=== block 1 ===
**Block 1: met3 routing**

Bar = 20 µm.
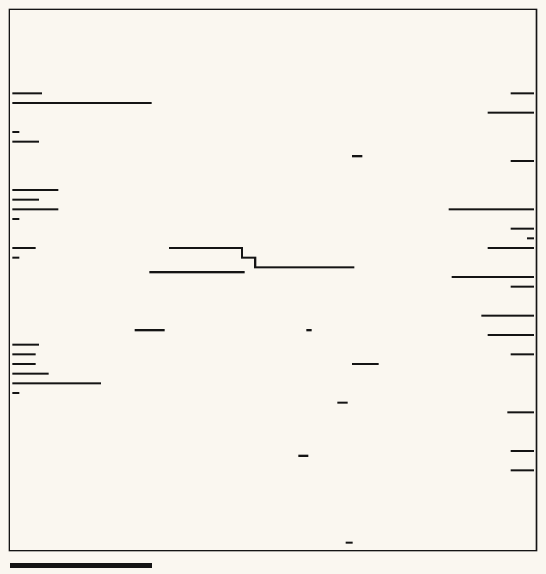

## config.mk

```make
export PLATFORM = sky130hd
export DESIGN_NAME = alu_mul_sequencer_flat
export DESIGN_NICKNAME = d
export VERILOG_FILES = /design/src/rtl/alu_mul_sequencer_if.sv /design/src/rtl/alu_mul_sequencer.sv /design/src/flat_wrapper.sv
export SDC_FILE = /design/constraint.sdc
export NUM_CORES = 1
export LEC_CHECK = 0
export ABC_AREA = 0
export ABC_CLOCK_PERIOD_IN_PS = 2000
export CAP_MARGIN = 25
export CORE_AREA = 3 3 71 73
export CTS_CLUSTER_DIAMETER = 30
export DETAILED_ROUTE_END_ITERATION = 10
export DIE_AREA = 0 0 74 76
export PLACE_DENSITY_LB_ADDON = 0.05
export SYNTH_ARGS = -nofsm -noshare
export SYNTH_HDL_FRONTEND = slang
export SYNTH_SLANG_ARGS = --single-unit
export TNS_END_PERCENT = 30
```

## constraint.sdc

```tcl
create_clock -name Clk -period 2 [get_ports Clk]
set_input_delay 0.4 -clock Clk [delete_from_list [all_inputs] [get_ports Clk]]
set_output_delay 0.4 -clock Clk [all_outputs]
set_load 0.03 [all_outputs]
```

## src/rtl/alu_mul_sequencer_if.sv

```systemverilog
// Bundle of the multiply request/result handshake and the ALU operand/result
// wires between the multiply sequencer and its environment.
interface alu_mul_sequencer_if #(
   parameter int W = 8
);
   logic           Start;
   logic [W-1:0]   MulA;
   logic [W-1:0]   MulB;
   logic           Busy;
   logic           Done;
   logic [2*W-1:0] Product;
   logic [W-1:0]   AluA;
   logic [W-1:0]   AluB;
   logic [2:0]     AluOp;
   logic [W-1:0]   AluRslt;
   logic           AluSCo;

   // Requester / ALU side: issues requests, returns ALU results.
   modport master (
      output Start, MulA, MulB, AluRslt, AluSCo,
      input  Busy, Done, Product, AluA, AluB, AluOp
   );

   // Sequencer side.
   modport slave (
      input  Start, MulA, MulB, AluRslt, AluSCo,
      output Busy, Done, Product, AluA, AluB, AluOp
   );
endinterface

```

## src/rtl/alu_mul_sequencer.sv

```systemverilog
// Unsigned W x W -> 2W shift-and-add multiplier that borrows the shared ALU:
// one ADD per multiplier bit, carry-out folded back into the partial product.
module alu_mul_sequencer #(
   parameter int         W      = 8,
   parameter logic [2:0] OP_ADD = 3'b000
) (
   input  logic                Clk,
   input  logic                Reset,
   alu_mul_sequencer_if.slave  bus
);

   localparam int CW = $clog2(W);

   typedef enum logic [1:0] {
      IDLE = 2'd0,
      RUN  = 2'd1,
      DONE = 2'd2
   } state_t;

   state_t           state_q, state_d;
   logic [W-1:0]     mcand_q, mcand_d;
   logic [W-1:0]     hi_q,    hi_d;
   logic [W-1:0]     lo_q,    lo_d;
   logic [CW-1:0]    count_q, count_d;
   logic [2*W-1:0]   product_q, product_d;
   logic [2*W-1:0]   shifted;

   // Next-state, operand capture and partial-product update.
   always_comb begin
      // NOTE: every signal gets its hold value first so no path leaves it
      // unassigned, which would otherwise infer a latch.
      state_d   = state_q;
      mcand_d   = mcand_q;
      hi_d      = hi_q;
      lo_d      = lo_q;
      count_d   = count_q;
      product_d = product_q;
      // {carry, sum, lo} shifted right by one, dropping the consumed lo[0].
      shifted   = {bus.AluSCo, bus.AluRslt, lo_q[W-1:1]};

      case (state_q)
         IDLE, DONE: begin
            if (bus.Start) begin
               mcand_d = bus.MulA;
               hi_d    = '0;
               lo_d    = bus.MulB;
               count_d = '0;
               state_d = RUN;
            end else begin
               state_d = IDLE;
            end
         end
         RUN: begin
            {hi_d, lo_d} = shifted;
            count_d      = count_q + 1'b1;
            if (count_q == CW'(W - 1)) begin
               state_d   = DONE;
               product_d = shifted;
            end
         end
         default: state_d = IDLE;
      endcase
   end

   // State and datapath registers; async reset abandons any partial multiply.
   always_ff @(posedge Clk or posedge Reset) begin
      // NOTE: every register is reset (no storage arrays here), so the block
      // comes out of reset fully defined, even mid-operation.
      if (Reset) begin
         state_q   <= IDLE;
         mcand_q   <= '0;
         hi_q      <= '0;
         lo_q      <= '0;
         count_q   <= '0;
         product_q <= '0;
      end else begin
         // NOTE: non-blocking assignments so every flop samples pre-edge values.
         state_q   <= state_d;
         mcand_q   <= mcand_d;
         hi_q      <= hi_d;
         lo_q      <= lo_d;
         count_q   <= count_d;
         product_q <= product_d;
      end
   end

   // Status and ALU drive decoded from registers; ALU sees 0+0 outside RUN.
   always_comb begin
      bus.Busy    = (state_q == RUN);
      bus.Done    = (state_q == DONE);
      bus.Product = product_q;
      bus.AluOp   = OP_ADD;
      bus.AluA    = (state_q == RUN) ? hi_q : '0;
      bus.AluB    = (state_q == RUN && lo_q[0]) ? mcand_q : '0;
   end

endmodule
```

## src/flat_wrapper.sv

```systemverilog
// flat-port wrapper written by rule: the top's interface ports become plain ports
module alu_mul_sequencer_flat 
#(
   parameter int         W      = 8,
   parameter logic [2:0] OP_ADD = 3'b000
)
  (Clk, Reset, bus_Start, bus_MulA, bus_MulB, bus_AluRslt, bus_AluSCo, bus_Busy, bus_Done, bus_Product, bus_AluA, bus_AluB, bus_AluOp);
  alu_mul_sequencer_if #(.W(W)) bus_i ();
  input  logic Clk;
  input  logic Reset;
  input wire logic [$bits(bus_i.Start)-1:0] bus_Start;
  input wire logic [$bits(bus_i.MulA)-1:0] bus_MulA;
  input wire logic [$bits(bus_i.MulB)-1:0] bus_MulB;
  input wire logic [$bits(bus_i.AluRslt)-1:0] bus_AluRslt;
  input wire logic [$bits(bus_i.AluSCo)-1:0] bus_AluSCo;
  output wire logic [$bits(bus_i.Busy)-1:0] bus_Busy;
  output wire logic [$bits(bus_i.Done)-1:0] bus_Done;
  output wire logic [$bits(bus_i.Product)-1:0] bus_Product;
  output wire logic [$bits(bus_i.AluA)-1:0] bus_AluA;
  output wire logic [$bits(bus_i.AluB)-1:0] bus_AluB;
  output wire logic [$bits(bus_i.AluOp)-1:0] bus_AluOp;
  assign bus_i.Start = bus_Start;
  assign bus_i.MulA = bus_MulA;
  assign bus_i.MulB = bus_MulB;
  assign bus_i.AluRslt = bus_AluRslt;
  assign bus_i.AluSCo = bus_AluSCo;
  assign bus_Busy = bus_i.Busy;
  assign bus_Done = bus_i.Done;
  assign bus_Product = bus_i.Product;
  assign bus_AluA = bus_i.AluA;
  assign bus_AluB = bus_i.AluB;
  assign bus_AluOp = bus_i.AluOp;
  alu_mul_sequencer #(.W(W), .OP_ADD(OP_ADD)) u_core (.Clk(Clk), .Reset(Reset), .bus(bus_i));
endmodule
```

=== block 2 ===
==> src/rtl/video_dram_arb.sv <==
// video_dram_arb: shares the video DRAM slot between graphics burst, tile-map, TS renderer and Z80
module video_dram_arb #(
    parameter int DATA_LAT = 2,
    parameter int STARVE   = 3
) (
    input  logic        clk,
    input  logic        res,
    input  logic        slot_stb,
    input  logic        vid_go,
    input  logic [20:0] vid_addr,
    input  logic [4:0]  vid_bw,
    input  logic        tm_req,
    input  logic [20:0] tm_addr,
    input  logic        ts_req,
    input  logic [20:0] ts_addr,
    input  logic        ts_lp,
    input  logic        cpu_req,
    input  logic [20:0] cpu_addr,
    input  logic        cpu_rnw,
    output logic        dram_req,
    output logic [20:0] dram_addr,
    output logic        dram_rnw,
    output logic        vid_busy,
    output logic        vid_pre_next,
    output logic        tm_pre_next,
    output logic        ts_pre_next,
    output logic        cpu_pre_next,
    output logic        vid_next,
    output logic        tm_next,
    output logic        ts_next,
    output logic        cpu_next
);
    localparam int SW = $clog2(STARVE + 1);
    localparam logic [3:0] OWN_VID = 4'b1000;
    localparam logic [3:0] OWN_TM  = 4'b0100;
    localparam logic [3:0] OWN_TS  = 4'b0010;
    localparam logic [3:0] OWN_CPU = 4'b0001;

    typedef enum logic {IDLE, BURST} state_t;

    state_t                     state_q, state_d;
    logic [4:0]                 cnt_q, cnt_d;
    logic [20:0]                ptr_q, ptr_d;
    logic [SW-1:0]              starve_q, starve_d;
    logic                       dram_req_q, dram_req_d;
    logic [20:0]                dram_addr_q, dram_addr_d;
    logic                       dram_rnw_q, dram_rnw_d;
    logic                       vid_busy_q, vid_busy_d;
    logic [3:0]                 pre_q, pre_d;
    logic [DATA_LAT-1:0][3:0]   tag_q, tag_d;
    logic                       cpu_win;

    // Slot arbitration: burst continuation first, then vid_go > tm > ts/cpu with Z80 anti-starvation
    always_comb begin
        state_d     = state_q;
        cnt_d       = cnt_q;
        ptr_d       = ptr_q;
        starve_d    = starve_q;
        pre_d       = '0;
        dram_addr_d = '0;
        dram_rnw_d  = 1'b1;
        vid_busy_d  = vid_busy_q && state_q == BURST;
        cpu_win     = cpu_req && (ts_lp || !ts_req || starve_q == SW'(STARVE));
        if (slot_stb) begin
            if (state_q == BURST) begin
                pre_d       = OWN_VID;
                dram_addr_d = ptr_q;
                ptr_d       = ptr_q + 21'd1;
                cnt_d       = cnt_q - 5'd1;
                state_d     = cnt_q == 5'd1 ? IDLE : BURST;
                vid_busy_d  = 1'b1;
            end else if (vid_go) begin
                pre_d       = OWN_VID;
                dram_addr_d = vid_addr;
                ptr_d       = vid_addr + 21'd1;
                cnt_d       = vid_bw;
                state_d     = vid_bw != 5'd0 ? BURST : IDLE;
                vid_busy_d  = 1'b1;
            end else if (tm_req) begin
                pre_d       = OWN_TM;
                dram_addr_d = tm_addr;
            end else if (cpu_win) begin
                pre_d       = OWN_CPU;
                dram_addr_d = cpu_addr;
                dram_rnw_d  = cpu_rnw;
            end else if (ts_req) begin
                pre_d       = OWN_TS;
                dram_addr_d = ts_addr;
            end
            starve_d = (!cpu_req || pre_d[0]) ? '0 :
                       (pre_d[1] && starve_q != SW'(STARVE)) ? starve_q + SW'(1) : starve_q;
        end
        dram_req_d = |pre_d;
    end

    // Owner-tag pipe: one tag per issued slot, emerging DATA_LAT clk after dram_req
    always_comb begin
        tag_d[0] = pre_q;
        for (int i = 1; i < DATA_LAT; i++) tag_d[i] = tag_q[i-1];
    end

    // State and registered outputs; reset aborts any burst and drops in-flight tags
    always_ff @(posedge clk or posedge res) begin
        if (res) begin
            state_q     <= IDLE;
            cnt_q       <= '0;
            ptr_q       <= '0;
            starve_q    <= '0;
            dram_req_q  <= 1'b0;
            dram_addr_q <= '0;
            dram_rnw_q  <= 1'b1;
            vid_busy_q  <= 1'b0;
            pre_q       <= '0;
            tag_q       <= '0;
        end else begin
            state_q     <= state_d;
            cnt_q       <= cnt_d;
            ptr_q       <= ptr_d;
            starve_q    <= starve_d;
            dram_req_q  <= dram_req_d;
            dram_addr_q <= dram_addr_d;
            dram_rnw_q  <= dram_rnw_d;
            vid_busy_q  <= vid_busy_d;
            pre_q       <= pre_d;
            tag_q       <= tag_d;
        end
    end

    assign dram_req     = dram_req_q;
    assign dram_addr    = dram_addr_q;
    assign dram_rnw     = dram_rnw_q;
    assign vid_busy     = vid_busy_q;
    assign vid_pre_next = pre_q[3];
    assign tm_pre_next  = pre_q[2];
    assign ts_pre_next  = pre_q[1];
    assign cpu_pre_next = pre_q[0];
    assign vid_next     = tag_q[DATA_LAT-1][3];
    assign tm_next      = tag_q[DATA_LAT-1][2];
    assign ts_next      = tag_q[DATA_LAT-1][1];
    assign cpu_next     = tag_q[DATA_LAT-1][0];
endmodule

==> config.mk <==
export PLATFORM = sky130hd
export DESIGN_NAME = video_dram_arb
export DESIGN_NICKNAME = d
export VERILOG_FILES = /design/src/rtl/video_dram_arb.sv
export SDC_FILE = /design/constraint.sdc
export NUM_CORES = 1
export LEC_CHECK = 0
export CAP_MARGIN = 10
export CORE_ASPECT_RATIO = 1.4
export CORE_MARGIN = 1
export CORE_UTILIZATION = 36
export CTS_CLUSTER_DIAMETER = 50
export CTS_CLUSTER_SIZE = 14
export DETAILED_ROUTE_END_ITERATION = 10
export GPL_TIMING_DRIVEN = 0
export PLACE_DENSITY = 0.67
export SLEW_MARGIN = 30
export SYNTH_ARGS = -nofsm -noshare
export SYNTH_HDL_FRONTEND = slang
export SYNTH_SLANG_ARGS = --single-unit
==> constraint.sdc <==
create_clock -name clk -period 3.1 [get_ports clk]
set_input_delay 0.465 -clock clk [delete_from_list [all_inputs] [get_ports clk]]
set_output_delay 0.465 -clock clk [all_outputs]
set_load 0.05 [all_outputs]

==> screenshots <==
Cell placement.
image #1
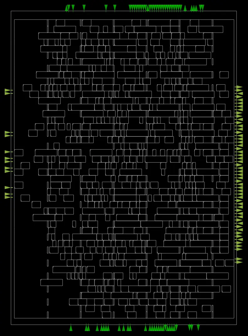
image #2
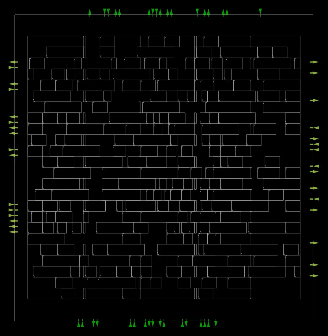
The one with the most sequential cells is image #1.
The one with the most cells is image #1.
| from | picture |
|---|---|
| block 2 | image #1 |
| block 1 | image #2 |

**Block 2: gate-type map**

Bar = 20 µm.
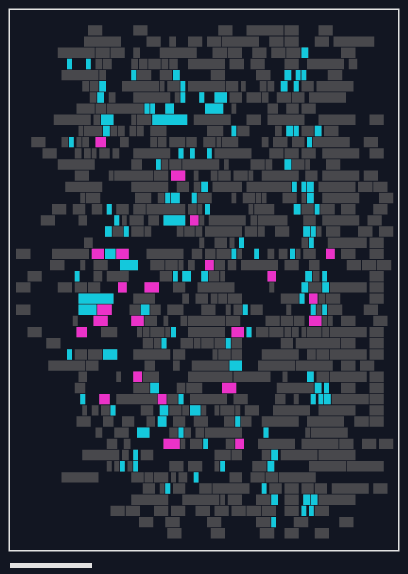
legend:
  NAND gates:
    colour: cyan
    cells: 114
  AND and OR gates:
    colour: magenta
    cells: 23
Layout Cells excl Fill: 766
combinational share of cell area: 0.392
Top cell excl fill/tap: clkdlybuf4s50_1

==> reports/results.txt, block 2 <==
Clk sink count = 65
Worst Hold Class = flop to flop
P_clk = 1.18 mW
Synth Flop Type = dfrtp_1
GR Overflow Total = 0
Critical path fanouts, max = 19
Clock period minus worst slack = 2.98 ns
Synth Warn # = 0
Switching power share of the total = 0.413
Commonest cells post-synth = nand2_1 (66), dfrtp_1 (64), nor2_1 (32)
Fin area = 6210 µm²
Number of synthesized register bits = 65
Cell taking the most area after synthesis = dfrtp_1
Crit path DRT = 3.32 ns
Share of cells above drive strength 1 = 0.106
Cell area leaders = dfrtp_1 (37%), nand2_1 (5.7%), mux2i_1 (4.4%), a311oi_1 (3.5%), nand3_1 (3.3%)
CP endpoint kind = flop
Largest Pwr Group = combinational logic
Die Ht = 131 µm
Core Box Area = 11500 µm²
Vias in the first global route = 4630
Worst-path cell chain = buf_6 -> buf_12 -> buf_4 -> buf_6 -> mux2_2 -> ha_4 -> nand4_1 -> a221oi_4 -> buf_4 -> nand3b_1 -> mux2i_1 -> o221a_2
Comb pwr share = 0.497
Post-synthesis sequential area ratio = 0.378
Die span in x = 94.5 µm
Run status = completed
[block 2: final cells by class]
| cell class | count | area (µm²) | share of cell area |
|---|---|---|---|
| plain buffers | 37 | 238 | 0.0383 |
| clock buffers | 9 | 225 | 0.0363 |
| clock inverters | 7 | 119 | 0.0192 |
| inverters | 10 | 40.0 | 0.00645 |
| multi-input cells | 361 | 2430 | 0.392 |
| flip-flops and latches | 65 | 1630 | 0.262 |
| well taps | 144 | 180 | 0.0290 |
| repair buffers | 133 | 1340 | 0.216 |
[block 2: worst paths after layout]
kind,cells past startpoint,endpoint,from,slack [ns]
max,12,ptr_q[14],state_q,0.12
min,0,vid_next,tag_d[7],0.35
max reg2reg,12,ptr_q[14],state_q,0.12
min reg2reg,0,vid_next,tag_d[7],0.35
max in group asynchronous,3,dram_rnw,res,2.09
min in group asynchronous,2,ptr_q[2],res,0.45
[block 2: timing repair]
item / CTS / global route
endpoints found under the setup margin: 9 / 7
pin swaps: 2 / 1
buffers inserted: 3 / 0
resized: 5 / 2
[block 2: cells by family after synthesis]
group,Yosys count,synth area share
fa+ha+maj,4,0.0116
xor+xnor,4,0.00813
mux,21,0.0494
compound gates,138,0.247
buf+inv,48,0.0630
simple gates,194,0.243
flops,65,0.378
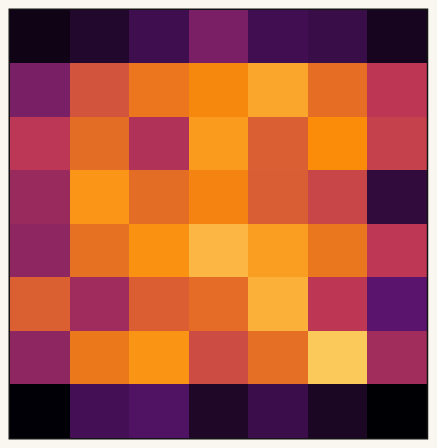
**Above:** block 1 (cell area per tile).
The die is cut into 7 by 8 equal tiles; black is low, pale yellow is high, 0 to 100% covered.
fullest tile: 88%
mean over tiles: 48%
nearly empty tiles: 3.6%
densest ninth of the die: centre

Notes on 'met3 routing' of block 1 above:
share of all routed wire: 4.8%
wire length on this layer: 202 µm
nets with wire on the layer: 34

==> reports/results.txt, block 1 <==
Peak VDD IR = 0.912 mV
Initial antenna violation count = 0
Largest net degree at the start of global routing = 30
Clock buffer count = 7
Synth Instances = 162
Layout Nets = 256
Post-Syn Area = 2050 µm²
Sequential Area = 1130 µm²
CP top delay family = buffers and inverters
Die Ht = 76 µm
GR Overflow Total = 0
Via density per instance = 5.06
CP endpoint kind = output pin
Clk sink count = 45
P_clk = 706 µW
Fin Clk Skew = 0.00760 ns
Comb pwr = 2.59 mW
Clock period minus worst slack = 1.93 ns
Fmax = 519 MHz
Cell Type Count = 26
Pre-Place Util = 0.463
Top Layout Cells = dfrtp_1 (45), clkdlybuf4s50_1 (43), mux2_2 (19)
Max-cap violations = 0
Critical path fanouts, max = 16
Run status = completed
CP startpoint kind = flop
Clock-cell share of area = 0.0417
Post-CTS Setup Bufs = 0
RR Startpoint = u_core.count_q[0]
Setup crit start = u_core.state_q[1]
Synth Flop Type = dfrtp_1
TritonCTS buffer count = 5
Top cell area share = 0.550
CTS tree = done
Residual DRC = 0
[block 1: through the flow]
stage	power (mW)	hold slack, ns	cell area [µm²]	instances	util
detailed placement	4.30	0.475	2680	271	0.608
CTS	4.97	0.399	2790	279	0.632
floorplan	3.38	0.458	2050	164	-
global route	5.23	0.418	2790	279	0.632
global placement	4.24	0.480	2680	271	0.608
finish	4.94	0.398	2790	279	0.632
[block 1: kinds of logic after synthesis]
kind of cell	count (synthesis)	share of synthesized area
buffers and inverters	21	0.0599
AND/OR/NAND/NOR	34	0.102
AND-OR/OR-AND	28	0.0881
multiplexers	31	0.185
adder cells (fa/ha/maj)	2	0.0122
other	1	0.00183
flip-flops	45	0.550
[block 1: layer usage]
metal	share of wire	vias to the layer above	wire length, µm	track usage
li1	-	679	-	-
met4	0.024	0	102	0.0707
met3	0.047	11	201	0.0396
met2	0.50	40	2130	0.257
met5	0	-	0	0
met1	0.43	681	1810	0.211
[block 1: registers in the layout, summed over array words and instances (netlist names)]
register	flops
u_core.hi_q	8
u_core.bus.Product	16
u_core.count_q	3
u_core.mcand_q	8
u_core.lo_q	8
u_core.state_q	2

=== block 3 ===
**Block 3: wires at chosen ports, followed through buffers**

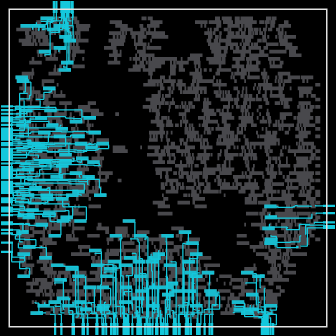

==> src/rtl/photonic_pkg.sv <==
// Shared constants, state encoding and saturating helpers for the photonic order receiver.
package photonic_pkg;

    localparam int         DATA_W_DEF      = 128;
    localparam logic [7:0] PREAMBLE_DEF    = 8'hD5;
    localparam int         SYNC_STAGES_DEF = 2;
    localparam int         LAT_W           = 32;

    typedef enum logic [1:0] {
        ST_HUNT    = 2'b00,
        ST_PAYLOAD = 2'b01,
        ST_DONE    = 2'b10,
        ST_BAD     = 2'b11
    } rx_state_t;

    function automatic logic [15:0] sat_inc16(input logic [15:0] i_v);
        return (i_v == 16'hFFFF) ? i_v : i_v + 16'd1;
    endfunction

    function automatic logic [LAT_W-1:0] sat_inc_lat(input logic [LAT_W-1:0] i_v);
        return (i_v == {LAT_W{1'b1}}) ? i_v : i_v + {{(LAT_W-1){1'b0}}, 1'b1};
    endfunction

endpackage

==> src/rtl/photonic_order_receiver_sync.sv <==
// Flop chain that brings the raw optical pulse line into the system clock domain.
module photonic_pulse_sync #(
    parameter int STAGES = 2
) (
    input  logic i_clk,
    input  logic i_rst,
    input  logic i_d,
    output logic o_q
);

    logic [STAGES-1:0] r_sync;

    always_ff @(posedge i_clk or posedge i_rst) begin
        if (i_rst) begin
            r_sync <= '0;
        end else begin
            r_sync <= {r_sync[STAGES-2:0], i_d};
        end
    end

    assign o_q = r_sync[STAGES-1];

endmodule

==> src/rtl/photonic_order_receiver.sv <==
// Hunts for the preamble on the synchronised pulse line, deserialises the payload LSB first
// and holds the resulting order word on a valid/ready output with latency and drop statistics.
module photonic_order_receiver
    import photonic_pkg::*;
#(
    parameter int         DATA_W      = DATA_W_DEF,
    parameter logic [7:0] PREAMBLE    = PREAMBLE_DEF,
    parameter int         SYNC_STAGES = SYNC_STAGES_DEF
) (
    input  logic              clk_156mhz,
    input  logic              reset,
    input  logic              photonic_pulse_in,
    output logic [DATA_W-1:0] order_data,
    output logic              order_valid,
    input  logic              order_ready,
    output logic [LAT_W-1:0]  frame_latency,
    output logic [15:0]       frame_count,
    output logic [15:0]       overflow_count,
    output logic              rx_busy,
    output logic [1:0]        dbg_state
);

    // Handshake: a word transfers on every rising edge where order_valid and order_ready are
    // both high; while order_valid is high and not accepted, order_data is held unchanged.

    logic              w_bit;
    rx_state_t         r_state;
    rx_state_t         w_next_state;
    logic [6:0]        r_hunt_hist;
    logic [7:0]        w_hunt_next;
    logic [DATA_W-1:0] r_shift;
    logic [7:0]        r_bit_cnt;
    logic [LAT_W-1:0]  r_rx_lat;
    logic [LAT_W-1:0]  r_hold_lat;
    logic [DATA_W-1:0] r_data;
    logic              r_valid;
    logic [LAT_W-1:0]  r_frame_lat;
    logic [15:0]       r_frame_cnt;
    logic [15:0]       r_over_cnt;
    logic              w_handshake;
    logic              w_load;
    logic              w_drop;

    photonic_pulse_sync #(
        .STAGES (SYNC_STAGES)
    ) u_sync (
        .i_clk (clk_156mhz),
        .i_rst (reset),
        .i_d   (photonic_pulse_in),
        .o_q   (w_bit)
    );

    // The hunt register's newest value is the 7 held bits plus the bit arriving now, so the
    // match is taken on that value and PAYLOAD starts with the very next sampled bit.
    always_comb begin
        w_next_state = r_state;
        w_hunt_next  = {r_hunt_hist, w_bit};
        w_handshake  = r_valid && order_ready;
        w_load       = (r_state == ST_DONE) && (!r_valid || w_handshake);
        w_drop       = (r_state == ST_DONE) && !w_load;
        case (r_state)
            ST_HUNT:    if (w_hunt_next == PREAMBLE) w_next_state = ST_PAYLOAD;
            ST_PAYLOAD: if (r_bit_cnt == 8'(DATA_W - 1)) w_next_state = ST_DONE;
            ST_DONE:    w_next_state = ST_HUNT;
            default:    w_next_state = ST_HUNT;
        endcase
    end

    always_ff @(posedge clk_156mhz or posedge reset) begin
        if (reset) begin
            r_state <= ST_HUNT;
        end else begin
            r_state <= w_next_state;
        end
    end

    always_ff @(posedge clk_156mhz or posedge reset) begin
        if (reset) begin
            r_hunt_hist <= '0;
            r_shift     <= '0;
            r_bit_cnt   <= '0;
            r_rx_lat    <= '0;
        end else begin
            case (r_state)
                ST_HUNT: begin
                    r_hunt_hist <= w_hunt_next[6:0];
                    r_bit_cnt   <= '0;
                    r_rx_lat    <= '0;
                end
                ST_PAYLOAD: begin
                    r_shift   <= {w_bit, r_shift[DATA_W-1:1]};
                    r_bit_cnt <= r_bit_cnt + 8'd1;
                    r_rx_lat  <= sat_inc_lat(r_rx_lat);
                end
                default: begin
                    // Payload tail bits must not be able to complete a preamble.
                    r_hunt_hist <= '0;
                end
            endcase
        end
    end

    always_ff @(posedge clk_156mhz or posedge reset) begin
        if (reset) begin
            r_data      <= '0;
            r_valid     <= 1'b0;
            r_hold_lat  <= '0;
            r_frame_lat <= '0;
            r_frame_cnt <= '0;
            r_over_cnt  <= '0;
        end else begin
            if (w_load) begin
                r_data     <= r_shift;
                r_valid    <= 1'b1;
                r_hold_lat <= sat_inc_lat(r_rx_lat);
            end else if (w_handshake) begin
                r_valid <= 1'b0;
            end else if (r_valid) begin
                r_hold_lat <= sat_inc_lat(r_hold_lat);
            end
            if (w_handshake) begin
                r_frame_lat <= r_hold_lat;
                r_frame_cnt <= sat_inc16(r_frame_cnt);
            end
            if (w_drop) begin
                r_over_cnt <= sat_inc16(r_over_cnt);
            end
        end
    end

    assign order_data     = r_data;
    assign order_valid    = r_valid;
    assign frame_latency  = r_frame_lat;
    assign frame_count    = r_frame_cnt;
    assign overflow_count = r_over_cnt;
    assign rx_busy        = (r_state == ST_PAYLOAD) || (r_state == ST_DONE);
    assign dbg_state      = r_state;

endmodule

==> config.mk <==
export PLATFORM = sky130hd
export DESIGN_NAME = photonic_order_receiver
export DESIGN_NICKNAME = d
export VERILOG_FILES = /design/src/rtl/photonic_pkg.sv /design/src/rtl/photonic_order_receiver_sync.sv /design/src/rtl/photonic_order_receiver.sv
export SDC_FILE = /design/constraint.sdc
export NUM_CORES = 1
export LEC_CHECK = 0
export ABC_AREA = 1
export CORE_MARGIN = 4
export CORE_UTILIZATION = 35
export DETAILED_ROUTE_END_ITERATION = 12
export PLACE_DENSITY = 0.63
export REMOVE_ABC_BUFFERS = 1
export SYNTH_ARGS = -nofsm -noshare
export SYNTH_HDL_FRONTEND = slang
export SYNTH_HIERARCHICAL = 1
export SYNTH_SLANG_ARGS = --single-unit
==> constraint.sdc <==
create_clock -name clk_156mhz -period 41.7 [get_ports clk_156mhz]
set_input_delay 10.425 -clock clk_156mhz [delete_from_list [all_inputs] [get_ports clk_156mhz]]
set_output_delay 10.425 -clock clk_156mhz [all_outputs]
set_load 0.01 [all_outputs]
=== block 4 ===
[src/rtl/reg_file_pkg.sv]
// Shared defaults and types for the register file with write scoreboard.
// Bypass is selected at build time with REG_FILE_BYPASS_EN.
package reg_file_pkg;

  localparam int DEF_DATA_W = 32;
  localparam int DEF_ADDR_W = 5;

  typedef struct packed {
    logic                  valid;
    logic [DEF_ADDR_W-1:0] addr;
  } sb_entry_t;

  // Two-port pause codes kept for older decode stages: bit 0 = rs, bit 1 = rt
  typedef enum logic [1:0] {
    PAUSE_NO   = 2'b00,
    PAUSE_RS   = 2'b01,
    PAUSE_RT   = 2'b10,
    PAUSE_BOTH = 2'b11
  } pause_t;

  function automatic pause_t pause_code(input logic [1:0] hz);
    return pause_t'(hz);
  endfunction

endpackage

[src/rtl/reg_file_sb_if.sv]
// Bus between the ID stage and the register file: read ports, issue, writeback and flush.
interface reg_file_sb_if
  import reg_file_pkg::*;
#(
  parameter int DATA_W = DEF_DATA_W,
  parameter int ADDR_W = DEF_ADDR_W,
  parameter int NUM_RD = 2
);
  logic [NUM_RD*ADDR_W-1:0] rd_addr;
  logic [NUM_RD*DATA_W-1:0] rd_data;
  logic [NUM_RD-1:0]        rd_hazard;
  logic [NUM_RD-1:0]        rd_used;
  logic                     stall;
  logic                     issue_valid;
  logic                     issue_we;
  logic [ADDR_W-1:0]        issue_rd;
  logic                     wb_we;
  logic [ADDR_W-1:0]        wb_addr;
  logic [DATA_W-1:0]        wb_data;
  logic                     flush;
  logic [31:0]              stall_cnt;

  modport master (
    output rd_addr, rd_used, issue_valid, issue_we, issue_rd,
           wb_we, wb_addr, wb_data, flush,
    input  rd_data, rd_hazard, stall, stall_cnt
  );

  modport slave (
    input  rd_addr, rd_used, issue_valid, issue_we, issue_rd,
           wb_we, wb_addr, wb_data, flush,
    output rd_data, rd_hazard, stall, stall_cnt
  );
endinterface

[src/rtl/reg_sb_track.sv]
// In-flight destination tracker: a PIPE_DEPTH shift chain of {valid, addr} and per-port hazard compare.
module reg_sb_track #(
  parameter int ADDR_W     = 5,
  parameter int NUM_RD     = 2,
  parameter int PIPE_DEPTH = 3,
  parameter bit BYPASS     = 1'b0
) (
  input  logic                     clk,
  input  logic                     rst,
  input  logic                     push,
  input  logic [ADDR_W-1:0]        push_addr,
  input  logic                     flush,
  input  logic [NUM_RD*ADDR_W-1:0] rd_addr,
  output logic [NUM_RD-1:0]        rd_hazard
);
  // With write-through the last stage is being written this cycle, so it cannot hazard
  localparam int CMP_DEPTH = BYPASS ? PIPE_DEPTH - 1 : PIPE_DEPTH;

  logic [PIPE_DEPTH-1:0] sb_vld;
  logic [ADDR_W-1:0]     sb_addr [PIPE_DEPTH];

  always_ff @(posedge clk or posedge rst) begin
    if (rst) begin
      sb_vld <= '0;
      for (int k = 0; k < PIPE_DEPTH; k++) sb_addr[k] <= '0;
    end else begin
      for (int k = PIPE_DEPTH - 1; k > 0; k--) begin
        sb_vld[k]  <= sb_vld[k-1] & ~flush;
        sb_addr[k] <= sb_addr[k-1];
      end
      sb_vld[0]  <= push & ~flush;
      sb_addr[0] <= push_addr;
    end
  end

  always_comb begin
    rd_hazard = '0;
    for (int i = 0; i < NUM_RD; i++) begin
      for (int k = 0; k < CMP_DEPTH; k++) begin
        if (rd_addr[i*ADDR_W +: ADDR_W] != '0 && sb_vld[k] &&
            sb_addr[k] == rd_addr[i*ADDR_W +: ADDR_W])
          rd_hazard[i] = 1'b1;
      end
    end
  end

endmodule

[src/rtl/reg_file_sb.sv]
// Register file with built-in write scoreboard for the ID stage.
// Define REG_FILE_BYPASS_EN for writeback-to-read write-through (one fewer stall cycle).
module reg_file_sb
  import reg_file_pkg::*;
#(
  parameter int DATA_W     = DEF_DATA_W,
  parameter int ADDR_W     = DEF_ADDR_W,
  parameter int NUM_RD     = 2,
  parameter int PIPE_DEPTH = 3
) (
  input  logic          clk,
  input  logic          rst,
  reg_file_sb_if.slave  rf
);
`ifdef REG_FILE_BYPASS_EN
  localparam bit BYPASS = 1'b1;
`else
  localparam bit BYPASS = 1'b0;
`endif

  logic [DATA_W-1:0] regs [2**ADDR_W];
  logic              push;

  function automatic logic [31:0] sat_inc(input logic [31:0] v);
    return (v == '1) ? v : v + 32'd1;
  endfunction

  always_ff @(posedge clk or posedge rst) begin
    if (rst) begin
      for (int j = 0; j < 2**ADDR_W; j++) regs[j] <= '0;
    end else if (rf.wb_we && rf.wb_addr != '0) begin
      regs[rf.wb_addr] <= rf.wb_data;
    end
  end

  for (genvar i = 0; i < NUM_RD; i++) begin : g_rd
    logic [ADDR_W-1:0] ra;
    logic [DATA_W-1:0] rv;
    assign ra = rf.rd_addr[i*ADDR_W +: ADDR_W];
    always_comb begin
      rv = (ra == '0) ? '0 : regs[ra];
`ifdef REG_FILE_BYPASS_EN
      if (!rst && rf.wb_we && rf.wb_addr != '0 && rf.wb_addr == ra) rv = rf.wb_data;
`endif
    end
    assign rf.rd_data[i*DATA_W +: DATA_W] = rv;
  end

  // A stalled issue becomes a bubble; r0 destinations never occupy a slot
  assign rf.stall = |(rf.rd_hazard & rf.rd_used);
  assign push     = rf.issue_valid & ~rf.stall & rf.issue_we & (rf.issue_rd != '0);

  reg_sb_track #(
    .ADDR_W     (ADDR_W),
    .NUM_RD     (NUM_RD),
    .PIPE_DEPTH (PIPE_DEPTH),
    .BYPASS     (BYPASS)
  ) u_track (
    .clk       (clk),
    .rst       (rst),
    .push      (push),
    .push_addr (rf.issue_rd),
    .flush     (rf.flush),
    .rd_addr   (rf.rd_addr),
    .rd_hazard (rf.rd_hazard)
  );

  always_ff @(posedge clk or posedge rst) begin
    if (rst)                              rf.stall_cnt <= '0;
    else if (rf.issue_valid && rf.stall)  rf.stall_cnt <= sat_inc(rf.stall_cnt);
  end

endmodule

[src/flat_wrapper.sv]
// flat-port wrapper written by rule: the top's interface ports become plain ports
module reg_file_sb_flat import reg_file_pkg::*;
#(
  parameter int DATA_W     = DEF_DATA_W,
  parameter int ADDR_W     = DEF_ADDR_W,
  parameter int NUM_RD     = 2,
  parameter int PIPE_DEPTH = 3
)
  (clk, rst, rf_rd_addr, rf_rd_used, rf_issue_valid, rf_issue_we, rf_issue_rd, rf_wb_we, rf_wb_addr, rf_wb_data, rf_flush, rf_rd_data, rf_rd_hazard, rf_stall, rf_stall_cnt);
  reg_file_sb_if #(.DATA_W(DATA_W), .ADDR_W(ADDR_W), .NUM_RD(NUM_RD)) rf_i ();
  input  logic clk;
  input  logic rst;
  input wire logic [$bits(rf_i.rd_addr)-1:0] rf_rd_addr;
  input wire logic [$bits(rf_i.rd_used)-1:0] rf_rd_used;
  input wire logic [$bits(rf_i.issue_valid)-1:0] rf_issue_valid;
  input wire logic [$bits(rf_i.issue_we)-1:0] rf_issue_we;
  input wire logic [$bits(rf_i.issue_rd)-1:0] rf_issue_rd;
  input wire logic [$bits(rf_i.wb_we)-1:0] rf_wb_we;
  input wire logic [$bits(rf_i.wb_addr)-1:0] rf_wb_addr;
  input wire logic [$bits(rf_i.wb_data)-1:0] rf_wb_data;
  input wire logic [$bits(rf_i.flush)-1:0] rf_flush;
  output wire logic [$bits(rf_i.rd_data)-1:0] rf_rd_data;
  output wire logic [$bits(rf_i.rd_hazard)-1:0] rf_rd_hazard;
  output wire logic [$bits(rf_i.stall)-1:0] rf_stall;
  output wire logic [$bits(rf_i.stall_cnt)-1:0] rf_stall_cnt;
  assign rf_i.rd_addr = rf_rd_addr;
  assign rf_i.rd_used = rf_rd_used;
  assign rf_i.issue_valid = rf_issue_valid;
  assign rf_i.issue_we = rf_issue_we;
  assign rf_i.issue_rd = rf_issue_rd;
  assign rf_i.wb_we = rf_wb_we;
  assign rf_i.wb_addr = rf_wb_addr;
  assign rf_i.wb_data = rf_wb_data;
  assign rf_i.flush = rf_flush;
  assign rf_rd_data = rf_i.rd_data;
  assign rf_rd_hazard = rf_i.rd_hazard;
  assign rf_stall = rf_i.stall;
  assign rf_stall_cnt = rf_i.stall_cnt;
  reg_file_sb #(.DATA_W(DATA_W), .ADDR_W(ADDR_W), .NUM_RD(NUM_RD), .PIPE_DEPTH(PIPE_DEPTH)) u_core (.clk(clk), .rst(rst), .rf(rf_i));
endmodule
[config.mk]
export PLATFORM = sky130hd
export DESIGN_NAME = reg_file_sb_flat
export DESIGN_NICKNAME = d
export VERILOG_FILES = /design/src/rtl/reg_file_pkg.sv /design/src/rtl/reg_file_sb_if.sv /design/src/rtl/reg_sb_track.sv /design/src/rtl/reg_file_sb.sv /design/src/flat_wrapper.sv
export SDC_FILE = /design/constraint.sdc
export NUM_CORES = 2
export LEC_CHECK = 0
export CAP_MARGIN = 20
export CORE_MARGIN = 5
export CORE_UTILIZATION = 55
export CTS_CLUSTER_DIAMETER = 200
export DETAILED_ROUTE_END_ITERATION = 10
export PLACE_DENSITY = 0.72
export SETUP_SLACK_MARGIN = 0.15
export SKIP_LAST_GASP = 1
export SYNTH_ARGS = -nofsm -noshare
export SYNTH_HDL_FRONTEND = slang
export SYNTH_SLANG_ARGS = --single-unit
[constraint.sdc]
create_clock -name clk -period 64.7 [get_ports clk]
set_input_delay 16.175 -clock clk [delete_from_list [all_inputs] [get_ports clk]]
set_output_delay 16.175 -clock clk [all_outputs]
set_load 0.01 [all_outputs]
=== block 5 ===
### src/rtl/otter_pipe_hazard_ctrl.sv
// otter_pipe_hazard_ctrl
//   Hazard and forwarding controller for the OTTER pipelined MCU.
//   Keeps a scoreboard of in-flight destination registers (entry 0 = ID/EX,
//   entry 1 = EX/MEM, ...). From it the block derives the load-use stall,
//   the redirect flush and the EX-stage operand forwarding selects.
//
// Parameters
//   DEPTH     scoreboard entries after ID (2..6)
//   LOAD_LAT  extra cycles after EX before load data can be forwarded (1..DEPTH-1)
//   RA_W      register-address width
//   SEL_W     forwarding-select width (holds 0..DEPTH-1)
//
// Ports
//   CLOCK, RESET                 clock, synchronous active-high reset
//   ID_RS1/ID_RS2, ID_USE_RS*    sources of the IF/ID instruction
//   ID_RD, ID_REGWRITE, ID_MEMREAD  destination info of the IF/ID instruction
//   EX_REDIRECT                  taken branch/jump resolved in EX
//   EXT_STALL                    freeze the whole pipeline
//   PC_WRITE, IF_ID_WRITE        PC and IF/ID enables
//   IF_ID_FLUSH, ID_EX_BUBBLE    NOP insertion into IF/ID and ID/EX
//   FWD_SEL_A/B                  EX operand source: 0 = ID/EX, k = pipeline reg k
//   STALL_CNT, FLUSH_CNT         saturating load-use / redirect counters,
//                                present only when OTTER_HAZARD_PERF_EN is defined
module otter_pipe_hazard_ctrl #(
    parameter int unsigned DEPTH    = 3,
    parameter int unsigned LOAD_LAT = 1,
    parameter int unsigned RA_W     = 5,
    parameter int unsigned SEL_W    = 3
) (
    input  logic             CLOCK,
    input  logic             RESET,
    input  logic [RA_W-1:0]  ID_RS1,
    input  logic [RA_W-1:0]  ID_RS2,
    input  logic             ID_USE_RS1,
    input  logic             ID_USE_RS2,
    input  logic [RA_W-1:0]  ID_RD,
    input  logic             ID_REGWRITE,
    input  logic             ID_MEMREAD,
    input  logic             EX_REDIRECT,
    input  logic             EXT_STALL,
    output logic             PC_WRITE,
    output logic             IF_ID_WRITE,
    output logic             IF_ID_FLUSH,
    output logic             ID_EX_BUBBLE,
`ifdef OTTER_HAZARD_PERF_EN
    output logic [31:0]      STALL_CNT,
    output logic [31:0]      FLUSH_CNT,
`endif
    output logic [SEL_W-1:0] FWD_SEL_A,
    output logic [SEL_W-1:0] FWD_SEL_B
);

    logic [DEPTH-1:0]           v_q, v_d, rw_q, rw_d, mr_q, mr_d;
    logic [DEPTH-1:0][RA_W-1:0] rd_q, rd_d;
    logic [RA_W-1:0]            ex_rs1_q, ex_rs1_d, ex_rs2_q, ex_rs2_d;
    logic                       ex_u1_q, ex_u1_d, ex_u2_q, ex_u2_d;

    logic [DEPTH-1:0] hit_id1, hit_id2, hit_ex1, hit_ex2;
    logic             load_use;
    logic [SEL_W:0]   pick_a, pick_b;

    // Youngest producer wins. MSB of the result flags a load that is still
    // too young to forward; the select then falls back to 0.
    function automatic logic [SEL_W:0] pick_src(input logic [DEPTH-1:0] hit,
                                                input logic [DEPTH-1:0] mr);
        logic [SEL_W:0] r;
        logic           found;
        r     = '0;
        found = 1'b0;
        for (int unsigned k = 1; k < DEPTH; k++) begin
            if (!found && hit[k]) begin
                found = 1'b1;
                if (mr[k] && (k < LOAD_LAT + 1)) r[SEL_W] = 1'b1;
                else                             r[SEL_W-1:0] = SEL_W'(k);
            end
        end
        return r;
    endfunction

    always_comb begin
        hit_id1  = '0;
        hit_id2  = '0;
        hit_ex1  = '0;
        hit_ex2  = '0;
        load_use = 1'b0;
        for (int unsigned e = 0; e < DEPTH; e++) begin
            hit_id1[e] = v_q[e] && rw_q[e] && (rd_q[e] == ID_RS1)   && (ID_RS1   != '0) && ID_USE_RS1;
            hit_id2[e] = v_q[e] && rw_q[e] && (rd_q[e] == ID_RS2)   && (ID_RS2   != '0) && ID_USE_RS2;
            hit_ex1[e] = v_q[e] && rw_q[e] && (rd_q[e] == ex_rs1_q) && (ex_rs1_q != '0) && ex_u1_q;
            hit_ex2[e] = v_q[e] && rw_q[e] && (rd_q[e] == ex_rs2_q) && (ex_rs2_q != '0) && ex_u2_q;
        end
        for (int unsigned j = 0; j < LOAD_LAT; j++) begin
            if (mr_q[j] && (hit_id1[j] || hit_id2[j])) load_use = 1'b1;
        end
    end

    always_comb begin
        pick_a       = pick_src(hit_ex1, mr_q);
        pick_b       = pick_src(hit_ex2, mr_q);
        v_d          = v_q;
        rd_d         = rd_q;
        rw_d         = rw_q;
        mr_d         = mr_q;
        ex_rs1_d     = ex_rs1_q;
        ex_rs2_d     = ex_rs2_q;
        ex_u1_d      = ex_u1_q;
        ex_u2_d      = ex_u2_q;
        PC_WRITE     = 1'b1;
        IF_ID_WRITE  = 1'b1;
        IF_ID_FLUSH  = 1'b0;
        ID_EX_BUBBLE = 1'b0;
        FWD_SEL_A    = pick_a[SEL_W-1:0];
        FWD_SEL_B    = pick_b[SEL_W-1:0];

        if (RESET) begin
            ID_EX_BUBBLE = 1'b1;
            FWD_SEL_A    = '0;
            FWD_SEL_B    = '0;
        end else if (EXT_STALL) begin
            PC_WRITE    = 1'b0;
            IF_ID_WRITE = 1'b0;
        end else begin
            for (int unsigned e = 1; e < DEPTH; e++) begin
                v_d[e]  = v_q[e-1];
                rd_d[e] = rd_q[e-1];
                rw_d[e] = rw_q[e-1];
                mr_d[e] = mr_q[e-1];
            end
            if (EX_REDIRECT || load_use) begin
                // The bubble entering ID/EX carries no sources, so the next
                // EX cycle never forwards on behalf of a squashed instruction.
                v_d[0]       = 1'b0;
                rw_d[0]      = 1'b0;
                mr_d[0]      = 1'b0;
                ex_u1_d      = 1'b0;
                ex_u2_d      = 1'b0;
                ID_EX_BUBBLE = 1'b1;
                if (EX_REDIRECT) begin
                    IF_ID_FLUSH = 1'b1;
                end else begin
                    PC_WRITE    = 1'b0;
                    IF_ID_WRITE = 1'b0;
                end
            end else begin
                v_d[0]   = 1'b1;
                rd_d[0]  = ID_RD;
                rw_d[0]  = ID_REGWRITE;
                mr_d[0]  = ID_MEMREAD;
                ex_rs1_d = ID_RS1;
                ex_rs2_d = ID_RS2;
                ex_u1_d  = ID_USE_RS1;
                ex_u2_d  = ID_USE_RS2;
            end
        end
    end

    always_ff @(posedge CLOCK) begin
        if (RESET) begin
            v_q      <= '0;
            rd_q     <= '0;
            rw_q     <= '0;
            mr_q     <= '0;
            ex_rs1_q <= '0;
            ex_rs2_q <= '0;
            ex_u1_q  <= 1'b0;
            ex_u2_q  <= 1'b0;
        end else begin
            v_q      <= v_d;
            rd_q     <= rd_d;
            rw_q     <= rw_d;
            mr_q     <= mr_d;
            ex_rs1_q <= ex_rs1_d;
            ex_rs2_q <= ex_rs2_d;
            ex_u1_q  <= ex_u1_d;
            ex_u2_q  <= ex_u2_d;
        end
        // A forwardable match on a too-young load means the stall logic let
        // a dependent instruction through.
        if (!RESET) assert (!(pick_a[SEL_W] || pick_b[SEL_W]));
    end

`ifdef OTTER_HAZARD_PERF_EN
    logic [31:0] stall_cnt_q, stall_cnt_d, flush_cnt_q, flush_cnt_d;

    always_comb begin
        stall_cnt_d = stall_cnt_q;
        flush_cnt_d = flush_cnt_q;
        if (!EXT_STALL) begin
            if (EX_REDIRECT) begin
                if (flush_cnt_q != '1) flush_cnt_d = flush_cnt_q + 32'd1;
            end else if (load_use) begin
                if (stall_cnt_q != '1) stall_cnt_d = stall_cnt_q + 32'd1;
            end
        end
    end

    always_ff @(posedge CLOCK) begin
        if (RESET) begin
            stall_cnt_q <= '0;
            flush_cnt_q <= '0;
        end else begin
            stall_cnt_q <= stall_cnt_d;
            flush_cnt_q <= flush_cnt_d;
        end
    end

    assign STALL_CNT = stall_cnt_q;
    assign FLUSH_CNT = flush_cnt_q;
`endif

endmodule
### config.mk
export PLATFORM = sky130hd
export DESIGN_NAME = otter_pipe_hazard_ctrl
export DESIGN_NICKNAME = d
export VERILOG_FILES = /design/src/rtl/otter_pipe_hazard_ctrl.sv
export SDC_FILE = /design/constraint.sdc
export NUM_CORES = 1
export LEC_CHECK = 0
export CORE_ASPECT_RATIO = 0.6
export CORE_UTILIZATION = 40
export DETAILED_ROUTE_END_ITERATION = 12
export PLACE_DENSITY = 0.7
export SLEW_MARGIN = 25
export SYNTH_ARGS = -nofsm -noshare
export SYNTH_HDL_FRONTEND = slang
export SYNTH_SLANG_ARGS = --single-unit
### constraint.sdc
create_clock -name CLOCK -period 3.9 [get_ports CLOCK]
set_input_delay 0.585 -clock CLOCK [delete_from_list [all_inputs] [get_ports CLOCK]]
set_output_delay 0.585 -clock CLOCK [all_outputs]
set_load 0.005 [all_outputs]
=== block 6 ===
--- config.mk ---
export PLATFORM = sky130hd
export DESIGN_NAME = apb_cmd_master
export DESIGN_NICKNAME = d
export VERILOG_FILES = /design/src/rtl/apb_cmd_pkg.sv /design/src/rtl/apb_cmd_slot.sv /design/src/rtl/apb_cmd_master.sv
export SDC_FILE = /design/constraint.sdc
export NUM_CORES = 1
export LEC_CHECK = 0
export CAP_MARGIN = 20
export CORE_UTILIZATION = 52
export DETAILED_ROUTE_END_ITERATION = 12
export PLACE_DENSITY_LB_ADDON = 0.1
export SLEW_MARGIN = 5
export SYNTH_ARGS = -nofsm -noshare
export SYNTH_HDL_FRONTEND = slang
export SYNTH_SLANG_ARGS = --single-unit
--- constraint.sdc ---
create_clock -name iCLK -period 9.1 [get_ports iCLK]
set_clock_uncertainty 0.05 [all_clocks]
set_input_delay 1.365 -clock iCLK [delete_from_list [all_inputs] [get_ports iCLK]]
set_output_delay 1.365 -clock iCLK [all_outputs]
set_load 0.05 [all_outputs]
--- src/rtl/apb_cmd_pkg.sv ---
// Shared types for the APB command master: FSM states, the command record
// and the default error word returned on failed reads.
package apb_cmd_pkg;

    typedef enum logic [1:0] {
        ST_IDLE   = 2'd0,
        ST_SETUP  = 2'd1,
        ST_ACCESS = 2'd2
    } state_t;

    typedef struct packed {
        logic        dir;
        logic [15:0] addr;
        logic [31:0] wdata;
    } cmd_t;

    localparam logic        DIR_READ         = 1'b0;
    localparam logic        DIR_WRITE        = 1'b1;
    localparam logic [31:0] ERR_DATA_DEFAULT = 32'hDEAD_BEEF;

    // A simultaneous write+read strobe resolves to the write.
    function automatic cmd_t make_cmd(input logic        wr,
                                      input logic [15:0] addr,
                                      input logic [31:0] wdata);
        cmd_t c;
        c.dir   = wr ? DIR_WRITE : DIR_READ;
        c.addr  = addr;
        c.wdata = wdata;
        return c;
    endfunction

endpackage

--- src/rtl/apb_cmd_slot.sv ---
// One-entry pending command register. Refills in the same cycle it drains,
// and flags any command that arrives while it is full and not draining.
module apb_cmd_slot
    import apb_cmd_pkg::*;
(
    input  logic clk,
    input  logic rst,
    input  logic push,
    input  logic drain,
    input  logic dual,
    input  cmd_t cmd_in,
    output logic full,
    output cmd_t cmd,
    output logic drop
);

    // Slot occupancy, contents and registered drop pulse.
    always_ff @(posedge clk or posedge rst) begin
        if (rst) begin
            full <= 1'b0;
            cmd  <= '0;
            drop <= 1'b0;
        end else begin
            drop <= dual | (push & full & ~drain);
            if (drain) begin
                full <= push;
                if (push) begin
                    cmd <= cmd_in;
                end
            end else if (push && !full) begin
                full <= 1'b1;
                cmd  <= cmd_in;
            end
        end
    end

endmodule

--- src/rtl/apb_cmd_master.sv ---
// APB3 master turning UART parser command strobes into SETUP/ACCESS transfers,
// with one pending command, a PREADY timeout and error-word substitution.
module apb_cmd_master
    import apb_cmd_pkg::*;
#(
    parameter int          TIMEOUT  = 1024,
    parameter logic [31:0] ERR_DATA = ERR_DATA_DEFAULT
) (
    input  logic        iCLK,
    input  logic        iRESET,
    input  logic        iCMD_WRITE,
    input  logic        iCMD_READ,
    input  logic [15:0] iCMD_ADDR,
    input  logic [31:0] iCMD_WDATA,
    output logic        oRDATA_EN,
    output logic [31:0] oRDATA,
    output logic        oBUSY,
    output logic        oDROP,
    output logic        oPSEL,
    output logic        oPENABLE,
    output logic        oPWRITE,
    output logic [15:0] oPADDR,
    output logic [31:0] oPWDATA,
    input  logic        iPREADY,
    input  logic        iPSLVERR,
    input  logic [31:0] iPRDATA
);

    localparam int              CNT_W    = (TIMEOUT > 0) ? $clog2(TIMEOUT + 1) : 1;
    localparam logic [CNT_W-1:0] CNT_LAST = CNT_W'(TIMEOUT - 1);
    localparam logic [CNT_W-1:0] CNT_ONE  = CNT_W'(1);

    state_t           state_r;
    logic [CNT_W-1:0] cnt_r;
    logic             psel_r, penable_r, pwrite_r, rdata_en_r;
    logic [15:0]      paddr_r;
    logic [31:0]      pwdata_r, rdata_r;

    logic strobe_s, dual_s, tout_s, done_s, direct_s, drain_s, push_s;
    logic slot_full_s, slot_drop_s;
    cmd_t new_cmd_s, slot_cmd_s, launch_cmd_s;

    // Command arbitration: launch directly, drain the slot, or park in the slot.
    always_comb begin
        strobe_s  = iCMD_WRITE | iCMD_READ;
        dual_s    = iCMD_WRITE & iCMD_READ;
        new_cmd_s = make_cmd(iCMD_WRITE, iCMD_ADDR, iCMD_WDATA);
        if (TIMEOUT != 0) begin
            tout_s = (cnt_r == CNT_LAST) && !iPREADY;
        end else begin
            tout_s = 1'b0;
        end
        done_s       = (state_r == ST_ACCESS) && (iPREADY || tout_s);
        direct_s     = (state_r == ST_IDLE) && !slot_full_s && strobe_s;
        drain_s      = slot_full_s && ((state_r == ST_IDLE) || done_s);
        push_s       = strobe_s && !direct_s;
        launch_cmd_s = slot_full_s ? slot_cmd_s : new_cmd_s;
    end

    apb_cmd_slot u_slot (
        .clk    (iCLK),
        .rst    (iRESET),
        .push   (push_s),
        .drain  (drain_s),
        .dual   (dual_s),
        .cmd_in (new_cmd_s),
        .full   (slot_full_s),
        .cmd    (slot_cmd_s),
        .drop   (slot_drop_s)
    );

    // Transfer FSM with registered bus outputs, timeout counter and read response.
    always_ff @(posedge iCLK or posedge iRESET) begin
        if (iRESET) begin
            state_r    <= ST_IDLE;
            cnt_r      <= '0;
            psel_r     <= 1'b0;
            penable_r  <= 1'b0;
            pwrite_r   <= 1'b0;
            paddr_r    <= 16'h0000;
            pwdata_r   <= 32'h0000_0000;
            rdata_en_r <= 1'b0;
            rdata_r    <= 32'h0000_0000;
        end else begin
            rdata_en_r <= 1'b0;
            case (state_r)
                ST_IDLE: begin
                    if (drain_s || direct_s) begin
                        state_r   <= ST_SETUP;
                        psel_r    <= 1'b1;
                        penable_r <= 1'b0;
                        pwrite_r  <= launch_cmd_s.dir;
                        paddr_r   <= launch_cmd_s.addr;
                        pwdata_r  <= launch_cmd_s.wdata;
                    end
                end
                ST_SETUP: begin
                    state_r   <= ST_ACCESS;
                    penable_r <= 1'b1;
                    cnt_r     <= '0;
                end
                ST_ACCESS: begin
                    if (done_s) begin
                        if (pwrite_r == DIR_READ) begin
                            rdata_en_r <= 1'b1;
                            rdata_r    <= (iPREADY && !iPSLVERR) ? iPRDATA : ERR_DATA;
                        end
                        penable_r <= 1'b0;
                        // Pending command goes straight to SETUP, no idle gap.
                        if (slot_full_s) begin
                            state_r  <= ST_SETUP;
                            pwrite_r <= slot_cmd_s.dir;
                            paddr_r  <= slot_cmd_s.addr;
                            pwdata_r <= slot_cmd_s.wdata;
                        end else begin
                            state_r <= ST_IDLE;
                            psel_r  <= 1'b0;
                        end
                    end else begin
                        cnt_r <= cnt_r + CNT_ONE;
                    end
                end
                default: begin
                    state_r   <= ST_IDLE;
                    psel_r    <= 1'b0;
                    penable_r <= 1'b0;
                end
            endcase
        end
    end

    assign oPSEL     = psel_r;
    assign oPENABLE  = penable_r;
    assign oPWRITE   = pwrite_r;
    assign oPADDR    = paddr_r;
    assign oPWDATA   = pwdata_r;
    assign oRDATA_EN = rdata_en_r;
    assign oRDATA    = rdata_r;
    assign oDROP     = slot_drop_s;
    assign oBUSY     = (state_r != ST_IDLE) | slot_full_s;

endmodule

**Block 6: cell area per tile**

The die is cut into 11 by 11 equal tiles; black is low, pale yellow is high, 0 to 100% covered.
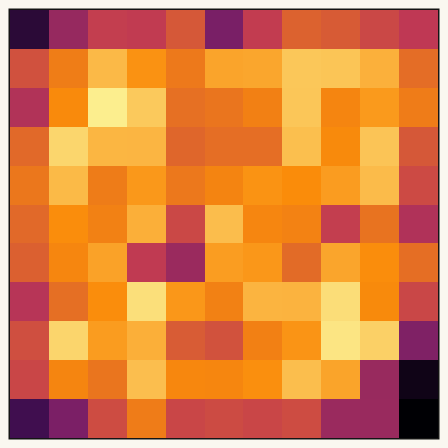
fullest tile: 96%
tiles over 75% full: 37%
nearly empty tiles: 0.80%
mean over tiles: 67%

==> reports/results.txt, block 6 <==
Worst Hold Class = flop to flop
DIE AREA = 12500 µm²
Top cell area share = 0.587
Post-CTS Setup Bufs = 0
Run status = finished, violations left
RSZ-0062 raised after global routing = false
Fin Hold WS = 0.452 ns
# port buffers = 171
Sequential Area = 3680 µm²
H-tree depth = 4
Met3 Usage GRT = 0.0582
First-pass GRT wire length = 24700 µm
Flop share of the area = 0.429
Ys async rst share = 1.00
Cell area leaders = dfrtp_1 (59%), mux2i_1 (8.5%), a21oi_1 (8.4%), mux2_2 (7.0%), o22a_1 (3.4%)
Multi-input gate area = 2400 µm²
Yosys top cell by instances = dfrtp_1
Row cnt = 39
Xor/xnor share of the synthesized area = 0
TritonCTS buffer count = 17
Pre-CTS WS = 5.04 ns
Failing checks = DRC
Residual DRC = 11
[block 6: power by group]
group          internal [mW]  switching, mW  total (mW)  leakage [nW]
Sequential             0.962          0.190        1.15          1.70
Clock                  0.396          0.260       0.656         0.277
Combinational          0.712           1.14        1.85          1.51
Total                   2.07           1.59        3.66          3.48
[block 6: sequential cells by signal (all words and copies together) (netlist names)]
register and count:
oPENABLE 1, u_slot.drop 1, u_slot.cmd 49, u_slot.full 1, oPWDATA 32, oRDATA 32
oPADDR 16, oRDATA_EN 1, oPWRITE 1, state_r 1, cnt_r 11, oPSEL 1
[block 6: final timing paths]
check,from,slack [ns],to,cells after the start
hold / removal,u_slot.cmd[43],0.45,u_slot.cmd[43],1
hold reg to reg,u_slot.cmd[43],0.45,u_slot.cmd[43],1
min in group asynchronous,iRESET,1.39,oRDATA[24],2
setup / recovery,iCMD_WRITE,5.47,oPWDATA[20],6
max in group asynchronous,iRESET,6.30,oRDATA_EN,3
setup reg to reg,oPENABLE,6.44,oPWDATA[20],5
[block 6: worst max-delay path, delay by kind of cell]
family | cells | cell delay [ns]
AOI/OAI and AO/OA | 3 | 0.45
buffers and inverters | 2 | 1.07
and+or+nand+nor | 1 | 0.92
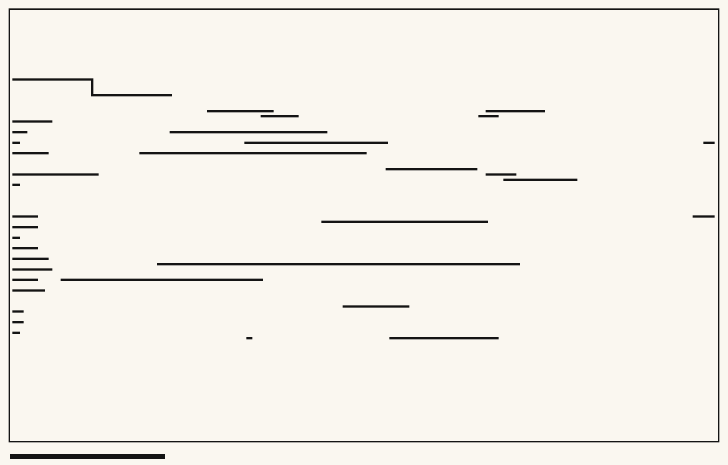
**Above:** block 5 (met3 routing).
Bar = 20 µm.
share of all routed wire: 7.3%
nets with wire on the layer: 31

==> reports/results.txt, block 5 <==
Run status = completed
Final setup violation count = 0
Top cell category = logic gates
GPL Wtd Cong = 0.796
WL met2 = 1580 µm
Most used routing layer = met1
Uppermost layer routed = met4
Drt first-iter violations = 51
Yosys synthesis chip area = 1910 µm²
Clk slew on worst S/H paths = 0.06 ns
Share of cells above drive strength 1 = 0.0638
Pre-Place Util = 0.416
Commonest cells post-synth = dfxtp_1 (35), nand2b_1 (31), mux2i_1 (30)
RR Startpoint = mr_q[0]
Residual DRC = 0
Cell area leaders = dfxtp_1 (37%), mux2i_1 (16%), nand2b_1 (10%), xnor2_1 (8.7%), xor2_1 (4.1%)
H-tree depth = 2
Row cnt = 19
Via count = 1477
Syn Area/Cell = 9.22 µm²
Largest net degree at the start of global routing = 56
TritonCTS buffer count = 5
Leakage power = 0.880 nW
Peak VDD IR = 0.152 mV
Post-synthesis sequential area ratio = 0.367
Flop share of the area = 0.301
Top cell area share = 0.367
Placed Area = 2230 µm²
Fin area = 2330 µm²
Total GRT Usage = 0.178
I/O pin total = 33
AND-OR/OR-AND Cells, Area Fraction = 0.0387
[block 5: worst paths after layout]
check | endpoint | slack, ns | cells after the start
min reg2reg | ex_u1_q | 0.48 | 2
min | ex_u1_q | 0.48 | 2
max reg2reg | rd_q[4] | 1.86 | 6
max | ID_EX_BUBBLE | 0.69 | 7
[block 5: power by group]
part / leakage (nW) / total (mW) / internal, mW / switching [mW]
registers: 0.285 / 0.389 / 0.371 / 0.0178
clock network: 0.0515 / 0.290 / 0.161 / 0.129
logic: 0.544 / 0.109 / 0.0626 / 0.0461
[block 5: layout by cell type, fill, tap and decap left out, drive strengths merged]
master,n
a21oi,5
nor2,19
o21bai,1
a31oi,1
xor2,9
and4,1
nand2,7
nand4,7
dfxtp,35
nand3,2
nor4,4
buf,3
mux2i,30
nor4b,1
or2,1
conb,2
inv,1
o21ai,2
nor2b,1
o211ai,2
and3,3
or2b,1
clkbuf,8
nand2b,31
or4,4
nor3,5
clkdlybuf4s50,30
xnor2,19
[block 5: flip-flops by register name (all words and copies together), names as in the netlist]
signal and cells:
ex_u2_q 1, rw_q 3, ex_u1_q 1, ex_rs2_q 5, rd_q 15, mr_q 2
ex_rs1_q 5, v_q 3
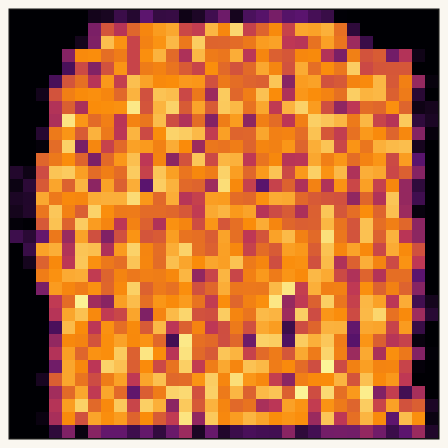
**Above:** block 4 (cell area per tile).
The die is cut into 33 by 33 equal tiles; black is low, pale yellow is high, 0 to 100% covered.
emptiest ninth of the die: north-west
fullest tile: 98%
tiles over 75% full: 30%
mean over tiles: 56%
nearly empty tiles: 12%

==> reports/results.txt, block 4 <==
Fmax = 27.5 MHz
Buffering overhead = 0.0351
Switching power share of the total = 0.259
Drt first-iter violations = 2955
Setup crit start = rf_rd_addr[1]
MUX area fraction = 0.465
# Taps = 1368
Most used routing layer = met2
Yosys synthesis chip area = 56400 µm²
Layout Nets = 3460
First-pass GRT wire length = 238000 µm
Final worst setup slack = 28.28 ns
Combinational share of cell area = 0.447
CTS resizes = 0
Top cell category = logic gates
Placed wire-length estimate = 88100 µm
CTS root buf = clkbuf_16
Crit share post-route = 0.563
Flip-flops with a built-in enable = 0
CP Class = input pin to output pin
Peak VDD IR = 0.0240 mV
Run status = completed
RR Endpoint = u_core.rf.stall_cnt[13]
Pre-CTS WS = 28.28 ns
Core Box Area = 102000 µm²
Pre-Place Util = 0.554
Area grow syn2layout = 11.5%
Share of power burned in registers = 0.447
CTS tree = done
Vias in the first global route = 36200
GPL Wtd Cong = 0.820
Main logic family = multiplexers
Syn Area/Cell = 16.4 µm²
Top cell excl fill/tap = dfrtp_1
Clock buffer count = 154
Worst-path cell chain = buf_8 -> buf_4 -> buf_4 -> mux4_2 -> mux4_2 -> mux2i_1 -> nor2_1 -> clkdlybuf4s50_1
==> block 4: synth_stat cells, types with 4 or more instances <==
cell type  count  area, µm²
inv_1          6       22.5
nand3_2        6       60.1
mux4_2       640      14400
nor2_1        86        323
nand2_1       34        128
mux2_2       993      11200
mux2i_1       64        641
and3_1        14       87.6
nor3_1        10       50.1
and2_1         4       25.0
nor3b_1        4       30.0
buf_1         65        244
and4_1         7       61.3
clkbuf_1     256        961
nand3_1       11       55.1
nand3b_1       4       30.0
xor2_1         7       61.3
xnor2_1       53        464
buf_2         63        315
nand4_1       22        138
dfrtp_1     1074      26900
==> block 4: power by group through the flow <==
| stage | sequential (mW) | clock (mW) | combinational [mW] |
|---|---|---|---|
| 2_1_floorplan | 0.864 | 0 | 0.315 |
| 5_1_grt | 0.898 | 0.725 | 0.434 |
| 3_5_place_dp | 0.892 | 0 | 0.407 |
| 4_1_cts | 0.881 | 0.698 | 0.408 |
| 6_report | 0.885 | 0.688 | 0.405 |
| 3_3_place_gp | 0.876 | 0 | 0.394 |
==> block 4: routing by layer <==
metal / wire length, µm / vias to the layer above
met3: 12800 / 340
met4: 5390 / 2
met5: 18 / -
li1: - / 13300
met1: 61400 / 18300
met2: 77700 / 1418
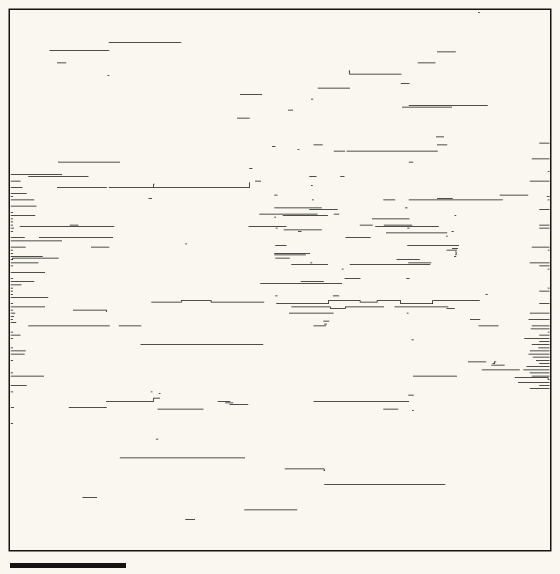
**Above:** block 3 (met3 routing).
Bar = 50 µm.
main direction: horizontal
nets with wire on the layer: 160
via count: 14300
Post-Route WL: 44300 µm
met3 Usage GRT: 0.0261

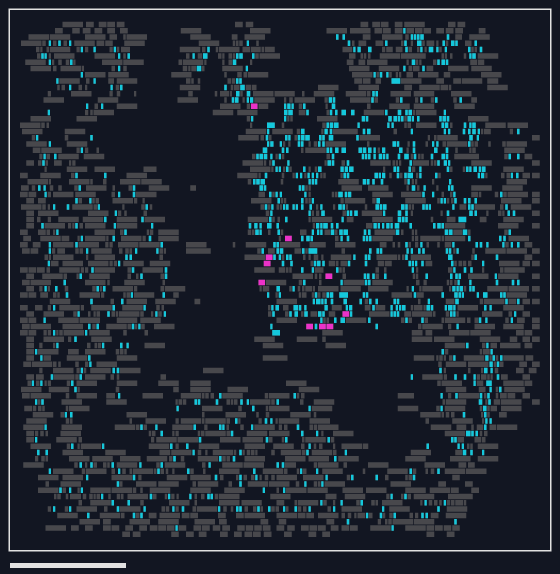
**Above:** block 3 (gate-type map).
Bar = 50 µm.
legend:
  NAND gates:
    colour: cyan
    cells: 818
    where: widely spread
  AND-OR and OR-AND gates:
    colour: magenta
    cells: 10
    where: centre

## Picture notes: 'wires at chosen ports, followed through buffers' of block 3
legend:
  `order_data`:
    colour: cyan
    bits: 128
    direction: output
    edge: 61 south, 51 west, 11 north, 5 east
    end_cells: 128
    buffers: 128
    wire: 5800 µm
I/O pin total: 200
# port buffers: 199

==> reports/results.txt, block 3 <==
Initial antenna violation count = 0
Top Layout Cells = nand2_1 (675), dfrtp_1 (404), o21ai_0 (333)
RR Startpoint = order_valid
Fmax = 76.2 MHz
Vias in the first global route = 13900
R2R cell count = 9
Late-Pin Clk Latency = 0.58 ns
Crit path DRT = 42.17 ns
Slew margin rel. = 0.229
Run status = completed
Area grow syn2layout = 23.3%
Hold Path End = u_sync/r_sync[1]
TritonCTS buffer count = 46
Layout Nets = 2303
H-tree depth = 2
Hold path depth = 0
Crit path to = r_hold_lat[28]
Met3 WL = 2150 µm
Placed Area = 20300 µm²
Top cell excl fill/tap = nand2_1
Post-route ant nets = 0
Clock period minus worst slack = 13.12 ns
Top cell area share = 0.569
Switching power share of the total = 0.332
Sequential Power = 466 µW
Main logic family = simple AND/OR/NAND/NOR gates
## block 3: area by class of cell
class / instances / area, µm² / area share
sequential: 404 / 10100 / 0.461
multi-input combinational: 1392 / 6410 / 0.292
clock inverter: 20 / 310 / 0.0142
clock buffer: 63 / 1280 / 0.0586
inverter: 237 / 898 / 0.0410
timing repair buffer: 210 / 2070 / 0.0946
tap: 672 / 841 / 0.0383
## block 3: registers in the layout, indices dropped and copies added (netlist names)
register and cells:
order_valid 1, u_sync/r_sync 2, r_bit_cnt 8, r_hold_lat 32, overflow_count 16, dbg_state 2
order_data 128, r_shift 128, r_hunt_hist 7, frame_count 16, frame_latency 32, r_rx_lat 32
## block 3: per-stage QoR
| stage | utilization | cells | total power, mW | hold slack (ns) |
|---|---|---|---|---|
| 3_3_place_gp | 0.405 | 2915 | 0.725 | 0.337 |
| 2_1_floorplan | - | 2033 | 0.615 | 0.331 |
| 5_1_grt | 0.437 | 2998 | 1.21 | 0.371 |
| 3_5_place_dp | 0.405 | 2915 | 0.729 | 0.336 |
| 6_report | 0.437 | 2998 | 1.14 | 0.353 |
| 4_1_cts | 0.437 | 2998 | 1.16 | 0.358 |


==> gallery <==
Cell area per tile.
Plate I
The die is cut into 9 by 6 equal tiles; black is low, pale yellow is high, 0 to 100% covered.
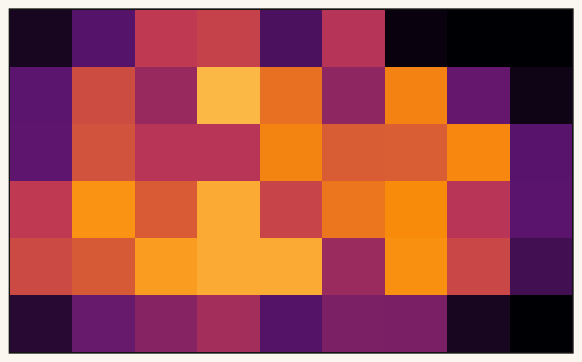
Plate II
The die is cut into 23 by 23 equal tiles; black is low, pale yellow is high, 0 to 100% covered.
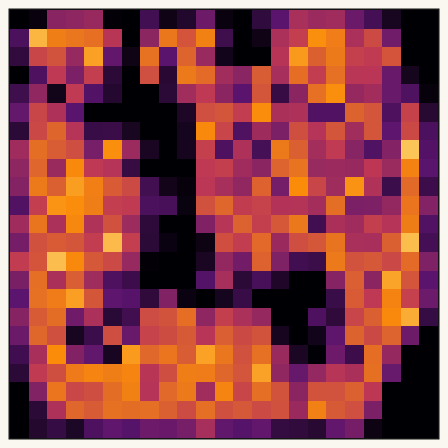
Plate III
The die is cut into 9 by 13 equal tiles; black is low, pale yellow is high, 0 to 100% covered.
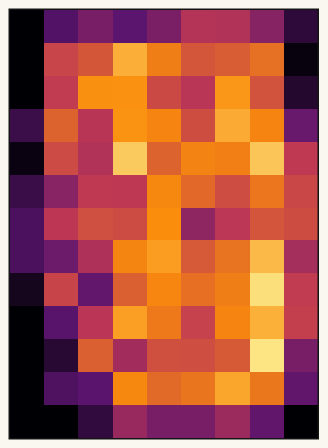
| from | picture |
|---|---|
| block 2 | Plate III |
| block 5 | Plate I |
| block 3 | Plate II |
Of these, lowest utilization: Plate II

Key to Plate II:
tiles over 75% full: 4.2%
mean over tiles: 39%
nearly empty tiles: 13%


==> gallery <==
Gate-type map.
(a)
Bar = 20 µm.
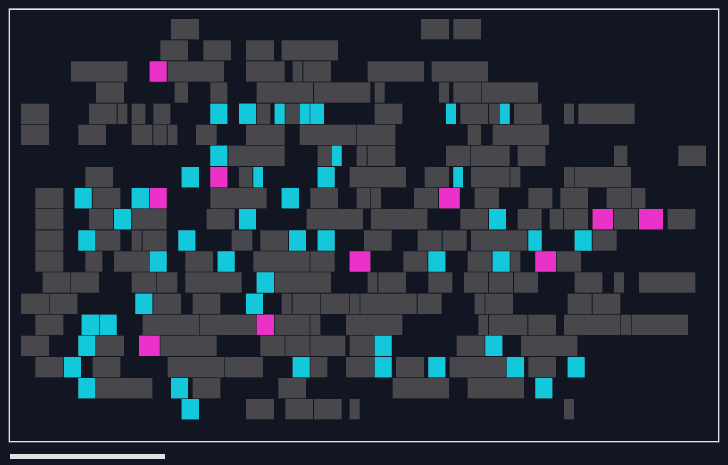
(b)
Bar = 20 µm.
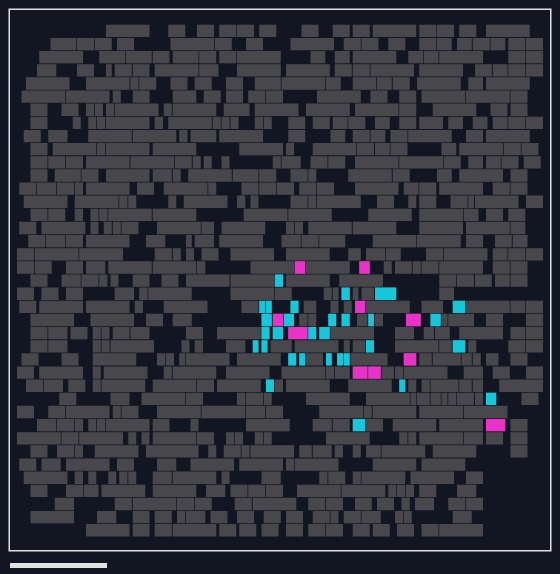
(c)
Bar = 100 µm.
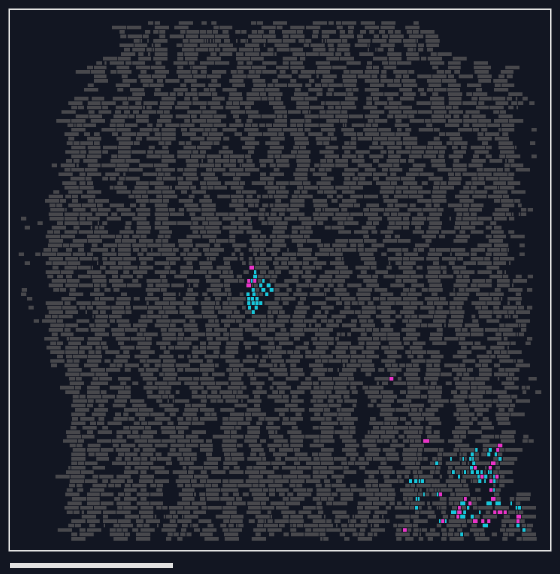
(d)
Bar = 20 µm.
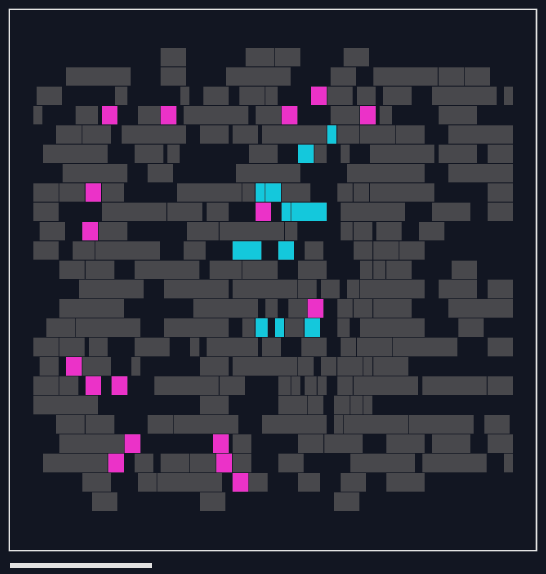
block 5: (a)
block 1: (d)
block 6: (b)
block 4: (c)
- most cells: (c)
- largest die: (c)

Key to (b):
legend:
  AND and OR gates:
    colour: magenta
    cells: 10
  NAND gates:
    colour: cyan
    cells: 30

Power figures rest on the tool's default switching activity, not on a simulated workload.
